######## block 1 ########
**Block 1: where the registers sit**

Scale: 6 px per µm. Other sequential cells in the stronger grey, the rest of the logic in the fainter grey.
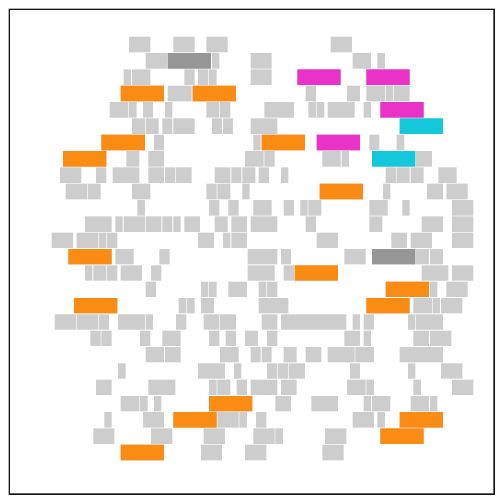

### src/rtl/wallace_acc.sv
// wallace_acc: frame accumulator behind the 6x6 Wallace multiplier.
// Sums COUNT unsigned products per frame and presents each total on a
// valid/ready port. It flags carry-out per frame and sticky product drops.
// Optional build macro: SATURATE_EN clamps the total to 2^ACC_W-1 on carry.
// Without it the total wraps and acc_ovf still reports the carry.
module wallace_acc #(
  parameter int PROD_W = 13,
  parameter int ACC_W  = 16,
  parameter int COUNT  = 8
) (
  input  logic              clk,
  input  logic              rst_n,
  input  logic              clear,
  input  logic              prod_valid,
  input  logic [PROD_W-1:0] prod,
  output logic              in_ready,
  output logic              acc_valid,
  input  logic              acc_ready,
  output logic [ACC_W-1:0]  acc_out,
  output logic              acc_ovf,
  output logic              drop_err,
  output logic              busy
);

  typedef enum logic [1:0] {IDLE, ACCUM, HOLD} state_t;

  localparam int CW = $clog2(COUNT + 1);
  localparam logic [CW-1:0] LAST = CW'(COUNT - 1);
  localparam logic [CW-1:0] ONE  = CW'(1);

  state_t            state, state_nxt, first_st;
  logic [ACC_W-1:0]  acc, acc_nxt;
  logic              ovf, ovf_nxt;
  logic [CW-1:0]     cnt;
  logic              accept;
  logic [ACC_W:0]    sum;

  // The multiplier cannot stall, so in_ready only gates what gets counted.
  assign in_ready = (state != HOLD) || acc_ready;
  assign accept   = prod_valid && in_ready;
  // A one-product frame completes on its first product.
  assign first_st = (COUNT == 1) ? HOLD : ACCUM;
  assign sum      = {1'b0, acc} + (ACC_W + 1)'(prod);

  // Running-sum update; bit ACC_W of the sum is the carry out.
  always_comb begin
    ovf_nxt = ovf | sum[ACC_W];
`ifdef SATURATE_EN
    // Once a frame has carried it stays pinned at full scale.
    acc_nxt = ovf_nxt ? '1 : sum[ACC_W-1:0];
`else
    acc_nxt = sum[ACC_W-1:0];
`endif
  end

  // State register.
  always_ff @(posedge clk) begin
    if (!rst_n) state <= IDLE;
    else        state <= state_nxt;
  end

  // Next-state logic; clear aborts the frame from any state.
  always_comb begin
    state_nxt = state;
    unique case (state)
      IDLE:  if (accept) state_nxt = first_st;
      ACCUM: if (accept && cnt == LAST) state_nxt = HOLD;
      HOLD:  if (acc_ready) state_nxt = prod_valid ? first_st : IDLE;
      default: state_nxt = IDLE;
    endcase
    if (clear) state_nxt = IDLE;
  end

  // Datapath: sum, carry flag, product counter and sticky drop flag.
  always_ff @(posedge clk) begin
    if (!rst_n || clear) begin
      acc      <= '0;
      ovf      <= 1'b0;
      cnt      <= '0;
      drop_err <= 1'b0;
    end else begin
      if (prod_valid && !in_ready) drop_err <= 1'b1;
      if (accept) begin
        if (state == ACCUM) begin
          acc <= acc_nxt;
          ovf <= ovf_nxt;
          cnt <= cnt + ONE;
        end else begin
          // First product of a frame, from IDLE or on the HOLD handshake.
          acc <= ACC_W'(prod);
          ovf <= 1'b0;
          cnt <= ONE;
        end
      end
    end
  end

  // Outputs decoded from state; acc and ovf are frozen while in HOLD.
  always_comb begin
    acc_valid = (state == HOLD);
    busy      = (state == ACCUM);
    acc_out   = acc;
    acc_ovf   = ovf;
  end

endmodule

### config.mk
export PLATFORM = sky130hd
export DESIGN_NAME = wallace_acc
export DESIGN_NICKNAME = d
export VERILOG_FILES = /design/src/rtl/wallace_acc.sv
export SDC_FILE = /design/constraint.sdc
export NUM_CORES = 1
export LEC_CHECK = 0
export CAP_MARGIN = 20
export CELL_PAD_IN_SITES_DETAIL_PLACEMENT = 0
export CELL_PAD_IN_SITES_GLOBAL_PLACEMENT = 2
export CORE_MARGIN = 3
export CORE_UTILIZATION = 30
export DETAILED_ROUTE_END_ITERATION = 6
export PLACE_DENSITY = 0.82
export REMOVE_ABC_BUFFERS = 1
export SYNTH_ARGS = -nofsm -noshare
export SYNTH_HDL_FRONTEND = slang
export SYNTH_SLANG_ARGS = --single-unit
### constraint.sdc
create_clock -name clk -period 5.95 [get_ports clk]
set_input_delay 1.19 -clock clk [delete_from_list [all_inputs] [get_ports clk]]
set_output_delay 1.19 -clock clk [all_outputs]
set_load 0.005 [all_outputs]
######## block 2 ########
File: src/rtl/subbytes_shiftrows_serial_if.sv
// Handshake/bus bundle for the serial SubBytes+ShiftRows stage.
//   ena       : start pulse, sampled only while busy is low
//   inv       : 0 = SubBytes then ShiftRows, 1 = InvShiftRows then InvSubBytes
//   state_in  : 128-bit input state, byte k = [8k+7:8k], k = 4*col + row
//   state_out : 128-bit result register
//   busy      : operation in progress
//   done      : one-cycle pulse when state_out is updated
interface subbytes_shiftrows_serial_if;
    localparam int unsigned STATE_W = 128;

    logic               ena;
    logic               inv;
    logic [STATE_W-1:0] state_in;
    logic [STATE_W-1:0] state_out;
    logic               busy;
    logic               done;

    modport master (
        output ena, inv, state_in,
        input  state_out, busy, done
    );

    modport slave (
        input  ena, inv, state_in,
        output state_out, busy, done
    );
endinterface

File: src/rtl/subbytes_shiftrows_serial.sv
// Area-optimised SubBytes+ShiftRows (and inverse) round stage.
// BYTES_PER_CYCLE shared S-box lanes iterate over the 16 state bytes;
// the result is published in state_out with a one-cycle done pulse
// 16/BYTES_PER_CYCLE+1 edges after the accepting edge.
// Ports:
//   clk : clock, rising edge
//   rst : asynchronous, active-high reset
//   bus : slave side of subbytes_shiftrows_serial_if (ena/inv/state_in in,
//         state_out/busy/done out, all outputs registered)
module subbytes_shiftrows_serial #(
    parameter int unsigned BYTES_PER_CYCLE = 1
) (
    input  logic                          clk,
    input  logic                          rst,
    subbytes_shiftrows_serial_if.slave    bus
);

    localparam int unsigned STATE_W   = 128;
    localparam int unsigned NUM_BYTES = 16;
    localparam int unsigned CNT_W     = 5;
    localparam int unsigned IDX_W     = 4;
    localparam int unsigned LAST_CNT  = NUM_BYTES - BYTES_PER_CYCLE;

    typedef enum logic [1:0] {
        ST_IDLE = 2'd0,
        ST_RUN  = 2'd1,
        ST_DONE = 2'd2
    } state_e;

    // GF(2^8) multiply modulo x^8+x^4+x^3+x+1
    function automatic logic [7:0] gf_mul(input logic [7:0] a, input logic [7:0] b);
        logic [7:0] aa;
        logic [7:0] p;
        aa = a;
        p  = 8'h00;
        for (int i = 0; i < 8; i++) begin
            if (b[i]) p = p ^ aa;
            aa = {aa[6:0], 1'b0} ^ (aa[7] ? 8'h1b : 8'h00);
        end
        return p;
    endfunction

    // Multiplicative inverse as x^254 (maps 0 to 0)
    function automatic logic [7:0] gf_inv(input logic [7:0] x);
        logic [7:0] r;
        logic [7:0] base;
        r    = 8'h01;
        base = x;
        for (int i = 0; i < 8; i++) begin
            if (i != 0) r = gf_mul(r, base);
            base = gf_mul(base, base);
        end
        return r;
    endfunction

    function automatic logic [7:0] affine(input logic [7:0] x);
        return x ^ {x[6:0], x[7]} ^ {x[5:0], x[7:6]} ^ {x[4:0], x[7:5]}
                 ^ {x[3:0], x[7:4]} ^ 8'h63;
    endfunction

    function automatic logic [7:0] inv_affine(input logic [7:0] s);
        return {s[6:0], s[7]} ^ {s[4:0], s[7:5]} ^ {s[1:0], s[7:2]} ^ 8'h05;
    endfunction

    state_e               state_q, state_d;
    logic [STATE_W-1:0]   in_q, in_d;
    logic                 inv_q, inv_d;
    logic [CNT_W-1:0]     cnt_q, cnt_d;
    logic [STATE_W-1:0]   part_q, part_d;
    logic [STATE_W-1:0]   out_q, out_d;
    logic                 busy_q, busy_d;
    logic                 done_q, done_d;

    logic [7:0]           lane_byte [BYTES_PER_CYCLE];
    logic [IDX_W-1:0]     lane_idx  [BYTES_PER_CYCLE];

    // S-box lanes: one shared inversion per lane, affine on the side the mode needs
    for (genvar l = 0; l < BYTES_PER_CYCLE; l++) begin : g_lane
        logic [IDX_W-1:0] k;
        logic [1:0]       row;
        logic [1:0]       col;
        logic [1:0]       src_col;
        logic [7:0]       src_byte;
        logic [7:0]       pre;
        logic [7:0]       inv_out;

        // counter is always a multiple of the lane count, so this never overflows
        assign k        = cnt_q[IDX_W-1:0] + IDX_W'(l);
        assign row      = k[1:0];
        assign col      = k[3:2];
        // 2-bit arithmetic gives the mod-4 column rotation for free
        assign src_col  = inv_q ? (col - row) : (col + row);
        assign src_byte = in_q[8*{src_col, row} +: 8];
        assign pre      = inv_q ? inv_affine(src_byte) : src_byte;
        assign inv_out  = gf_inv(pre);

        assign lane_byte[l] = inv_q ? inv_out : affine(inv_out);
        assign lane_idx[l]  = k;
    end

    // Next-state and datapath update
    always_comb begin
        state_d = state_q;
        in_d    = in_q;
        inv_d   = inv_q;
        cnt_d   = cnt_q;
        part_d  = part_q;
        out_d   = out_q;
        busy_d  = busy_q;
        done_d  = 1'b0;

        case (state_q)
            ST_IDLE: begin
                if (bus.ena) begin
                    in_d    = bus.state_in;
                    inv_d   = bus.inv;
                    cnt_d   = '0;
                    busy_d  = 1'b1;
                    state_d = ST_RUN;
                end
            end
            ST_RUN: begin
                for (int l = 0; l < BYTES_PER_CYCLE; l++) begin
                    part_d[8*lane_idx[l] +: 8] = lane_byte[l];
                end
                cnt_d = cnt_q + CNT_W'(BYTES_PER_CYCLE);
                if (cnt_q == CNT_W'(LAST_CNT)) begin
                    state_d = ST_DONE;
                end
            end
            ST_DONE: begin
                out_d   = part_q;
                done_d  = 1'b1;
                busy_d  = 1'b0;
                state_d = ST_IDLE;
            end
            default: begin
                busy_d  = 1'b0;
                state_d = ST_IDLE;
            end
        endcase
    end

    // State and output registers
    always_ff @(posedge clk or posedge rst) begin
        if (rst) begin
            state_q <= ST_IDLE;
            in_q    <= '0;
            inv_q   <= 1'b0;
            cnt_q   <= '0;
            part_q  <= '0;
            out_q   <= '0;
            busy_q  <= 1'b0;
            done_q  <= 1'b0;
        end else begin
            state_q <= state_d;
            in_q    <= in_d;
            inv_q   <= inv_d;
            cnt_q   <= cnt_d;
            part_q  <= part_d;
            out_q   <= out_d;
            busy_q  <= busy_d;
            done_q  <= done_d;
        end
    end

    assign bus.state_out = out_q;
    assign bus.busy      = busy_q;
    assign bus.done      = done_q;

endmodule

File: src/flat_wrapper.sv
// flat-port wrapper written by rule: the top's interface ports become plain ports
module subbytes_shiftrows_serial_flat 
#(
    parameter int unsigned BYTES_PER_CYCLE = 1
)
  (clk, rst, bus_ena, bus_inv, bus_state_in, bus_state_out, bus_busy, bus_done);
  subbytes_shiftrows_serial_if bus_i ();
  input  logic clk;
  input  logic rst;
  input wire logic [$bits(bus_i.ena)-1:0] bus_ena;
  input wire logic [$bits(bus_i.inv)-1:0] bus_inv;
  input wire logic [$bits(bus_i.state_in)-1:0] bus_state_in;
  output wire logic [$bits(bus_i.state_out)-1:0] bus_state_out;
  output wire logic [$bits(bus_i.busy)-1:0] bus_busy;
  output wire logic [$bits(bus_i.done)-1:0] bus_done;
  assign bus_i.ena = bus_ena;
  assign bus_i.inv = bus_inv;
  assign bus_i.state_in = bus_state_in;
  assign bus_state_out = bus_i.state_out;
  assign bus_busy = bus_i.busy;
  assign bus_done = bus_i.done;
  subbytes_shiftrows_serial #(.BYTES_PER_CYCLE(BYTES_PER_CYCLE)) u_core (.clk(clk), .rst(rst), .bus(bus_i));
endmodule
File: config.mk
export PLATFORM = sky130hd
export DESIGN_NAME = subbytes_shiftrows_serial_flat
export DESIGN_NICKNAME = d
export VERILOG_FILES = /design/src/rtl/subbytes_shiftrows_serial_if.sv /design/src/rtl/subbytes_shiftrows_serial.sv /design/src/flat_wrapper.sv
export SDC_FILE = /design/constraint.sdc
export NUM_CORES = 2
export LEC_CHECK = 0
export ABC_AREA = 0
export ABC_CLOCK_PERIOD_IN_PS = 31900
export CORE_MARGIN = 3
export CORE_UTILIZATION = 48
export CTS_BUF_LIST = sky130_fd_sc_hd__clkbuf_4 sky130_fd_sc_hd__clkbuf_8
export DETAILED_ROUTE_END_ITERATION = 10
export MAX_ROUTING_LAYER = met4
export PLACE_DENSITY = 0.66
export RECOVER_POWER = 100
export SLEW_MARGIN = 10
export SYNTH_ARGS = -nofsm -noshare
export SYNTH_HDL_FRONTEND = slang
export SYNTH_SLANG_ARGS = --single-unit
File: constraint.sdc
create_clock -name clk -period 31.9 [get_ports clk]
set_input_delay 3.19 -clock clk [delete_from_list [all_inputs] [get_ports clk]]
set_output_delay 3.19 -clock clk [all_outputs]
set_load 0.01 [all_outputs]
######## block 3 ########
`src/rtl/systolic_job_scheduler_pkg.sv`:
```
// Shared types for the systolic job scheduler: FSM states, the job descriptor
// and the legality rule for a job's matrix dimension.
package systolic_job_scheduler_pkg;

    localparam int JOB_AW = 12;
    localparam int JOB_NW = 4;

    typedef enum logic [1:0] {
        SCHED_IDLE      = 2'd0,
        SCHED_LAUNCH    = 2'd1,
        SCHED_WAIT_DONE = 2'd2
    } sched_state_t;

    typedef struct packed {
        logic [JOB_AW-1:0] addr_a;
        logic [JOB_AW-1:0] addr_b;
        logic [JOB_AW-1:0] addr_c;
        logic [JOB_NW-1:0] n;
    } job_desc_t;

    // A job is runnable only if its dimension fits the array (1..max_n).
    function automatic logic job_n_legal(input logic [JOB_NW-1:0] n, input int max_n);
        return (n != 4'd0) && (int'(n) <= max_n);
    endfunction

endpackage

```
`src/rtl/systolic_job_scheduler_if.sv`:
```
// Host job-descriptor handshake plus the SystolicController launch/done signals.
// master = host/controller side, slave = scheduler.
interface systolic_job_scheduler_if #(
    parameter int AW = 12
) ();

    logic          job_valid;
    logic          job_ready;
    logic [AW-1:0] job_addr_a;
    logic [AW-1:0] job_addr_b;
    logic [AW-1:0] job_addr_c;
    logic [3:0]    job_n;

    logic          ctrl_new_data;
    logic [AW-1:0] ctrl_addr_a;
    logic [AW-1:0] ctrl_addr_b;
    logic [AW-1:0] ctrl_addr_c;
    logic [3:0]    ctrl_n;
    logic          ctrl_done;

    modport master (
        output job_valid, job_addr_a, job_addr_b, job_addr_c, job_n, ctrl_done,
        input  job_ready, ctrl_new_data, ctrl_addr_a, ctrl_addr_b, ctrl_addr_c, ctrl_n
    );

    modport slave (
        input  job_valid, job_addr_a, job_addr_b, job_addr_c, job_n, ctrl_done,
        output job_ready, ctrl_new_data, ctrl_addr_a, ctrl_addr_b, ctrl_addr_c, ctrl_n
    );

endinterface

```
`src/rtl/systolic_job_scheduler_job_fifo.sv`:
```
// job_fifo: synchronous FIFO of job descriptors with registered full and a count.
module job_fifo
    import systolic_job_scheduler_pkg::*;
#(
    parameter  int DEPTH = 4,
    localparam int PW    = $clog2(DEPTH),
    localparam int CW    = PW + 1
) (
    input  logic          clk,
    input  logic          rst,
    input  logic          push,
    input  logic          pop,
    input  job_desc_t     wr_data,
    output job_desc_t     rd_data,
    output logic          full,
    output logic          empty,
    output logic [CW-1:0] count
);

    job_desc_t     mem_r [DEPTH];
    logic [PW-1:0] wr_ptr_r;
    logic [PW-1:0] rd_ptr_r;
    logic [CW-1:0] count_r;
    logic [CW-1:0] count_next_s;
    logic          full_r;
    logic          push_s;
    logic          pop_s;

    assign push_s  = push && !full_r;
    assign pop_s   = pop && (count_r != CW'(0));
    assign rd_data = mem_r[rd_ptr_r];
    assign full    = full_r;
    assign empty   = (count_r == CW'(0));
    assign count   = count_r;

    always_comb begin
        count_next_s = count_r;
        case ({push_s, pop_s})
            2'b10:   count_next_s = count_r + CW'(1);
            2'b01:   count_next_s = count_r - CW'(1);
            default: count_next_s = count_r;
        endcase
    end

    // full resets high so the host sees no ready while reset is applied.
    always_ff @(posedge clk or posedge rst) begin
        if (rst) begin
            wr_ptr_r <= PW'(0);
            rd_ptr_r <= PW'(0);
            count_r  <= CW'(0);
            full_r   <= 1'b1;
        end else begin
            if (push_s) begin
                wr_ptr_r <= wr_ptr_r + PW'(1);
            end
            if (pop_s) begin
                rd_ptr_r <= rd_ptr_r + PW'(1);
            end
            count_r <= count_next_s;
            full_r  <= (count_next_s == CW'(DEPTH));
        end
    end

    always_ff @(posedge clk) begin
        if (push_s) begin
            mem_r[wr_ptr_r] <= wr_data;
        end
    end

endmodule

```
`src/rtl/systolic_job_scheduler.sv`:
```
// Queues matrix-multiply jobs and launches them one at a time on SystolicController.
// Define JOB_TIMEOUT_EN to add a done-watchdog and the sticky err_timeout output.
module systolic_job_scheduler
    import systolic_job_scheduler_pkg::*;
#(
    parameter int N       = 4,
    parameter int DEPTH   = 4,
    parameter int AW      = 12,
    parameter int TIMEOUT = 1024
) (
    input  logic                     clk,
    input  logic                     rst,
    systolic_job_scheduler_if.slave  bus,
    output logic                     busy,
    output logic [$clog2(DEPTH):0]   fifo_count,
    output logic [15:0]              jobs_completed,
    output logic                     err_invalid
`ifdef JOB_TIMEOUT_EN
    ,
    output logic                     err_timeout
`endif
);

    if (DEPTH < 2 || (DEPTH & (DEPTH - 1)) != 0 || TIMEOUT < 1 || N < 1) begin : g_bad_params
        $error("systolic_job_scheduler: illegal DEPTH/TIMEOUT/N");
    end

    sched_state_t          state_r, state_next_s;
    job_desc_t             wr_s, head_s;
    logic                  empty_s, full_s;
    logic [$clog2(DEPTH):0] count_s;
    logic                  pop_s, load_s, bad_s, done_s;
    logic                  fetched_r, new_data_r, busy_r, err_inv_r;
    logic [AW-1:0]         ctrl_a_r, ctrl_b_r, ctrl_c_r;
    logic [3:0]            ctrl_n_r;
    logic [15:0]           jobs_r;

    assign wr_s = '{addr_a: JOB_AW'(bus.job_addr_a), addr_b: JOB_AW'(bus.job_addr_b),
                    addr_c: JOB_AW'(bus.job_addr_c), n: bus.job_n};

    job_fifo #(.DEPTH(DEPTH)) u_fifo (
        .clk     (clk),
        .rst     (rst),
        .push    (bus.job_valid),
        .pop     (pop_s),
        .wr_data (wr_s),
        .rd_data (head_s),
        .full    (full_s),
        .empty   (empty_s),
        .count   (count_s)
    );

    assign bus.job_ready     = !full_s;
    assign bus.ctrl_new_data = new_data_r;
    assign bus.ctrl_addr_a   = ctrl_a_r;
    assign bus.ctrl_addr_b   = ctrl_b_r;
    assign bus.ctrl_addr_c   = ctrl_c_r;
    assign bus.ctrl_n        = ctrl_n_r;
    assign busy              = busy_r;
    assign fifo_count        = count_s;
    assign jobs_completed    = jobs_r;
    assign err_invalid       = err_inv_r;

`ifdef JOB_TIMEOUT_EN
    localparam int TW = $clog2(TIMEOUT + 1);
    logic [TW-1:0] tmo_cnt_r;
    logic          tmo_s, err_tmo_r;

    assign err_timeout = err_tmo_r;

    // Watchdog: counts WAIT_DONE cycles, cleared whenever another state is active.
    always_ff @(posedge clk or posedge rst) begin
        if (rst) begin
            tmo_cnt_r <= TW'(0);
            err_tmo_r <= 1'b0;
        end else begin
            tmo_cnt_r <= (state_r == SCHED_WAIT_DONE) ? tmo_cnt_r + TW'(1) : TW'(0);
            err_tmo_r <= err_tmo_r | tmo_s;
        end
    end
`endif

    // IDLE pops in one cycle (fetched_r) and moves to LAUNCH on the next, so the
    // operands are already stable when new_data rises.
    always_comb begin
        state_next_s = state_r;
        pop_s        = 1'b0;
        load_s       = 1'b0;
        bad_s        = 1'b0;
        done_s       = 1'b0;
`ifdef JOB_TIMEOUT_EN
        tmo_s        = 1'b0;
`endif
        case (state_r)
            SCHED_IDLE: begin
                if (fetched_r) begin
                    state_next_s = SCHED_LAUNCH;
                end else if (!empty_s) begin
                    pop_s = 1'b1;
                    if (job_n_legal(head_s.n, N)) begin
                        load_s = 1'b1;
                    end else begin
                        bad_s = 1'b1;
                    end
                end else begin
                    state_next_s = SCHED_IDLE;
                end
            end
            SCHED_LAUNCH: state_next_s = SCHED_WAIT_DONE;
            SCHED_WAIT_DONE: begin
                if (bus.ctrl_done) begin
                    done_s       = 1'b1;
                    state_next_s = SCHED_IDLE;
                end
`ifdef JOB_TIMEOUT_EN
                else if (tmo_cnt_r == TW'(TIMEOUT - 1)) begin
                    tmo_s        = 1'b1;
                    state_next_s = SCHED_IDLE;
                end
`endif
                else begin
                    state_next_s = SCHED_WAIT_DONE;
                end
            end
            default: state_next_s = SCHED_IDLE;
        endcase
    end

    // State, launch operands and status registers.
    always_ff @(posedge clk or posedge rst) begin
        if (rst) begin
            state_r    <= SCHED_IDLE;
            fetched_r  <= 1'b0;
            new_data_r <= 1'b0;
            busy_r     <= 1'b0;
            err_inv_r  <= 1'b0;
            jobs_r     <= 16'd0;
            ctrl_a_r   <= AW'(0);
            ctrl_b_r   <= AW'(0);
            ctrl_c_r   <= AW'(0);
            ctrl_n_r   <= 4'd0;
        end else begin
            state_r    <= state_next_s;
            fetched_r  <= load_s;
            new_data_r <= (state_next_s == SCHED_LAUNCH);
            busy_r     <= (state_next_s != SCHED_IDLE);
            err_inv_r  <= err_inv_r | bad_s;
            jobs_r     <= jobs_r + {15'd0, done_s};
            if (load_s) begin
                ctrl_a_r <= AW'(head_s.addr_a);
                ctrl_b_r <= AW'(head_s.addr_b);
                ctrl_c_r <= AW'(head_s.addr_c);
                ctrl_n_r <= head_s.n;
            end
        end
    end

endmodule
```
`src/flat_wrapper.sv`:
```
// flat-port wrapper written by rule: the top's interface ports become plain ports
module systolic_job_scheduler_flat import systolic_job_scheduler_pkg::*;
#(
    parameter int N       = 4,
    parameter int DEPTH   = 4,
    parameter int AW      = 12,
    parameter int TIMEOUT = 1024
)
  (clk, rst, busy, fifo_count, jobs_completed, err_invalid, bus_job_valid, bus_job_addr_a, bus_job_addr_b, bus_job_addr_c, bus_job_n, bus_ctrl_done, bus_job_ready, bus_ctrl_new_data, bus_ctrl_addr_a, bus_ctrl_addr_b, bus_ctrl_addr_c, bus_ctrl_n);
  systolic_job_scheduler_if #(.AW(AW)) bus_i ();
  input  logic clk;
  input  logic rst;
  output logic busy;
  output logic [$clog2(DEPTH):0] fifo_count;
  output logic [15:0] jobs_completed;
  output logic err_invalid;
  input wire logic [$bits(bus_i.job_valid)-1:0] bus_job_valid;
  input wire logic [$bits(bus_i.job_addr_a)-1:0] bus_job_addr_a;
  input wire logic [$bits(bus_i.job_addr_b)-1:0] bus_job_addr_b;
  input wire logic [$bits(bus_i.job_addr_c)-1:0] bus_job_addr_c;
  input wire logic [$bits(bus_i.job_n)-1:0] bus_job_n;
  input wire logic [$bits(bus_i.ctrl_done)-1:0] bus_ctrl_done;
  output wire logic [$bits(bus_i.job_ready)-1:0] bus_job_ready;
  output wire logic [$bits(bus_i.ctrl_new_data)-1:0] bus_ctrl_new_data;
  output wire logic [$bits(bus_i.ctrl_addr_a)-1:0] bus_ctrl_addr_a;
  output wire logic [$bits(bus_i.ctrl_addr_b)-1:0] bus_ctrl_addr_b;
  output wire logic [$bits(bus_i.ctrl_addr_c)-1:0] bus_ctrl_addr_c;
  output wire logic [$bits(bus_i.ctrl_n)-1:0] bus_ctrl_n;
  assign bus_i.job_valid = bus_job_valid;
  assign bus_i.job_addr_a = bus_job_addr_a;
  assign bus_i.job_addr_b = bus_job_addr_b;
  assign bus_i.job_addr_c = bus_job_addr_c;
  assign bus_i.job_n = bus_job_n;
  assign bus_i.ctrl_done = bus_ctrl_done;
  assign bus_job_ready = bus_i.job_ready;
  assign bus_ctrl_new_data = bus_i.ctrl_new_data;
  assign bus_ctrl_addr_a = bus_i.ctrl_addr_a;
  assign bus_ctrl_addr_b = bus_i.ctrl_addr_b;
  assign bus_ctrl_addr_c = bus_i.ctrl_addr_c;
  assign bus_ctrl_n = bus_i.ctrl_n;
  systolic_job_scheduler #(.N(N), .DEPTH(DEPTH), .AW(AW), .TIMEOUT(TIMEOUT)) u_core (.clk(clk), .rst(rst), .bus(bus_i), .busy(busy), .fifo_count(fifo_count), .jobs_completed(jobs_completed), .err_invalid(err_invalid));
endmodule
```
`config.mk`:
```
export PLATFORM = sky130hd
export DESIGN_NAME = systolic_job_scheduler_flat
export DESIGN_NICKNAME = d
export VERILOG_FILES = /design/src/rtl/systolic_job_scheduler_pkg.sv /design/src/rtl/systolic_job_scheduler_if.sv /design/src/rtl/systolic_job_scheduler_job_fifo.sv /design/src/rtl/systolic_job_scheduler.sv /design/src/flat_wrapper.sv
export SDC_FILE = /design/constraint.sdc
export NUM_CORES = 1
export LEC_CHECK = 0
export CORE_MARGIN = 2
export CORE_UTILIZATION = 25
export DETAILED_ROUTE_END_ITERATION = 7
export PLACE_DENSITY = 0.47
export SLEW_MARGIN = 25
export SYNTH_ARGS = -nofsm -noshare
export SYNTH_HDL_FRONTEND = slang
export SYNTH_SLANG_ARGS = --single-unit
```
`constraint.sdc`:
```
create_clock -name clk -period 2.9 [get_ports clk]
set_clock_uncertainty 0.05 [all_clocks]
set_input_delay 0.58 -clock clk [delete_from_list [all_inputs] [get_ports clk]]
set_output_delay 0.58 -clock clk [all_outputs]
set_load 0.005 [all_outputs]
```
######## block 4 ########
`config.mk`:
```
export PLATFORM = sky130hd
export DESIGN_NAME = br_pred
export DESIGN_NICKNAME = d
export VERILOG_FILES = /design/src/rtl/br_pred_pkg.sv /design/src/rtl/br_pred_ctr2.sv /design/src/rtl/br_pred.sv
export SDC_FILE = /design/constraint.sdc
export NUM_CORES = 2
export LEC_CHECK = 0
export CAP_MARGIN = 20
export CORE_MARGIN = 2
export CORE_UTILIZATION = 62
export DETAILED_ROUTE_END_ITERATION = 8
export MAX_ROUTING_LAYER = met4
export PLACE_DENSITY = 0.83
export REMOVE_ABC_BUFFERS = 1
export SYNTH_ARGS = -nofsm -noshare
export SYNTH_HDL_FRONTEND = slang
export SYNTH_SLANG_ARGS = --single-unit
```
`constraint.sdc`:
```
create_clock -name clk -period 9.8 [get_ports clk]
set_input_delay 0.98 -clock clk [delete_from_list [all_inputs] [get_ports clk]]
set_output_delay 0.98 -clock clk [all_outputs]
set_load 0.05 [all_outputs]
```
`src/rtl/br_pred_pkg.sv`:
```
// Shared definitions for the fetch-stage branch predictor family.
// Holds the prediction metadata bus width, its field offsets, the 2-bit
// counter encodings and a small helper that classifies counter states.
package br_pred_pkg;

  localparam int PRE_W       = 76;
  localparam int PRE_TGT_LSB = 0;
  localparam int PRE_HIT     = 32;
  localparam int PRE_TAKEN   = 33;
  localparam int PRE_NPC     = 34;
  localparam int PRE_CTR_LSB = 35;
  localparam int PRE_COND    = 37;
  localparam int PRE_TWO     = 38;
  localparam int PRE_IDX_LSB = 39;

  localparam logic [1:0] CTR_SNT = 2'b00;
  localparam logic [1:0] CTR_WNT = 2'b01;
  localparam logic [1:0] CTR_WT  = 2'b10;
  localparam logic [1:0] CTR_ST  = 2'b11;

  // A counter at either end of its range gives a "strong" prediction.
  function automatic logic ctr_is_sat(input logic [1:0] c);
    return (c == CTR_SNT) || (c == CTR_ST);
  endfunction

endpackage

```
`src/rtl/br_pred_ctr2.sv`:
```
// 2-bit saturating counter next-state function.
// Ports:
//   ctr      - current counter value
//   taken    - observed direction (1 = count up, 0 = count down)
//   ctr_next - saturated next counter value
module br_pred_ctr2
  import br_pred_pkg::*;
(
  input  logic [1:0] ctr,
  input  logic       taken,
  output logic [1:0] ctr_next
);

  always_comb begin
    ctr_next = ctr;
    if (taken) begin
      if (ctr != CTR_ST) ctr_next = ctr + 2'd1;
    end else begin
      if (ctr != CTR_SNT) ctr_next = ctr - 2'd1;
    end
  end

endmodule

```
`src/rtl/br_pred.sv`:
```
// Fetch-stage branch predictor: direct-mapped BTB with per-entry 2-bit
// saturating counters. Produces a registered next-PC plus a metadata bus
// that travels with the instruction to the execute-stage resolver, whose
// outcome comes back on the update port.
// Ports:
//   clk, rstn              - clock, asynchronous active-low reset
//   lk_valid/lk_stall/lk_pc - fetch lookup request, stall, PC
//   pd_valid/pd_npc/pd_pre - registered prediction outputs
//   up_*                   - resolved branch/jump from execute
module br_pred
  import br_pred_pkg::*;
#(
  parameter int IDX_W = 6,
  parameter int TAG_W = 10
) (
  input  logic             clk,
  input  logic             rstn,
  input  logic             lk_valid,
  input  logic             lk_stall,
  input  logic [31:0]      lk_pc,
  output logic             pd_valid,
  output logic [31:0]      pd_npc,
  output logic [PRE_W-1:0] pd_pre,
  input  logic             up_valid,
  input  logic [31:0]      up_pc,
  input  logic             up_taken,
  input  logic [31:0]      up_target,
  input  logic             up_cond,
  input  logic [IDX_W-1:0] up_idx
);

  localparam int ENTRIES = 1 << IDX_W;

  logic [ENTRIES-1:0] valid_q, valid_d;
  logic [ENTRIES-1:0] cond_q, cond_d;
  logic [1:0]         ctr_q [ENTRIES];
  logic [1:0]         ctr_d [ENTRIES];
  logic [TAG_W-1:0]   tag_q [ENTRIES];
  logic [TAG_W-1:0]   tag_d [ENTRIES];
  logic [31:0]        tgt_q [ENTRIES];
  logic [31:0]        tgt_d [ENTRIES];

  logic             pd_valid_q, pd_valid_d;
  logic [31:0]      pd_npc_q, pd_npc_d;
  logic [PRE_W-1:0] pd_pre_q, pd_pre_d;

  // ---------------- lookup ----------------
  logic [IDX_W-1:0] lk_idx;
  logic [TAG_W-1:0] lk_tag;
  logic             lk_hit, lk_taken, lk_cond;
  logic [1:0]       lk_ctr;
  logic [31:0]      lk_npc;
  logic [PRE_W-1:0] lk_pre;

  assign lk_idx = lk_pc[IDX_W+1:2];
  assign lk_tag = lk_pc[IDX_W+TAG_W+1:IDX_W+2];

  always_comb begin
    lk_hit   = valid_q[lk_idx] && (tag_q[lk_idx] == lk_tag);
    lk_ctr   = ctr_q[lk_idx];
    lk_cond  = cond_q[lk_idx];
    // Unconditional jumps are always taken once they are in the BTB.
    lk_taken = lk_hit && (!lk_cond || lk_ctr[1]);
    lk_npc   = lk_taken ? tgt_q[lk_idx] : lk_pc + 32'd4;
    lk_pre                          = '0;
    lk_pre[PRE_TGT_LSB +: 32]       = lk_npc;
    lk_pre[PRE_HIT]                 = lk_hit;
    lk_pre[PRE_TAKEN]               = lk_taken;
    lk_pre[PRE_NPC]                 = lk_hit;
    lk_pre[PRE_CTR_LSB +: 2]        = lk_ctr;
    lk_pre[PRE_COND]                = lk_cond;
    lk_pre[PRE_TWO]                 = lk_hit && ctr_is_sat(lk_ctr);
    lk_pre[PRE_IDX_LSB +: IDX_W]    = lk_idx;
  end

  // Stall holds everything; a bubble only drops valid.
  always_comb begin
    pd_valid_d = pd_valid_q;
    pd_npc_d   = pd_npc_q;
    pd_pre_d   = pd_pre_q;
    if (!lk_stall) begin
      pd_valid_d = lk_valid;
      if (lk_valid) begin
        pd_npc_d = lk_npc;
        pd_pre_d = lk_pre;
      end
    end
  end

  // ---------------- update ----------------
  logic [TAG_W-1:0] up_tag;
  logic             up_hit;
  logic [1:0]       up_ctr_next;

  assign up_tag = up_pc[IDX_W+TAG_W+1:IDX_W+2];
  assign up_hit = valid_q[up_idx] && (tag_q[up_idx] == up_tag);

  br_pred_ctr2 u_ctr2 (
    .ctr      (ctr_q[up_idx]),
    .taken    (up_taken),
    .ctr_next (up_ctr_next)
  );

  always_comb begin
    valid_d = valid_q;
    cond_d  = cond_q;
    ctr_d   = ctr_q;
    tag_d   = tag_q;
    tgt_d   = tgt_q;
    if (up_valid) begin
      if (up_hit) begin
        // Jump entries keep their counter pinned at strongly-taken.
        if (up_cond && cond_q[up_idx]) ctr_d[up_idx] = up_ctr_next;
        if (up_taken) tgt_d[up_idx] = up_target;
      end else if (up_taken) begin
        valid_d[up_idx] = 1'b1;
        cond_d[up_idx]  = up_cond;
        tag_d[up_idx]   = up_tag;
        tgt_d[up_idx]   = up_target;
        ctr_d[up_idx]   = up_cond ? CTR_WT : CTR_ST;
      end
    end
  end

  always_ff @(posedge clk or negedge rstn) begin
    if (!rstn) begin
      valid_q    <= '0;
      cond_q     <= '0;
      for (int i = 0; i < ENTRIES; i++) ctr_q[i] <= CTR_WNT;
      pd_valid_q <= 1'b0;
      pd_npc_q   <= '0;
      pd_pre_q   <= '0;
    end else begin
      valid_q    <= valid_d;
      cond_q     <= cond_d;
      ctr_q      <= ctr_d;
      pd_valid_q <= pd_valid_d;
      pd_npc_q   <= pd_npc_d;
      pd_pre_q   <= pd_pre_d;
    end
  end

  // Tags and targets are qualified by valid, so they need no reset.
  always_ff @(posedge clk) begin
    tag_q <= tag_d;
    tgt_q <= tgt_d;
  end

  assign pd_valid = pd_valid_q;
  assign pd_npc   = pd_npc_q;
  assign pd_pre   = pd_pre_q;

  logic unused_up_pc;
  assign unused_up_pc = ^{up_pc[31:IDX_W+TAG_W+2], up_pc[IDX_W+1:0]};

endmodule
```

==> gallery <==
Where the registers sit.
panel A
Scale: 2 px per µm. Other sequential cells in the stronger grey, the rest of the logic in the fainter grey.
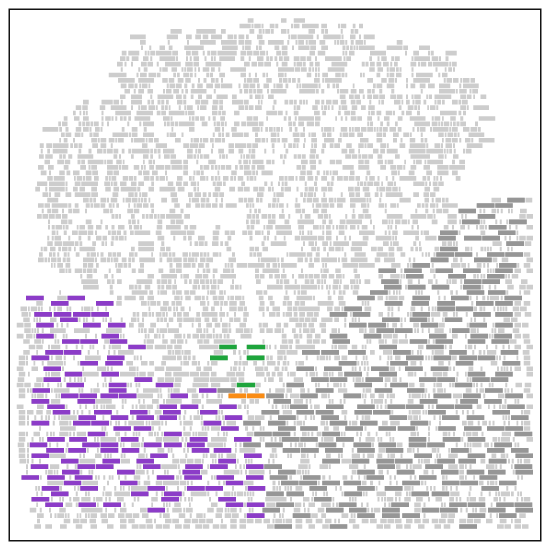
panel B
Scale: 1 px per µm. Other sequential cells in the stronger grey, the rest of the logic in the fainter grey.
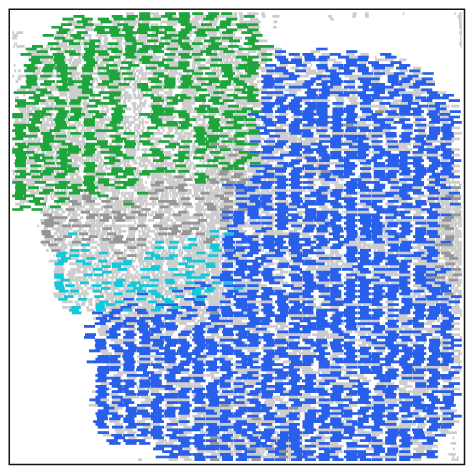
panel C
Scale: 2 px per µm. Other sequential cells in the stronger grey, the rest of the logic in the fainter grey.
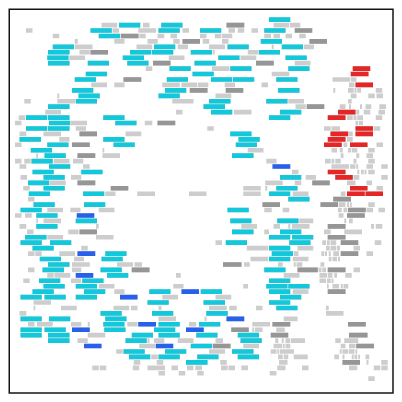
block 3 -> panel C
block 2 -> panel A
block 4 -> panel B
Of these, fewest cells: panel C

**Block 1: close-up of the layout**

Window x 48 to 73, y 48 to 73 µm. Cells in grey, sequential cells in the stronger grey; small squares are vias.
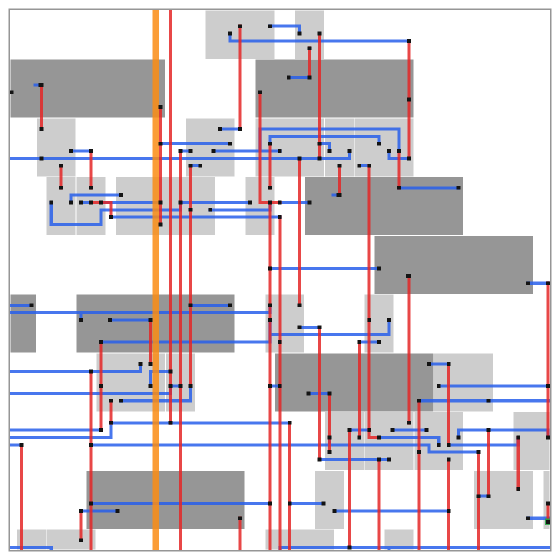
Blue is M1. Green is M3. Red is M2. Orange is M4.
29 logic cells have their middle in the window. Netlist names of flops here include cnt (4), state (2). Sequential cells in the window: 7. Most frequent: dfxtp_1 (7), nand2_1 (4), nor2_1 (3).

## Picture notes: 'where the registers sit' of block 1
Orange is acc_out, flops 16, where widely spread. Magenta is cnt, flops 4, where north-east. Cyan is state, flops 2.
Another 2 sequential cells are not coloured.

==> impl_metrics.tcl, block 1 <==
# place-and-route summary
set metrics [dict create \
    status "finished, final reports clean" \
    ys_top_cells_by_area "dfxtp_1 29%, ha_1 11%, nand2_1 6.1%" \
    cts_tree "done" \
    lay_top_cells "38 x clkdlybuf4s50_1, 27 x nand2_1, 24 x dfxtp_1" \
    place_ws_ns 2.21 \
    gp_congestion 0.744 \
    fp.coreArea_mm2 0.00524 \
    finalNonFillerCells 315 \
    flops 24 \
    syn_avg_cell_area_um2 7.87 \
    antenna_cells 0 \
    cts_resized 0 \
    synthDistinctLibCells 44 \
    drtIter0Drc 44 \
    cts_hold_buf 0 \
    signal_buffers 39 \
]
[block 1: critical path, stage by stage]
cell and delay, ns:
clkdlybuf4s50_1 0.39, or3b_1 0.45, clkdlybuf4s50_1 0.48
[block 1: metal layers]
layer,vias to the layer above,routed length [µm],global-route usage [%]
met5,-,0,0
li1,843,-,-
met1,763,2320,20.1
met3,4,124,1.35
met2,24,1860,22.6
met4,0,61,5.07
[block 1: cell families (layout without fill, tap and decap cells)]
kind of cell    count (synthesis)  after routing
compound gates                 70             70
xor+xnor                       10             10
fa+ha+maj                      15             15
buf+inv                        13             46
flops                          24             24
mux                             1              1
simple gates                   79             79
[block 1: flip-flops by register name, summed over array words and instances (netlist names)]
name and cells:
acc_ovf 1, drop_err 1, acc_out 16, cnt 4, state 2
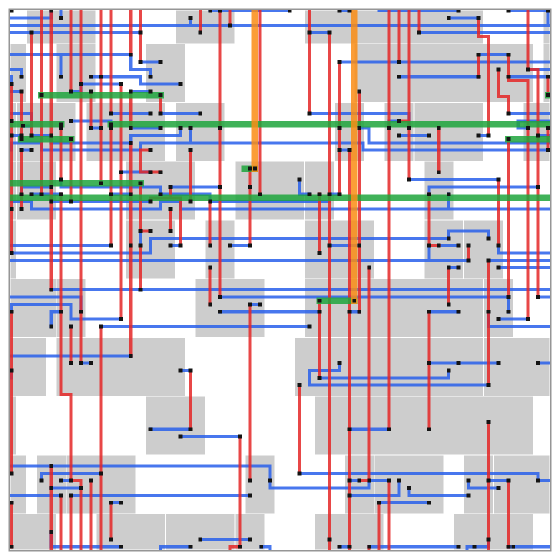
**Above:** block 2 (close-up of the layout).
Window x 186 to 211, y 186 to 211 µm. Cells in grey, sequential cells in the stronger grey; small squares are vias.
Green is M3. Orange is M4. Blue is M1. Red is M2.
Sequential cells in the window: 0. 45 logic cells have their middle in the window. Most frequent: xnor2_1 (9), nor2_1 (9), nand2_1 (4).

**Block 2: the metal 1 layer**

Scale: 1 px per µm.
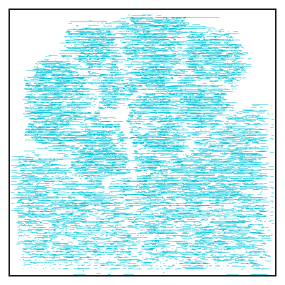
The layer holds 45% of the routed length. 3,753 nets have wire on it. The longest straight run is 46.5 µm. The layer carries 41.9 mm of wire. The wires run mostly horizontal.

==> impl_metrics.tcl, block 2 <==
# place-and-route summary
set metrics [dict create \
    maxCapViolCount 12 \
    slew_violations 835 \
    cts_resized 0 \
    synth-simple-area-share_pct 22.3 \
    post_cts.repair.setup_buffers 0 \
    design_area_mm2 0.0368 \
    io_pins 262 \
    min_path_type "reg -> reg" \
    status "finished with violations" \
    r2r-end "u_core.part_q[123]" \
    syn_avg_cell_area_um2 8.46 \
    ys_seq_share_pct 30.6 \
    grtUsageMet3_pct 3.18 \
    die_w_um 265 \
    wl_met2_um 42900 \
    numCtsBuffers 58 \
    top_area_share_pct 30.6 \
    synthDistinctLibCells 108 \
    drive_above_1_share_pct 8.85 \
    viasPerCell 5.69 \
    edf_count 0 \
    relSlewSlack_pct -503 \
    htree_num_levels 2 \
    yosys-top-cells-count "1,119 x nand2_1, 394 x dfrtp_1, 381 x xnor2_1, 306 x nor2_1, 163 x clkbuf_1" \
    cts_tree "done" \
    synth_top_cell_by_area "dfrtp_1" \
    gp_congestion 0.929 \
    finalNetCount 4101 \
    ys_top_cells_by_area "dfrtp_1 31%, nand2_1 13%, xnor2_1 10%" \
    grt-ovfl-total 0 \
    reg2reg_depth 65 \
    adder_share_pct 0.676 \
    ys_sh_aoi_pct 13.3 \
    track_usage_pct 26.4 \
    syn2layout_area_growth_pct 14.3 \
    log.warning_count 34 \
    ctsRootBufferMaster "clkbuf_8" \
    grt_pass1_vias 26183 \
    synth-area-yosys_mm2 0.0322 \
    failed_checks "max-capacitance violations, max-slew violations" \
]
[block 2: worst max-delay path: cells and delay by family, from the launching register on]
| kind | cells | cell delay (ns) |
|---|---|---|
| AND/OR/NAND/NOR | 8 | 2.06 |
| AND-OR/OR-AND | 16 | 3.84 |
| XOR/XNOR | 25 | 11.65 |
| multiplexers | 3 | 0.67 |
| adder cells (fa/ha/maj) | 4 | 2.15 |
| flip-flops | 1 | 0.35 |
| buffers and inverters | 9 | 5.19 |
[block 2: final cells by class]
class,instances,area (µm²)
Antenna cell,2,5.00
Clock buffer,93,1170
Clock inverter,12,185
Fill cell,6142,29300
Inverter,42,160
Multi-Input combinational cell,3127,21200
Sequential cell,394,9860
Tap cell,864,1080
Timing Repair Buffer,331,3120
[block 2: sequential cells by signal, indices dropped and copies added (netlist names)]
register	count
u_core.bus.busy	1
u_core.bus.done	1
u_core.bus.state_out	128
u_core.cnt_q	5
u_core.in_q	128
u_core.inv_q	1
u_core.part_q	128
u_core.state_q	2
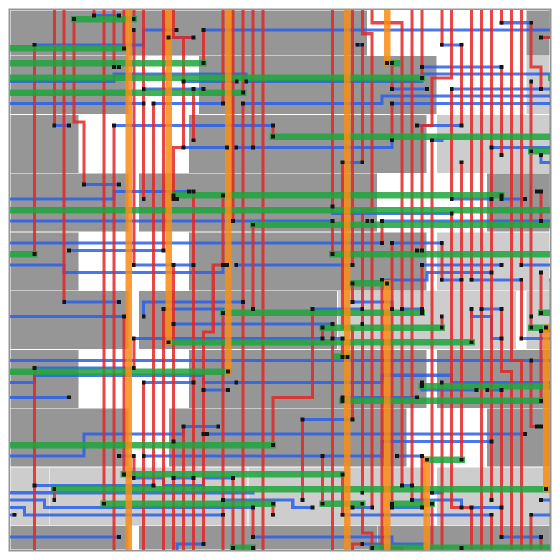
**Above:** block 4 (close-up of the layout).
Window x 328 to 353, y 328 to 353 µm. Cells in grey, sequential cells in the stronger grey; small squares are vias.
Orange is M4. Red is M2. Blue is M1. Green is M3.
Sequential cells in the window: 8. Netlist names of flops here include tgt_q (7), pd_npc (1). Most frequent: edfxtp_1 (7), mux4_2 (5). 14 logic cells have their middle in the window.

==> impl_metrics.tcl, block 4 <==
# place-and-route summary
set metrics [dict create \
    status "finished with violations" \
    failed_checks "design-rule violations" \
    yosys_cells 6185 \
    grt_pass1_vias 73772 \
    critPathCaptureType "flop" \
    dp_cells 8778 \
    cts_hold_buf 1 \
    remaining_drc_errors 59 \
    ys_ff 2989 \
    place_area_mm2 0.130 \
    dp_hpwl_um 219000 \
    top_area_share_pct 64.3 \
    async_reset_ff_share_pct 10.1 \
    cpMostUsedCell "buf_4" \
    ctsRootBufferMaster "clkbuf_16" \
    postSynthCellCount 6185 \
    grt_max_degree 118 \
    layout_setup_ws_ns 3.31 \
    drt-wirelength-per-cell_um 45.4 \
    cts_tree "done" \
]
block 4: state kept, by name, indices dropped and copies added (netlist names):
name	flops
pd_valid	1
tag_q	640
pd_npc	31
valid_q	64
ctr_q	128
tgt_q	2048
cond_q	64
pd_pre	13
block 4: area by class of cell:
| cell class | instances | share of cell area [%] |
|---|---|---|
| inverter | 57 | 0.160 |
| clock buffer | 373 | 5.86 |
| multi-input combinational | 2676 | 25.0 |
| tap | 2672 | 2.37 |
| antenna | 53 | 0.0942 |
| sequential | 2989 | 62.7 |
| timing repair buffer | 404 | 2.61 |
| clock inverter | 156 | 1.13 |
block 4: per-layer routing:
metal	up-vias	part of all wire [%]	global-route usage, %
met4	0	8.5	27.0
met3	2151	16	15.0
met1	38031	30	50.2
li1	26375	-	-
met2	8871	46	61.3
met5	-	0	-
**Block 3: routing congestion map**

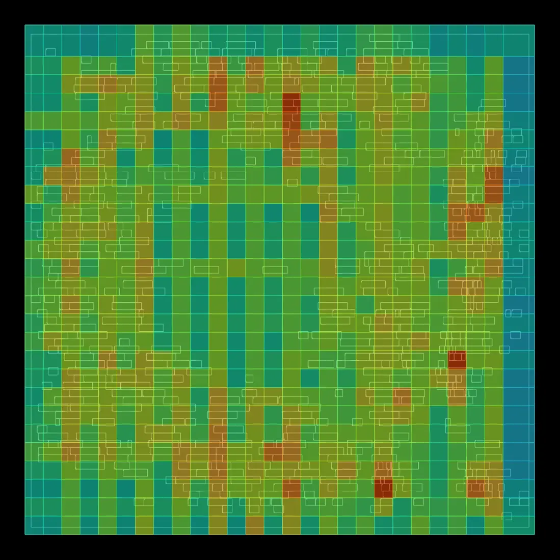
Layout Utilization: 32.9%
Avg WL per Cell: 18.0 µm
met2 Use GR: 17.8%

==> impl_metrics.tcl, block 3 <==
# place-and-route summary
set metrics [dict create \
    die_w_um 191 \
    track_usage_pct 10.3 \
    crit_path_end "u_core.bus.ctrl_addr_c[2]" \
    cts_hold_buf 0 \
    met1_usage_pct 12.9 \
    cp.required_ns 3.25 \
    grt_max_degree 41 \
    start_kind "flop" \
    cts_tree "done" \
    place_area_mm2 0.0105 \
    critPathCaptureType "flop" \
    status "finished, final reports clean" \
    max_freq_ghz 0.378 \
    fillCellCount 3378 \
    synthDistinctLibCells 40 \
    tightestPinTransition_ns 0.799 \
    final_common_cell "edfxtp_1" \
    yosys-top-cells-count "160 x edfxtp_1, 69 x dfrtp_1, 40 x mux4_2, 29 x mux2_4, 12 x xnor2_1" \
]
==> block 3: cell families (layout without fill, tap and decap cells) <==
family,after synthesis,in the layout,synth area share [%]
flip-flops,230,230,74.9
multiplexers,78,78,16.4
AND/OR/NAND/NOR,51,51,3.26
buffers and inverters,23,180,1.37
XOR/XNOR,20,20,2.00
AND-OR/OR-AND,12,12,0.857
adder cells (fa/ha/maj),8,8,1.23
==> block 3: through the flow <==
stage / hold slack [ns] / worst slack [ns] / std cells
after floorplan: 0.415 / 0.503 / 422
after global placement: 0.407 / 0.297 / 982
after detailed placement: 0.427 / 0.230 / 982
after CTS: 0.311 / 0.202 / 1034
after global routing: 0.358 / 0.0972 / 1034
final: 0.318 / 0.255 / 1034
==> block 3: metal layers <==
| metal | share of wire [%] | vias to the layer above | wire, µm |
|---|---|---|---|
| li1 | - | 1927 | - |
| met1 | 44 | 2206 | 8140 |
| met2 | 49 | 92 | 9140 |
| met3 | 4.5 | 32 | 832 |
| met4 | 2.7 | 0 | 502 |
| met5 | 0 | - | 0 |

######## block 5 ########
**Block 5: routing congestion map**

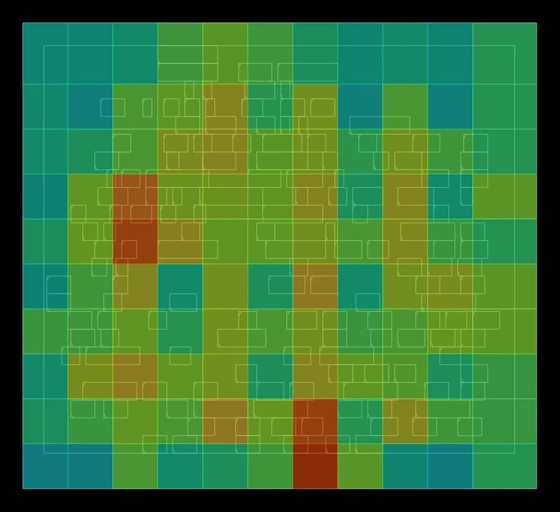

### src/rtl/dp_rr_arbiter.sv
`default_nettype none
// ============================================================================
//  Module   : dp_rr_arbiter
//  Purpose  : Round-robin arbiter sharing one WIDTH-bit streaming datapath
//             port among NUM_REQ requesters. A grant lasts up to BURST_LEN
//             beats, or until the owner drops valid, and then rotates.
//  Revision : 1.0  initial release
// ============================================================================
module dp_rr_arbiter #(
  parameter int WIDTH     = 8,
  parameter int NUM_REQ   = 4,
  parameter int BURST_LEN = 4
) (
  input  logic                       clk_i,
  input  logic                       rst_i,
  input  logic [NUM_REQ-1:0]         req_valid_i,
  input  logic [NUM_REQ*WIDTH-1:0]   req_data_i,
  output logic [NUM_REQ-1:0]         req_ready_o,
  output logic                       dp_valid_o,
  output logic [WIDTH-1:0]           dp_data_o,
  input  logic                       dp_ready_i,
  output logic [$clog2(NUM_REQ)-1:0] grant_id_o,
  output logic                       busy_o
);

  localparam int IDW = $clog2(NUM_REQ);
  localparam int CW  = $clog2(BURST_LEN + 1);
  localparam logic [CW-1:0]  LAST_BEAT = CW'(BURST_LEN - 1);
  localparam logic [IDW-1:0] LAST_ID   = IDW'(NUM_REQ - 1);

  typedef enum logic [0:0] {
    IDLE = 1'b0,
    BUSY = 1'b1
  } state_t;

  state_t           state, state_nxt;
  logic [IDW-1:0]   ptr, ptr_nxt;
  logic [IDW-1:0]   grant, grant_nxt;
  logic [CW-1:0]    beat_cnt, beat_cnt_nxt;
  logic [IDW-1:0]   scan_sel;
  logic             scan_hit;
  logic             busy;
  logic             owner_valid;
  logic             xfer;
  logic [WIDTH-1:0] slice [NUM_REQ];

  // Unpack the flat data bus and build the per-requester ready strobes
  for (genvar n = 0; n < NUM_REQ; n++) begin : g_lane
    assign slice[n]       = req_data_i[n*WIDTH +: WIDTH];
    assign req_ready_o[n] = busy & (grant == IDW'(n)) & dp_ready_i;
  end

  assign busy        = (state == BUSY);
  assign owner_valid = req_valid_i[grant];
  assign dp_valid_o  = busy & owner_valid;
  assign dp_data_o   = busy ? slice[grant] : '0;
  assign xfer        = dp_valid_o & dp_ready_i;
  assign busy_o      = busy;
  assign grant_id_o  = grant;

  // Find the first valid requester scanning upward from ptr with wrap-around
  always_comb begin
    int idx;
    idx      = 0;
    scan_hit = 1'b0;
    scan_sel = ptr;
    for (int i = 0; i < NUM_REQ; i++) begin
      idx = int'(ptr) + i;
      if (idx >= NUM_REQ) idx = idx - NUM_REQ;
      if (!scan_hit && req_valid_i[idx[IDW-1:0]]) begin
        scan_hit = 1'b1;
        scan_sel = idx[IDW-1:0];
      end
    end
  end

  // Next-state logic: one arbitration cycle in IDLE, burst counting in BUSY
  always_comb begin
    state_nxt    = state;
    ptr_nxt      = ptr;
    grant_nxt    = grant;
    beat_cnt_nxt = beat_cnt;
    case (state)
      IDLE: begin
        if (scan_hit) begin
          state_nxt    = BUSY;
          grant_nxt    = scan_sel;
          beat_cnt_nxt = '0;
        end
      end
      BUSY: begin
        // Release when the owner goes idle or its last allowed beat moves
        if (!owner_valid || (xfer && (beat_cnt == LAST_BEAT))) begin
          state_nxt    = IDLE;
          ptr_nxt      = (grant == LAST_ID) ? '0 : grant + 1'b1;
          beat_cnt_nxt = '0;
        end else if (xfer) begin
          beat_cnt_nxt = beat_cnt + 1'b1;
        end
      end
      default: begin
        state_nxt = IDLE;
      end
    endcase
  end

  // State registers with asynchronous reset so outputs drop without a clock
  always_ff @(posedge clk_i or posedge rst_i) begin
    if (rst_i) begin
      state    <= IDLE;
      ptr      <= '0;
      grant    <= '0;
      beat_cnt <= '0;
    end else begin
      state    <= state_nxt;
      ptr      <= ptr_nxt;
      grant    <= grant_nxt;
      beat_cnt <= beat_cnt_nxt;
    end
  end

endmodule
`default_nettype wire

### config.mk
export PLATFORM = sky130hd
export DESIGN_NAME = dp_rr_arbiter
export DESIGN_NICKNAME = d
export VERILOG_FILES = /design/src/rtl/dp_rr_arbiter.sv
export SDC_FILE = /design/constraint.sdc
export NUM_CORES = 1
export LEC_CHECK = 0
export ABC_CLOCK_PERIOD_IN_PS = 1700
export CAP_MARGIN = 5
export CELL_PAD_IN_SITES_DETAIL_PLACEMENT = 1
export CELL_PAD_IN_SITES_GLOBAL_PLACEMENT = 2
export CORE_ASPECT_RATIO = 0.9
export CORE_MARGIN = 3
export CORE_UTILIZATION = 18
export DETAILED_ROUTE_END_ITERATION = 16
export PLACE_DENSITY_LB_ADDON = 0.1
export SYNTH_ARGS = -nofsm -noshare
export SYNTH_HDL_FRONTEND = slang
export SYNTH_SLANG_ARGS = --single-unit
### constraint.sdc
create_clock -name clk_i -period 1.7 [get_ports clk_i]
set_input_delay 0.17 -clock clk_i [delete_from_list [all_inputs] [get_ports clk_i]]
set_output_delay 0.17 -clock clk_i [all_outputs]
set_load 0.02 [all_outputs]
######## block 6 ########
--- config.mk ---
export PLATFORM = sky130hd
export DESIGN_NAME = adc_scan_ctrl
export DESIGN_NICKNAME = d
export VERILOG_FILES = /design/src/rtl/adc_scan_ctrl.sv
export SDC_FILE = /design/constraint.sdc
export NUM_CORES = 1
export LEC_CHECK = 0
export CAP_MARGIN = 0
export CORE_ASPECT_RATIO = 0.7
export CORE_UTILIZATION = 50
export DETAILED_ROUTE_END_ITERATION = 10
export GPL_TIMING_DRIVEN = 0
export HOLD_SLACK_MARGIN = 0.08
export PLACE_DENSITY = 0.71
export SETUP_SLACK_MARGIN = 0.05
export SLEW_MARGIN = 20
export SYNTH_ARGS = -nofsm -noshare
export SYNTH_HDL_FRONTEND = slang
export SYNTH_SLANG_ARGS = --single-unit
--- constraint.sdc ---
create_clock -name clk -period 8.4 [get_ports clk]
set_input_delay 0.84 -clock clk [delete_from_list [all_inputs] [get_ports clk]]
set_output_delay 0.84 -clock clk [all_outputs]
set_load 0.05 [all_outputs]
--- src/rtl/adc_scan_ctrl.sv ---
// -----------------------------------------------------------------------------
// adc_scan_ctrl
//
// Round-robin scan controller for an 8-channel, 10-bit SPI ADC. It generates
// AD_CLK and the CS frame, sends the single-ended command (start, SGL, D2..D0),
// shifts in the 10-bit result, and presents each result as a tagged one-cycle
// strobe. Only the channels enabled in ch_enable are visited, in rotation.
//
// Parameters
//   CLK_DIV  : clk cycles per AD_CLK half-period (>= 2)
//   GAP_HALF : CS-high idle between frames, in half-periods (>= 1)
//
// Ports
//   clk, rst_n    : system clock, asynchronous active-low reset
//   scan_en       : keep scanning while high (sampled in IDLE and at gap end)
//   ch_enable     : per-channel enable mask
//   AD_CLK/CS/DIN : registered SPI outputs to the ADC (AD_CLK idles low)
//   DOUT          : serial data from the ADC
//   busy          : high from CS fall until the end of the inter-frame gap
//   result_valid  : one-cycle strobe; result_ch/result_data hold until next
//   rd_ch/rd_data : result bank read port (ADC_RESULT_BANK_EN only)
//
// Optional feature: define ADC_RESULT_BANK_EN to add an 8x10-bit bank of the
// latest result per channel with a combinational read port.
// -----------------------------------------------------------------------------
module adc_scan_ctrl #(
    parameter int CLK_DIV  = 27,
    parameter int GAP_HALF = 2
) (
    input  logic       clk,
    input  logic       rst_n,
    input  logic       scan_en,
    input  logic [7:0] ch_enable,
    output logic       AD_CLK,
    output logic       CS,
    output logic       DIN,
    input  logic       DOUT,
    output logic       busy,
    output logic       result_valid,
    output logic [2:0] result_ch,
    output logic [9:0] result_data
`ifdef ADC_RESULT_BANK_EN
    ,
    input  logic [2:0] rd_ch,
    output logic [9:0] rd_data
`endif
);

    localparam int CW = $clog2(CLK_DIV);
    localparam int HW = $clog2(36 + GAP_HALF);

    localparam logic [CW-1:0] DIV_M1 = CW'(CLK_DIV - 1);

    // Half-period index within a frame, counted from the CS fall (index 0).
    // Odd indices start with a rising AD_CLK edge, even ones with a falling.
    localparam logic [HW-1:0] H_FIRST_DATA = HW'(15);            // rising edge 8
    localparam logic [HW-1:0] H_LAST_FALL  = HW'(34);            // falling edge 17
    localparam logic [HW-1:0] H_GAP_END    = HW'(35 + GAP_HALF);

    localparam logic [2:0] S_IDLE  = 3'd0;
    localparam logic [2:0] S_SETUP = 3'd1;
    localparam logic [2:0] S_SHIFT = 3'd2;
    localparam logic [2:0] S_HOLD  = 3'd3;
    localparam logic [2:0] S_GAP   = 3'd4;

    logic [2:0]    r_state;
    logic [CW-1:0] r_div_cnt;
    logic [HW-1:0] r_half;
    logic [2:0]    r_cur_ch;
    logic [2:0]    r_last_ch;
    logic [9:0]    r_shift;
    logic          r_sclk;
    logic          r_cs;
    logic          r_din;
    logic          r_busy;
    logic          r_valid;
    logic [2:0]    r_result_ch;
    logic [9:0]    r_result_data;

    logic          w_tick;
    logic          w_start;
    logic [HW-1:0] w_half_next;
    logic [2:0]    w_next_ch;

    assign w_tick      = (r_div_cnt == '0);
    assign w_start     = scan_en && (ch_enable != 8'h00);
    assign w_half_next = r_half + 1'b1;

    // First enabled channel strictly after r_last_ch, wrapping 7 -> 0; an
    // offset of 8 lands back on r_last_ch, so a lone channel repeats.
    // Scanning offsets downward lets the smallest offset win.
    // NOTE: combinational blocks assign a default first so that no path
    // leaves the output unassigned, which would infer a latch.
    always_comb begin
        w_next_ch = r_last_ch;
        for (int i = 8; i >= 1; i--) begin
            if (ch_enable[3'(int'(r_last_ch) + i)]) begin
                w_next_ch = 3'(int'(r_last_ch) + i);
            end
        end
    end

    // NOTE: all state is updated with non-blocking assignments so every
    // register samples the pre-edge values regardless of statement order.
    always_ff @(posedge clk or negedge rst_n) begin
        if (!rst_n) begin
            r_state       <= S_IDLE;
            r_div_cnt     <= '0;
            r_half        <= '0;
            r_cur_ch      <= 3'd0;
            r_last_ch     <= 3'd7;
            r_shift       <= '0;
            r_sclk        <= 1'b0;
            r_cs          <= 1'b1;
            r_din         <= 1'b0;
            r_busy        <= 1'b0;
            r_valid       <= 1'b0;
            r_result_ch   <= 3'd0;
            r_result_data <= '0;
        end else begin
            r_valid <= 1'b0;

            // Half-period timer: free-running while a frame or gap is active.
            if (r_state != S_IDLE) begin
                r_div_cnt <= w_tick ? DIV_M1 : r_div_cnt - 1'b1;
            end

            case (r_state)
                S_IDLE: begin
                    if (w_start) begin
                        r_cs      <= 1'b0;
                        r_din     <= 1'b1;          // start bit on CS fall
                        r_busy    <= 1'b1;
                        r_cur_ch  <= w_next_ch;
                        r_half    <= '0;
                        r_div_cnt <= DIV_M1;
                        r_state   <= S_SETUP;
                    end
                end

                S_SETUP: begin
                    if (w_tick) begin
                        r_sclk  <= 1'b1;            // rising edge 1
                        r_half  <= w_half_next;
                        r_state <= S_SHIFT;
                    end
                end

                S_SHIFT: begin
                    if (w_tick) begin
                        r_half <= w_half_next;
                        if (w_half_next[0]) begin
                            r_sclk <= 1'b1;
                            // Rising edges 8..17 carry B9..B0.
                            if (w_half_next >= H_FIRST_DATA) begin
                                r_shift <= {r_shift[8:0], DOUT};
                            end
                        end else begin
                            r_sclk <= 1'b0;
                            // Falling edges 1..4 present SGL, D2, D1, D0.
                            case (w_half_next)
                                HW'(2):  r_din <= 1'b1;
                                HW'(4):  r_din <= r_cur_ch[2];
                                HW'(6):  r_din <= r_cur_ch[1];
                                HW'(8):  r_din <= r_cur_ch[0];
                                default: r_din <= 1'b0;
                            endcase
                            if (w_half_next == H_LAST_FALL) begin
                                r_state <= S_HOLD;
                            end
                        end
                    end
                end

                S_HOLD: begin
                    if (w_tick) begin
                        r_cs          <= 1'b1;
                        r_valid       <= 1'b1;
                        r_result_ch   <= r_cur_ch;
                        r_result_data <= r_shift;
                        r_last_ch     <= r_cur_ch;
                        r_half        <= w_half_next;
                        r_state       <= S_GAP;
                    end
                end

                S_GAP: begin
                    if (w_tick) begin
                        if (w_half_next == H_GAP_END) begin
                            if (w_start) begin
                                r_cs     <= 1'b0;
                                r_din    <= 1'b1;
                                r_cur_ch <= w_next_ch;
                                r_half   <= '0;
                                r_state  <= S_SETUP;
                            end else begin
                                r_busy   <= 1'b0;
                                r_state  <= S_IDLE;
                            end
                        end else begin
                            r_half <= w_half_next;
                        end
                    end
                end

                default: r_state <= S_IDLE;
            endcase
        end
    end

    assign AD_CLK       = r_sclk;
    assign CS           = r_cs;
    assign DIN          = r_din;
    assign busy         = r_busy;
    assign result_valid = r_valid;
    assign result_ch    = r_result_ch;
    assign result_data  = r_result_data;

`ifdef ADC_RESULT_BANK_EN
    logic [9:0] r_bank [8];

    // NOTE: the bank is small and must read as zero after reset, so it is
    // built from flops with an explicit clear rather than as a RAM.
    always_ff @(posedge clk or negedge rst_n) begin
        if (!rst_n) begin
            for (int i = 0; i < 8; i++) begin
                r_bank[i] <= '0;
            end
        end else if (r_state == S_HOLD && w_tick) begin
            r_bank[r_cur_ch] <= r_shift;
        end
    end

    assign rd_data = r_bank[rd_ch];
`endif

endmodule

######## block 7 ########
==> config.mk <==
export PLATFORM = sky130hd
export DESIGN_NAME = full_adder_flat
export DESIGN_NICKNAME = d
export VERILOG_FILES = /design/src/rtl/full_adder_if.sv /design/src/rtl/full_adder.sv /design/src/flat_wrapper.sv
export SDC_FILE = /design/constraint.sdc
export NUM_CORES = 1
export LEC_CHECK = 0
export ABC_AREA = 1
export CORE_AREA = 2 2 39 41
export CTS_CLUSTER_DIAMETER = 200
export DETAILED_ROUTE_END_ITERATION = 8
export DIE_AREA = 0 0 41 43
export PLACE_DENSITY_LB_ADDON = 0.3
export SETUP_SLACK_MARGIN = 0.4
export SYNTH_ARGS = -nofsm -noshare
export SYNTH_HDL_FRONTEND = slang
export SYNTH_SLANG_ARGS = --single-unit
==> constraint.sdc <==
create_clock -name clk -period 1.15 [get_ports clk]
set_input_delay 0.23 -clock clk [delete_from_list [all_inputs] [get_ports clk]]
set_output_delay 0.23 -clock clk [all_outputs]
set_load 0.1 [all_outputs]
==> src/rtl/full_adder_if.sv <==
// Operand/result bundle for full_adder; op_count exists only when FULL_ADDER_STATS_EN is defined.
interface full_adder_if #(
    parameter int WIDTH = 1,
    parameter int CNT_W = 16
);
    logic [WIDTH-1:0] a;
    logic [WIDTH-1:0] b;
    logic             cin;
    logic             in_valid;
    logic [WIDTH-1:0] sum;
    logic             carry;
    logic             out_valid;
`ifdef FULL_ADDER_STATS_EN
    logic [CNT_W-1:0] op_count;
`endif

    // Reject illegal parameterisations at elaboration
    if ((WIDTH < 1) || (WIDTH > 32) || (CNT_W < 1)) begin : g_param_err
        $error("full_adder_if: illegal WIDTH/CNT_W");
    end

    modport master (
        output a, b, cin, in_valid,
`ifdef FULL_ADDER_STATS_EN
        input  op_count,
`endif
        input  sum, carry, out_valid
    );

    modport slave (
        input  a, b, cin, in_valid,
`ifdef FULL_ADDER_STATS_EN
        output op_count,
`endif
        output sum, carry, out_valid
    );
endinterface

==> src/rtl/full_adder.sv <==
// Registered WIDTH-bit adder with carry-in/out and one-cycle latency.
// Define FULL_ADDER_STATS_EN to add a saturating accepted-operation counter (op_count).
module full_adder #(
    parameter int WIDTH = 1,
    parameter int CNT_W = 16
) (
    input  logic          clk,
    input  logic          rst,
    full_adder_if.slave   bus
);
    logic [WIDTH:0]   res_s;
    logic [WIDTH-1:0] sum_q;
    logic [WIDTH-1:0] sum_d;
    logic             carry_q;
    logic             carry_d;
    logic             valid_q;
    logic             valid_d;

    // Reject illegal parameterisations at elaboration
    if ((WIDTH < 1) || (WIDTH > 32) || (CNT_W < 1)) begin : g_param_err
        $error("full_adder: illegal WIDTH/CNT_W");
    end

    // WIDTH+1-bit sum so the top bit is the carry-out
    always_comb begin
        res_s = {1'b0, bus.a} + {1'b0, bus.b} + {{WIDTH{1'b0}}, bus.cin};
    end

    // Load on valid, otherwise hold result and drop out_valid
    always_comb begin
        sum_d   = sum_q;
        carry_d = carry_q;
        valid_d = 1'b0;
        if (bus.in_valid) begin
            sum_d   = res_s[WIDTH-1:0];
            carry_d = res_s[WIDTH];
            valid_d = 1'b1;
        end else begin
            sum_d   = sum_q;
            carry_d = carry_q;
            valid_d = 1'b0;
        end
    end

    // Result registers
    always_ff @(posedge clk or negedge rst) begin
        if (!rst) begin
            sum_q   <= {WIDTH{1'b0}};
            carry_q <= 1'b0;
            valid_q <= 1'b0;
        end else begin
            sum_q   <= sum_d;
            carry_q <= carry_d;
            valid_q <= valid_d;
        end
    end

    assign bus.sum       = sum_q;
    assign bus.carry     = carry_q;
    assign bus.out_valid = valid_q;

`ifdef FULL_ADDER_STATS_EN
    localparam logic [CNT_W-1:0] CNT_MAX = {CNT_W{1'b1}};

    logic [CNT_W-1:0] cnt_q;
    logic [CNT_W-1:0] cnt_d;

    // Count accepted operations, sticking at all-ones
    always_comb begin
        cnt_d = cnt_q;
        if (bus.in_valid && (cnt_q != CNT_MAX)) begin
            cnt_d = cnt_q + CNT_W'(1'b1);
        end else begin
            cnt_d = cnt_q;
        end
    end

    // Operation counter register
    always_ff @(posedge clk or negedge rst) begin
        if (!rst) begin
            cnt_q <= {CNT_W{1'b0}};
        end else begin
            cnt_q <= cnt_d;
        end
    end

    assign bus.op_count = cnt_q;
`endif
endmodule

==> src/flat_wrapper.sv <==
// flat-port wrapper written by rule: the top's interface ports become plain ports
module full_adder_flat 
#(
    parameter int WIDTH = 1,
    parameter int CNT_W = 16
)
  (clk, rst, bus_a, bus_b, bus_cin, bus_in_valid, bus_sum, bus_carry, bus_out_valid);
  full_adder_if #(.WIDTH(WIDTH), .CNT_W(CNT_W)) bus_i ();
  input  logic clk;
  input  logic rst;
  input wire logic [$bits(bus_i.a)-1:0] bus_a;
  input wire logic [$bits(bus_i.b)-1:0] bus_b;
  input wire logic [$bits(bus_i.cin)-1:0] bus_cin;
  input wire logic [$bits(bus_i.in_valid)-1:0] bus_in_valid;
  output wire logic [$bits(bus_i.sum)-1:0] bus_sum;
  output wire logic [$bits(bus_i.carry)-1:0] bus_carry;
  output wire logic [$bits(bus_i.out_valid)-1:0] bus_out_valid;
  assign bus_i.a = bus_a;
  assign bus_i.b = bus_b;
  assign bus_i.cin = bus_cin;
  assign bus_i.in_valid = bus_in_valid;
  assign bus_sum = bus_i.sum;
  assign bus_carry = bus_i.carry;
  assign bus_out_valid = bus_i.out_valid;
  full_adder #(.WIDTH(WIDTH), .CNT_W(CNT_W)) u_core (.clk(clk), .rst(rst), .bus(bus_i));
endmodule
######## block 8 ########
$ cat src/rtl/ni_pkg.sv
// Shared flit-ID constants, packetizer state encoding and flit-width helper.
package ni_pkg;

   localparam logic [1:0] FLIT_HEAD = 2'b10;
   localparam logic [1:0] FLIT_BODY = 2'b00;
   localparam logic [1:0] FLIT_TAIL = 2'b11;

   // State names the flit to be loaded into the output stage next; ST_DROP sinks self-addressed payload.
   typedef enum logic [1:0] {
      ST_IDLE = 2'd0,
      ST_BODY = 2'd1,
      ST_TAIL = 2'd2,
      ST_DROP = 2'd3
   } ni_state_e;

   function automatic int unsigned flit_width(input int unsigned id_w, input int unsigned data_w);
      return id_w + data_w;
   endfunction

endpackage

$ cat src/rtl/ni_flit_reg.sv
// Registered valid/ready output stage holding the outgoing flit.
module ni_flit_reg #(
   parameter int unsigned FLIT_W = 10
) (
   input  logic              clk_i,
   input  logic              rst_i,
   input  logic              in_valid_i,
   input  logic [FLIT_W-1:0] in_flit_i,
   output logic              in_ready_o,
   output logic [FLIT_W-1:0] flit_o,
   output logic              flit_valid_o,
   input  logic              flit_ready_i
);

   logic [FLIT_W-1:0] flit_q;
   logic              valid_q;

   assign in_ready_o   = !valid_q || flit_ready_i;
   assign flit_o       = flit_q;
   assign flit_valid_o = valid_q;

   // Data only updates on a real load so it stays put while the valid bit drains.
   always_ff @(posedge clk_i) begin
      if (rst_i) begin
         flit_q  <= '0;
         valid_q <= 1'b0;
      end else if (in_ready_o) begin
         valid_q <= in_valid_i;
         if (in_valid_i) begin
            flit_q <= in_flit_i;
         end
      end
   end

endmodule

$ cat src/rtl/ni_packetizer.sv
// NI transmitter: send request + payload words -> HEAD/BODY/TAIL flits.
// Optional NI_SELF_DROP_EN: self-addressed packets are sunk and flagged on err_self_o.
module ni_packetizer
   import ni_pkg::*;
#(
   parameter int unsigned COL_ADDR_W = 4,
   parameter int unsigned ROW_ADDR_W = 4,
   parameter int unsigned DATA_W     = 8,
   parameter int unsigned FLIT_ID_W  = 2,
   parameter int unsigned PKT_LEN_W  = 4,
   parameter logic [3:0]  COL_CORD   = 4'd0,
   parameter logic [3:0]  ROW_CORD   = 4'd0
) (
   input  logic                                   clk_i,
   input  logic                                   rst_i,
   input  logic                                   pkt_valid_i,
   output logic                                   pkt_ready_o,
   input  logic [COL_ADDR_W-1:0]                  pkt_col_addr_i,
   input  logic [ROW_ADDR_W-1:0]                  pkt_row_addr_i,
   input  logic [PKT_LEN_W-1:0]                   pkt_len_i,
   input  logic                                   data_valid_i,
   input  logic [DATA_W-1:0]                      data_i,
   output logic                                   data_ready_o,
   output logic [flit_width(FLIT_ID_W,DATA_W)-1:0] flit_o,
   output logic                                   flit_valid_o,
   input  logic                                   flit_ready_i,
   output logic                                   busy_o,
   output logic                                   err_self_o
);

   localparam int unsigned FLIT_W = flit_width(FLIT_ID_W, DATA_W);

   if (DATA_W < COL_ADDR_W + ROW_ADDR_W) begin : g_bad_data_w
      $error("ni_packetizer: DATA_W cannot hold the head address");
   end
   if (((COL_CORD >> COL_ADDR_W) != 4'd0) || ((ROW_CORD >> ROW_ADDR_W) != 4'd0)) begin : g_bad_cord
      $error("ni_packetizer: node coordinate exceeds address width");
   end

   ni_state_e            state_q, state_d;
   logic [PKT_LEN_W-1:0] cnt_q, cnt_d;
   logic                 adv;
   logic                 accept;
   logic                 consume;
   logic                 self_dst;
   logic                 out_valid;
   logic [FLIT_W-1:0]    out_flit;

`ifdef NI_SELF_DROP_EN
   assign self_dst = (pkt_col_addr_i == COL_ADDR_W'(COL_CORD)) &&
                     (pkt_row_addr_i == ROW_ADDR_W'(ROW_CORD));
`else
   assign self_dst = 1'b0;
`endif

   assign accept  = pkt_valid_i && pkt_ready_o;
   assign consume = data_valid_i && data_ready_o;

   always_ff @(posedge clk_i) begin
      if (rst_i) begin
         state_q <= ST_IDLE;
         cnt_q   <= '0;
      end else begin
         state_q <= state_d;
         cnt_q   <= cnt_d;
      end
   end

   // Next state: the state moves to IDLE once the TAIL is loaded, so a new head can follow it directly.
   always_comb begin
      state_d = state_q;
      cnt_d   = cnt_q;
      case (state_q)
         ST_IDLE: begin
            if (accept) begin
               cnt_d = pkt_len_i;
               if (self_dst) begin
                  state_d = (pkt_len_i == '0) ? ST_IDLE : ST_DROP;
               end else begin
                  state_d = (pkt_len_i > PKT_LEN_W'(1)) ? ST_BODY : ST_TAIL;
               end
            end
         end
         ST_BODY: begin
            if (consume) begin
               cnt_d = cnt_q - PKT_LEN_W'(1);
               if (cnt_q == PKT_LEN_W'(2)) begin
                  state_d = ST_TAIL;
               end
            end
         end
         ST_TAIL: begin
            if (adv && out_valid) begin
               cnt_d   = '0;
               state_d = ST_IDLE;
            end
         end
         ST_DROP: begin
            if (consume) begin
               cnt_d = cnt_q - PKT_LEN_W'(1);
               if (cnt_q == PKT_LEN_W'(1)) begin
                  state_d = ST_IDLE;
               end
            end
         end
         default: state_d = ST_IDLE;
      endcase
   end

   // Outputs and output-stage load; handshakes are held off while reset is asserted.
   always_comb begin
      pkt_ready_o  = 1'b0;
      data_ready_o = 1'b0;
      out_valid    = 1'b0;
      out_flit     = '0;
      if (!rst_i) begin
         case (state_q)
            ST_IDLE: begin
               pkt_ready_o = adv;
               out_valid   = pkt_valid_i && !self_dst;
               out_flit    = {FLIT_ID_W'(FLIT_HEAD), DATA_W'({pkt_row_addr_i, pkt_col_addr_i})};
            end
            ST_BODY: begin
               data_ready_o = adv;
               out_valid    = data_valid_i;
               out_flit     = {FLIT_ID_W'(FLIT_BODY), data_i};
            end
            ST_TAIL: begin
               data_ready_o = adv && (cnt_q != '0);
               out_valid    = data_valid_i || (cnt_q == '0);
               out_flit     = {FLIT_ID_W'(FLIT_TAIL), (cnt_q == '0) ? DATA_W'(0) : data_i};
            end
            ST_DROP: begin
               data_ready_o = adv;
            end
            default: ;
         endcase
      end
   end

   ni_flit_reg #(
      .FLIT_W (FLIT_W)
   ) u_flit_reg (
      .clk_i        (clk_i),
      .rst_i        (rst_i),
      .in_valid_i   (out_valid),
      .in_flit_i    (out_flit),
      .in_ready_o   (adv),
      .flit_o       (flit_o),
      .flit_valid_o (flit_valid_o),
      .flit_ready_i (flit_ready_i)
   );

   // Busy stays up while the TAIL still sits in the output stage.
   assign busy_o = (state_q != ST_IDLE) ||
                   (flit_valid_o && (flit_o[FLIT_W-1 -: FLIT_ID_W] == FLIT_ID_W'(FLIT_TAIL)));

`ifdef NI_SELF_DROP_EN
   logic err_self_q;

   always_ff @(posedge clk_i) begin
      if (rst_i) begin
         err_self_q <= 1'b0;
      end else begin
         err_self_q <= accept && self_dst;
      end
   end

   assign err_self_o = err_self_q;
`else
   assign err_self_o = 1'b0;
`endif

endmodule

$ cat config.mk
export PLATFORM = sky130hd
export DESIGN_NAME = ni_packetizer
export DESIGN_NICKNAME = d
export VERILOG_FILES = /design/src/rtl/ni_pkg.sv /design/src/rtl/ni_flit_reg.sv /design/src/rtl/ni_packetizer.sv
export SDC_FILE = /design/constraint.sdc
export NUM_CORES = 1
export LEC_CHECK = 0
export CAP_MARGIN = 40
export CELL_PAD_IN_SITES_DETAIL_PLACEMENT = 0
export CELL_PAD_IN_SITES_GLOBAL_PLACEMENT = 1
export CORE_UTILIZATION = 33
export DETAILED_ROUTE_END_ITERATION = 10
export GPL_ROUTABILITY_DRIVEN = 0
export GPL_TIMING_DRIVEN = 0
export PLACE_DENSITY = 0.81
export SETUP_SLACK_MARGIN = 0.4
export SLEW_MARGIN = 20
export SYNTH_ARGS = -nofsm -noshare
export SYNTH_HDL_FRONTEND = slang
export SYNTH_SLANG_ARGS = --single-unit
$ cat constraint.sdc
create_clock -name clk_i -period 5.91 [get_ports clk_i]
set_input_delay 1.182 -clock clk_i [delete_from_list [all_inputs] [get_ports clk_i]]
set_output_delay 1.182 -clock clk_i [all_outputs]
set_load 0.02 [all_outputs]
**Block 6: close-up of the layout**

Window x 61 to 86, y 40 to 65 µm. Cells in grey, sequential cells in the stronger grey; small squares are vias.
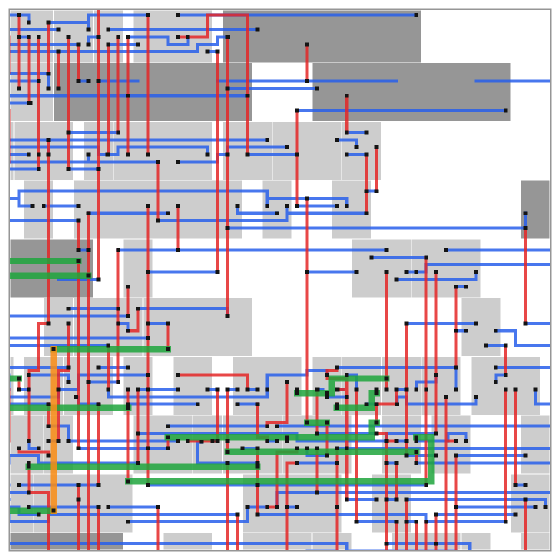
Orange is M4. Green is M3. Blue is M1. Red is M2.
Most frequent: a21oi_1 (6), o21ai_0 (5), nand2_1 (4). Sequential cells in the window: 3. 47 logic cells have their middle in the window. Netlist names of flops here include r_div_cnt (3).

==> impl_metrics.tcl, block 6 <==
# place-and-route summary
set metrics [dict create \
    post_cts.repair.setup_buffers 0 \
    clkTransAtPathRegs_ns 0.09 \
    top_layer "met4" \
    yosys-top-cells-count "60 x nand2_1, 44 x dfrtp_1, 20 x nor2_1, 19 x inv_1, 18 x mux2_2" \
    fp_util_pct 52.0 \
    cts_hold_buf 0 \
    track_usage_pct 23.7 \
    io_pins 30 \
    reg2reg_depth 11 \
    design_area_mm2 0.00375 \
    hold_viol_final 0 \
    antenna_found_initial 0 \
    r2r_slack_ns 4.82 \
    place_area_mm2 0.00365 \
    log.warning_count 31 \
    maxCapViolCount 0 \
    drtPass1Iterations 5 \
    busiest_layer "met1" \
    path_class "reg -> reg" \
    postSynthCellCount 339 \
    min_path_type "in -> async" \
    synth-simple-area-share_pct 17.8 \
    rsz0062_at_grt "no" \
    critPathCaptureType "flop" \
    vias 2784 \
    finalClockPeriodUsage_pct 42.6 \
    status "finished, final reports clean" \
    skew_ns 0.00573 \
    cp.required_ns 8.60 \
    top_area_share_pct 33.9 \
]
-- block 6: report_power, final --
group	internal, W	switching [W]	total, W
clock network	0.0000674	0.0000810	0.000148
registers	0.000304	0.0000647	0.000369
logic	0.000333	0.000444	0.000777
total	0.000704	0.000589	0.00129
-- block 6: flip-flops by register name, indices dropped and copies added, names as in the netlist --
name and count:
AD_CLK 1, CS 1, DIN 1, busy 1, r_cur_ch 3, r_div_cnt 5, r_half 6, r_last_ch 3
r_shift 10, r_state 3, result_ch 3, result_data 10, result_valid 1
-- block 6: layout make-up --
class | instances | area, µm² | share of cell area [%]
Buffer | 17 | 100 | 2.67
Clock buffer | 6 | 82.6 | 2.20
Clock inverter | 2 | 13.8 | 0.367
Inverter | 19 | 71.3 | 1.90
Multi-Input combinational cell | 255 | 1870 | 49.9
Sequential cell | 48 | 1210 | 32.2
Tap cell | 78 | 97.6 | 2.60
Timing Repair Buffer | 30 | 305 | 8.14
-- block 6: critical path, delay by kind of cell (launching register included) --
kind / cells / cell delay [ns]
AOI/OAI and AO/OA: 2 / 0.38
xor gates and xnor gates: 1 / 0.15
adders and majority gates: 1 / 0.32
buffers and inverters: 4 / 0.90
DFF: 1 / 0.54
muxes: 3 / 1.19
**Block 7: the metal 1 layer**

Scale: 6 px per µm.
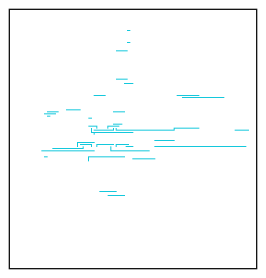
The wires run mostly horizontal. The layer carries 129 µm of wire.

**Block 7: close-up of the layout**

Window x 16 to 41, y 18 to 43 µm. Cells in grey, sequential cells in the stronger grey; small squares are vias.
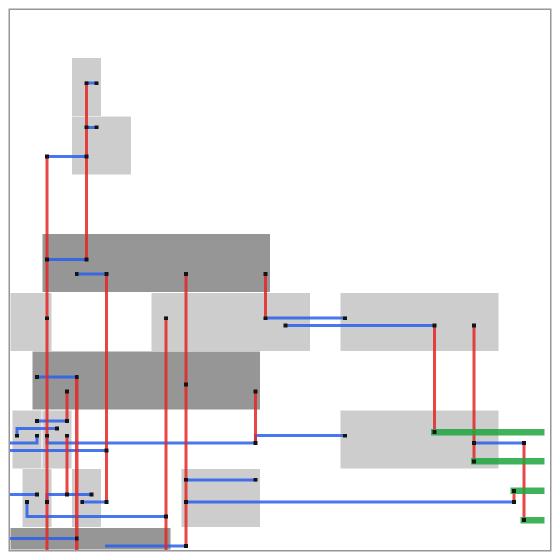
Green is M3. Blue is M1. Red is M2.
Netlist names of flops here include u_core.bus.out_valid (1), u_core.bus.sum (1). 13 logic cells have their middle in the window. Most frequent: nand2_1 (3), buf_12 (3). Sequential cells in the window: 2.

==> impl_metrics.tcl, block 7 <==
# place-and-route summary
set metrics [dict create \
    layout_setup_ws_ns 0.0291 \
    yosys_cells 11 \
    antenna_found_initial 0 \
    fin_util_pct 20.8 \
    drtIter0Drc 6 \
    routed_wl_um 309 \
    io_pins 9 \
    cts_hold_buf 0 \
    drt-wirelength-per-cell_um 7.92 \
    status "finished, final reports clean" \
    fp.coreArea_mm2 0.00138 \
    dieHeight_um 43 \
    ant_nets 0 \
    post_cts.repair.setup_buffers 0 \
    hold_viol_final 0 \
    r2r_slack_ns 0.44 \
    viasPerCell 2.95 \
    startpoint "u_core.bus.carry" \
]
[block 7: routing by layer]
metal  GRT usage [%]  wire [µm]  up-vias
met5               0          0        -
met4            10.0          0        0
met3            3.14         38        0
met2            5.94        142        9
met1            4.58        128       51
li1                -          -       55
[block 7: power by group through the flow]
stage | Combinational, W | Clock [W] | Sequential, W
3_3_place_gp | 0.000163 | 0 | 0.000138
6_report | 0.000163 | 0.000187 | 0.000136
2_1_floorplan | 0.0000122 | 0 | 0.000213
3_5_place_dp | 0.000165 | 0 | 0.000138
5_1_grt | 0.000172 | 0.000202 | 0.000137
4_1_cts | 0.000161 | 0.000197 | 0.000137
[block 7: cell usage after synthesis]
cell / count / area [µm²]
nand2_1: 6 / 22.5
inv_1: 1 / 3.75
fa_1: 1 / 20.0
dfrtp_1: 3 / 75.1
[block 7: layout make-up]
| type | count | area [µm²] |
|---|---|---|
| clock buffers | 4 | 26.3 |
| fillers | 150 | 1100 |
| inverters | 1 | 3.75 |
| multi-input cells | 7 | 45.0 |
| flip-flops and latches | 3 | 86.3 |
| well taps | 16 | 20.0 |
| repair buffers | 8 | 106 |
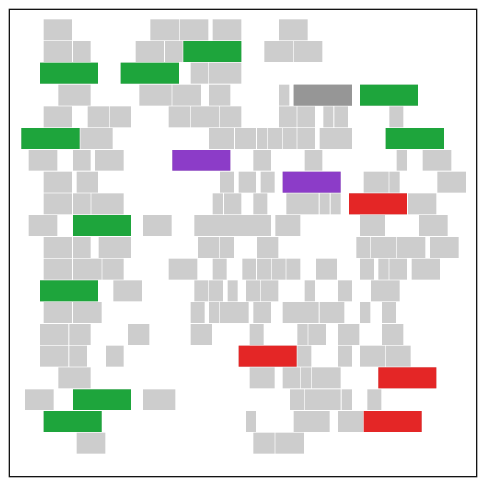
**Above:** block 8 (where the registers sit).
Scale: 8 px per µm. Other sequential cells in the stronger grey, the rest of the logic in the fainter grey.
Green is u_flit_reg.flit_o, flops 10, where widely spread. Red is cnt_q, flops 4. Purple is state_q, flops 2.

==> impl_metrics.tcl, block 8 <==
# place-and-route summary
set metrics [dict create \
    crit_path_end "pkt_ready_o" \
    ys_sh_aoi_pct 28.7 \
    grt_pass1_wl_um 5050 \
    ys_top_cells_by_area "dfxtp_1 33%, o32a_2 8.6%, a21oi_1 5.8%" \
    yosys-top-cells-count "17 x dfxtp_1, 12 x a21oi_1, 9 x and2_1, 8 x nor3b_1, 8 x o32a_2" \
    grt_max_degree 11 \
    post_cts.repair.setup_buffers 0 \
    routed_wl_um 2960 \
    status "finished, final reports clean" \
    rsz0062_at_grt "no" \
    mux_share_pct 1.92 \
    p_int_w 0.000213 \
    synthMostInstantiatedCell "dfxtp_1" \
    comb_share_pct 42.3 \
    dp_cells 201 \
    drive_above_1_share_pct 11.2 \
    p_seq_share_pct 42.3 \
    skew_ns 0.00790 \
    p_per_area_mw_per_mm2 213 \
    tightestPinTransition_ns 0.776 \
    cts_resized 0 \
    viasPerCell 5.34 \
    drt-wirelength-per-cell_um 14.4 \
    layout_setup_ws_ns 1.60 \
    clk_path_buf_depth 2 \
    drtPass1Iterations 4 \
    synthXorXnorAreaFrac_pct 0.839 \
    cts_sinks 17 \
    track_usage_pct 19.1 \
    power_leader "sequential cells" \
    hold_path_depth 1 \
    seq-power_w 0.000136 \
    critPathTopFamily "buffers and inverters" \
    worst_ir_drop_vdd_uv 87.4 \
    clk_share_pct 1.83 \
    antenna_found_initial 0 \
    cp.required_ns 4.73 \
    startpoint "rst_i" \
    r2r-end "u_flit_reg.flit_o[7]" \
    ys_ff 17 \
    finalClockPeriodUsage_pct 72.9 \
]
[block 8: cell families (layout without fill, tap and decap cells)]
logic type      Yosys count  in the layout
other cells               1              1
buf+inv                  14             56
fa+ha+maj                 3              3
compound gates           36             36
simple gates             45             45
flops                    17             17
mux                       2              2
xor+xnor                  1              1
[block 8: stage by stage]
| step | utilization, % | area, µm² |
|---|---|---|
| 2_1_floorplan | - | 1040 |
| 3_3_place_gp | 48.8 | 1480 |
| 3_5_place_dp | 48.8 | 1480 |
| 4_1_cts | 49.8 | 1510 |
| 5_1_grt | 49.8 | 1510 |
| 6_report | 49.8 | 1510 |
[block 8: flip-flops by register name, indices dropped and copies added, names as in the netlist]
signal                   count
u_flit_reg.flit_o           10
cnt_q                        4
state_q                      2
u_flit_reg.flit_valid_o      1
[block 8: metal layers]
| metal | vias up | GRT usage (%) | routed length, µm |
|---|---|---|---|
| met4 | 0 | 6.12 | 20 |
| li1 | 532 | - | - |
| met3 | 3 | 4.02 | 175 |
| met5 | - | 0 | 0 |
| met1 | 526 | 22.6 | 1350 |
| met2 | 34 | 34.2 | 1420 |
**Block 5: where the registers sit**

Scale: 6 px per µm. Other sequential cells in the stronger grey, the rest of the logic in the fainter grey.
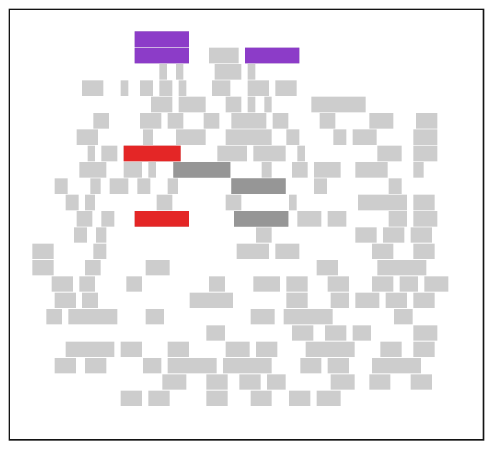
Purple is beat_cnt, flops 3. Red is grant_id_o, flops 2.
Another 3 sequential cells are not coloured.

## Picture notes: 'routing congestion map' of block 5
all-layer global routing usage: 11.6%
met1 usage: 16.3%
met2 Use GR: 19.2%
Layout Utilization: 38.7%
Top Usage Layer GRT: met2

==> impl_metrics.tcl, block 5 <==
# place-and-route summary
set metrics [dict create \
    grt_pass1_wl_um 5250 \
    min_path_type "in -> async" \
    power_w 0.00272 \
    finalNonFillerCells 216 \
    maxCapViolCount 0 \
    fin_crit_ns 1.77 \
    start_kind "flop" \
    layout_setup_ws_ns -0.0728 \
    dp_hpwl_um 2590 \
    place_area_mm2 0.00160 \
    status "finished with violations" \
    startpoint "grant_id_o[0]" \
    yosys_warnings 0 \
    nonClkBufAreaFrac_pct 41.0 \
    die_area_mm2 0.00563 \
    synth_nets 126 \
    remaining_drc_errors 0 \
    dieHeight_um 71.5 \
    ys_top_cells_by_area "mux4_2 24%, dfrtp_1 23%, ha_1 8.7%" \
    wl_met2_um 1500 \
    clk_latency_ns 0.23 \
    r2r-end "ptr[1]" \
    largest_reg_flops 3 \
    top_area_share_pct 23.6 \
    synth-area-yosys_um2 858 \
    design_area_mm2 0.00175 \
    inverters 8 \
    grtUsageMet3_pct 1.88 \
    failed_checks "negative setup slack" \
    setup_violations 10 \
    top_register "beat_cnt" \
    drtIter0Drc 33 \
    fp_util_pct 19.0 \
    ys_ff 8 \
    gp_congestion 0.774 \
    clk_path_buf_depth 2 \
    syn2layout_area_growth_pct 103 \
]
block 5: layout by cell type (no fill, tap or decap), types with 2 or more instances in the layout:
cell type / synthesis / layout
clkdlybuf4s50_1: 0 / 40
buf_6: 0 / 15
buf_4: 0 / 15
mux4_2: 9 / 9
and2_4: 0 / 9
inv_1: 8 / 7
dfrtp_1: 8 / 6
nand2b_1: 4 / 4
ha_1: 6 / 4
mux2i_1: 3 / 3
clkbuf_8: 0 / 3
nand2_1: 2 / 2
mux2_4: 0 / 2
nand4_1: 2 / 2
a21boi_0: 2 / 2
o21ai_0: 2 / 2
and3_4: 0 / 2
and3_1: 4 / 2
a21oi_1: 2 / 2
dfrtp_2: 0 / 2
block 5: kinds of logic (layout without fill, tap and decap cells):
family,count (synthesis),after routing,share of synthesized area [%]
AND/OR/NAND/NOR,29,29,21.0
multiplexers,14,14,29.7
AND-OR/OR-AND,12,12,11.7
buffers and inverters,12,85,5.54
flip-flops,8,8,23.3
adder cells (fa/ha/maj),6,6,8.75
block 5: power breakdown:
| group | switching, W | internal [W] |
|---|---|---|
| clock | 0.0000825 | 0.000163 |
| sequential | 0.000103 | 0.000279 |
| combinational | 0.000882 | 0.00121 |


==> screenshots <==
Routing congestion map.
(a)
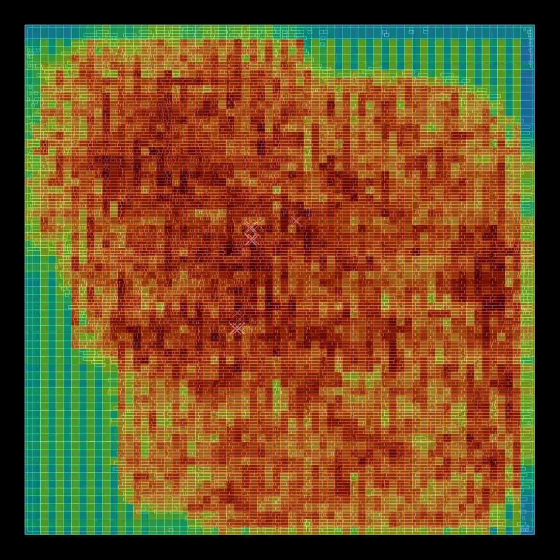
(b)
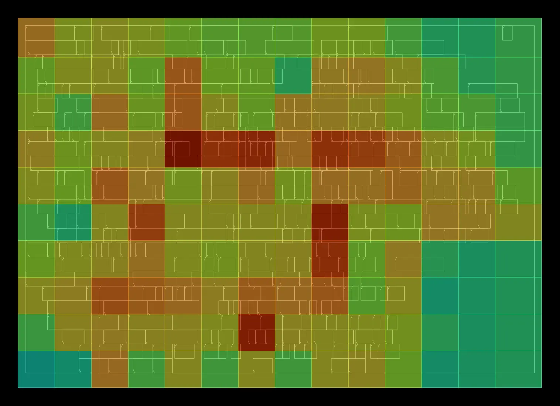
(c)
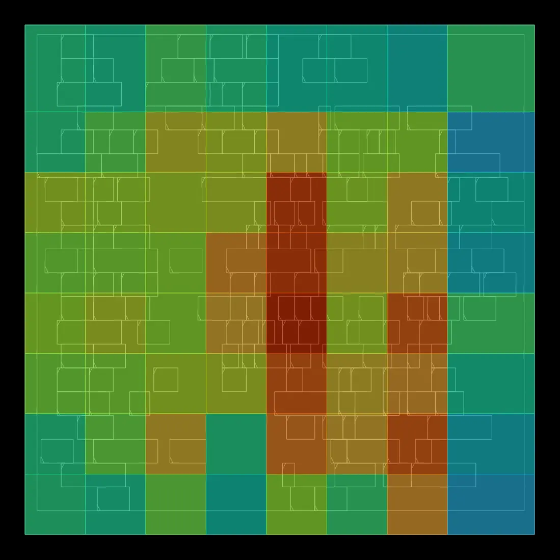
(d)
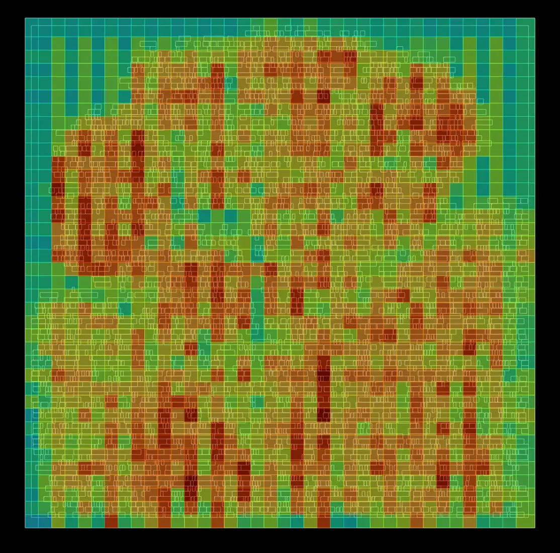
(e)
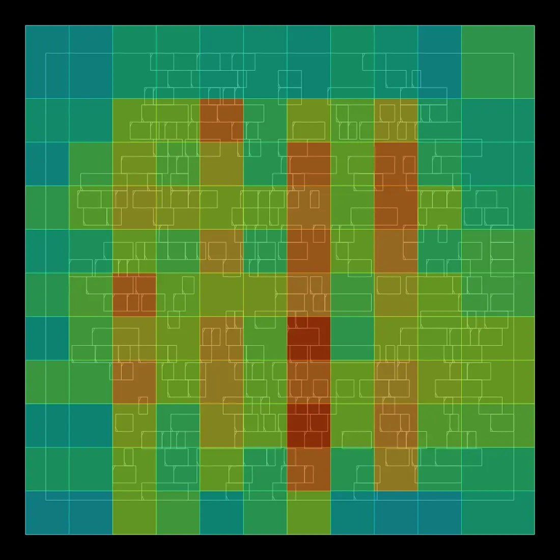
| picture | from |
|---|---|
| (b) | block 6 |
| (e) | block 1 |
| (c) | block 8 |
| (a) | block 4 |
| (d) | block 2 |
Of these, most wire per cell: (a)
Of these, lowest track usage: (e)


==> gallery <==
Gate-type map.
shot_01.png
Scale: 4 px per µm.
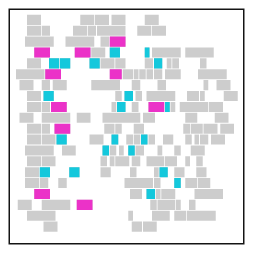
shot_02.png
Scale: 4 px per µm.
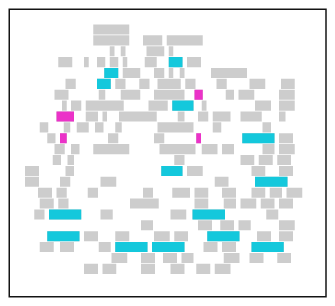
shot_03.png
Scale: 1.5 px per µm.
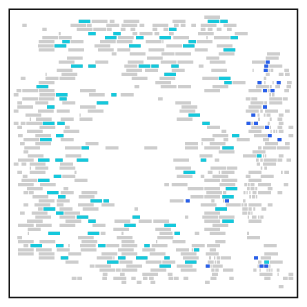
shot_04.png
Scale: 3 px per µm.
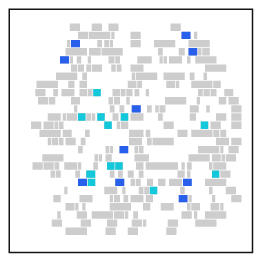
shot_05.png
Scale: 3 px per µm.
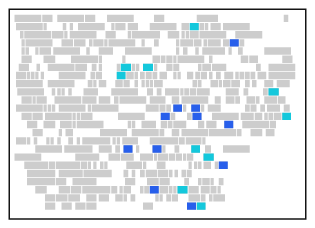
- most cells: shot_03.png
For block 6, see shot_05.png.
For block 5, see shot_02.png.
For block 1, see shot_04.png.
For block 3, see shot_03.png.
For block 8, see shot_01.png.

Key to shot_03.png:
Blue is xor and xnor cells, cells 20. Cyan is mux cells, cells 78, where widely spread.

Power is estimated from default activity; no workload was simulated.
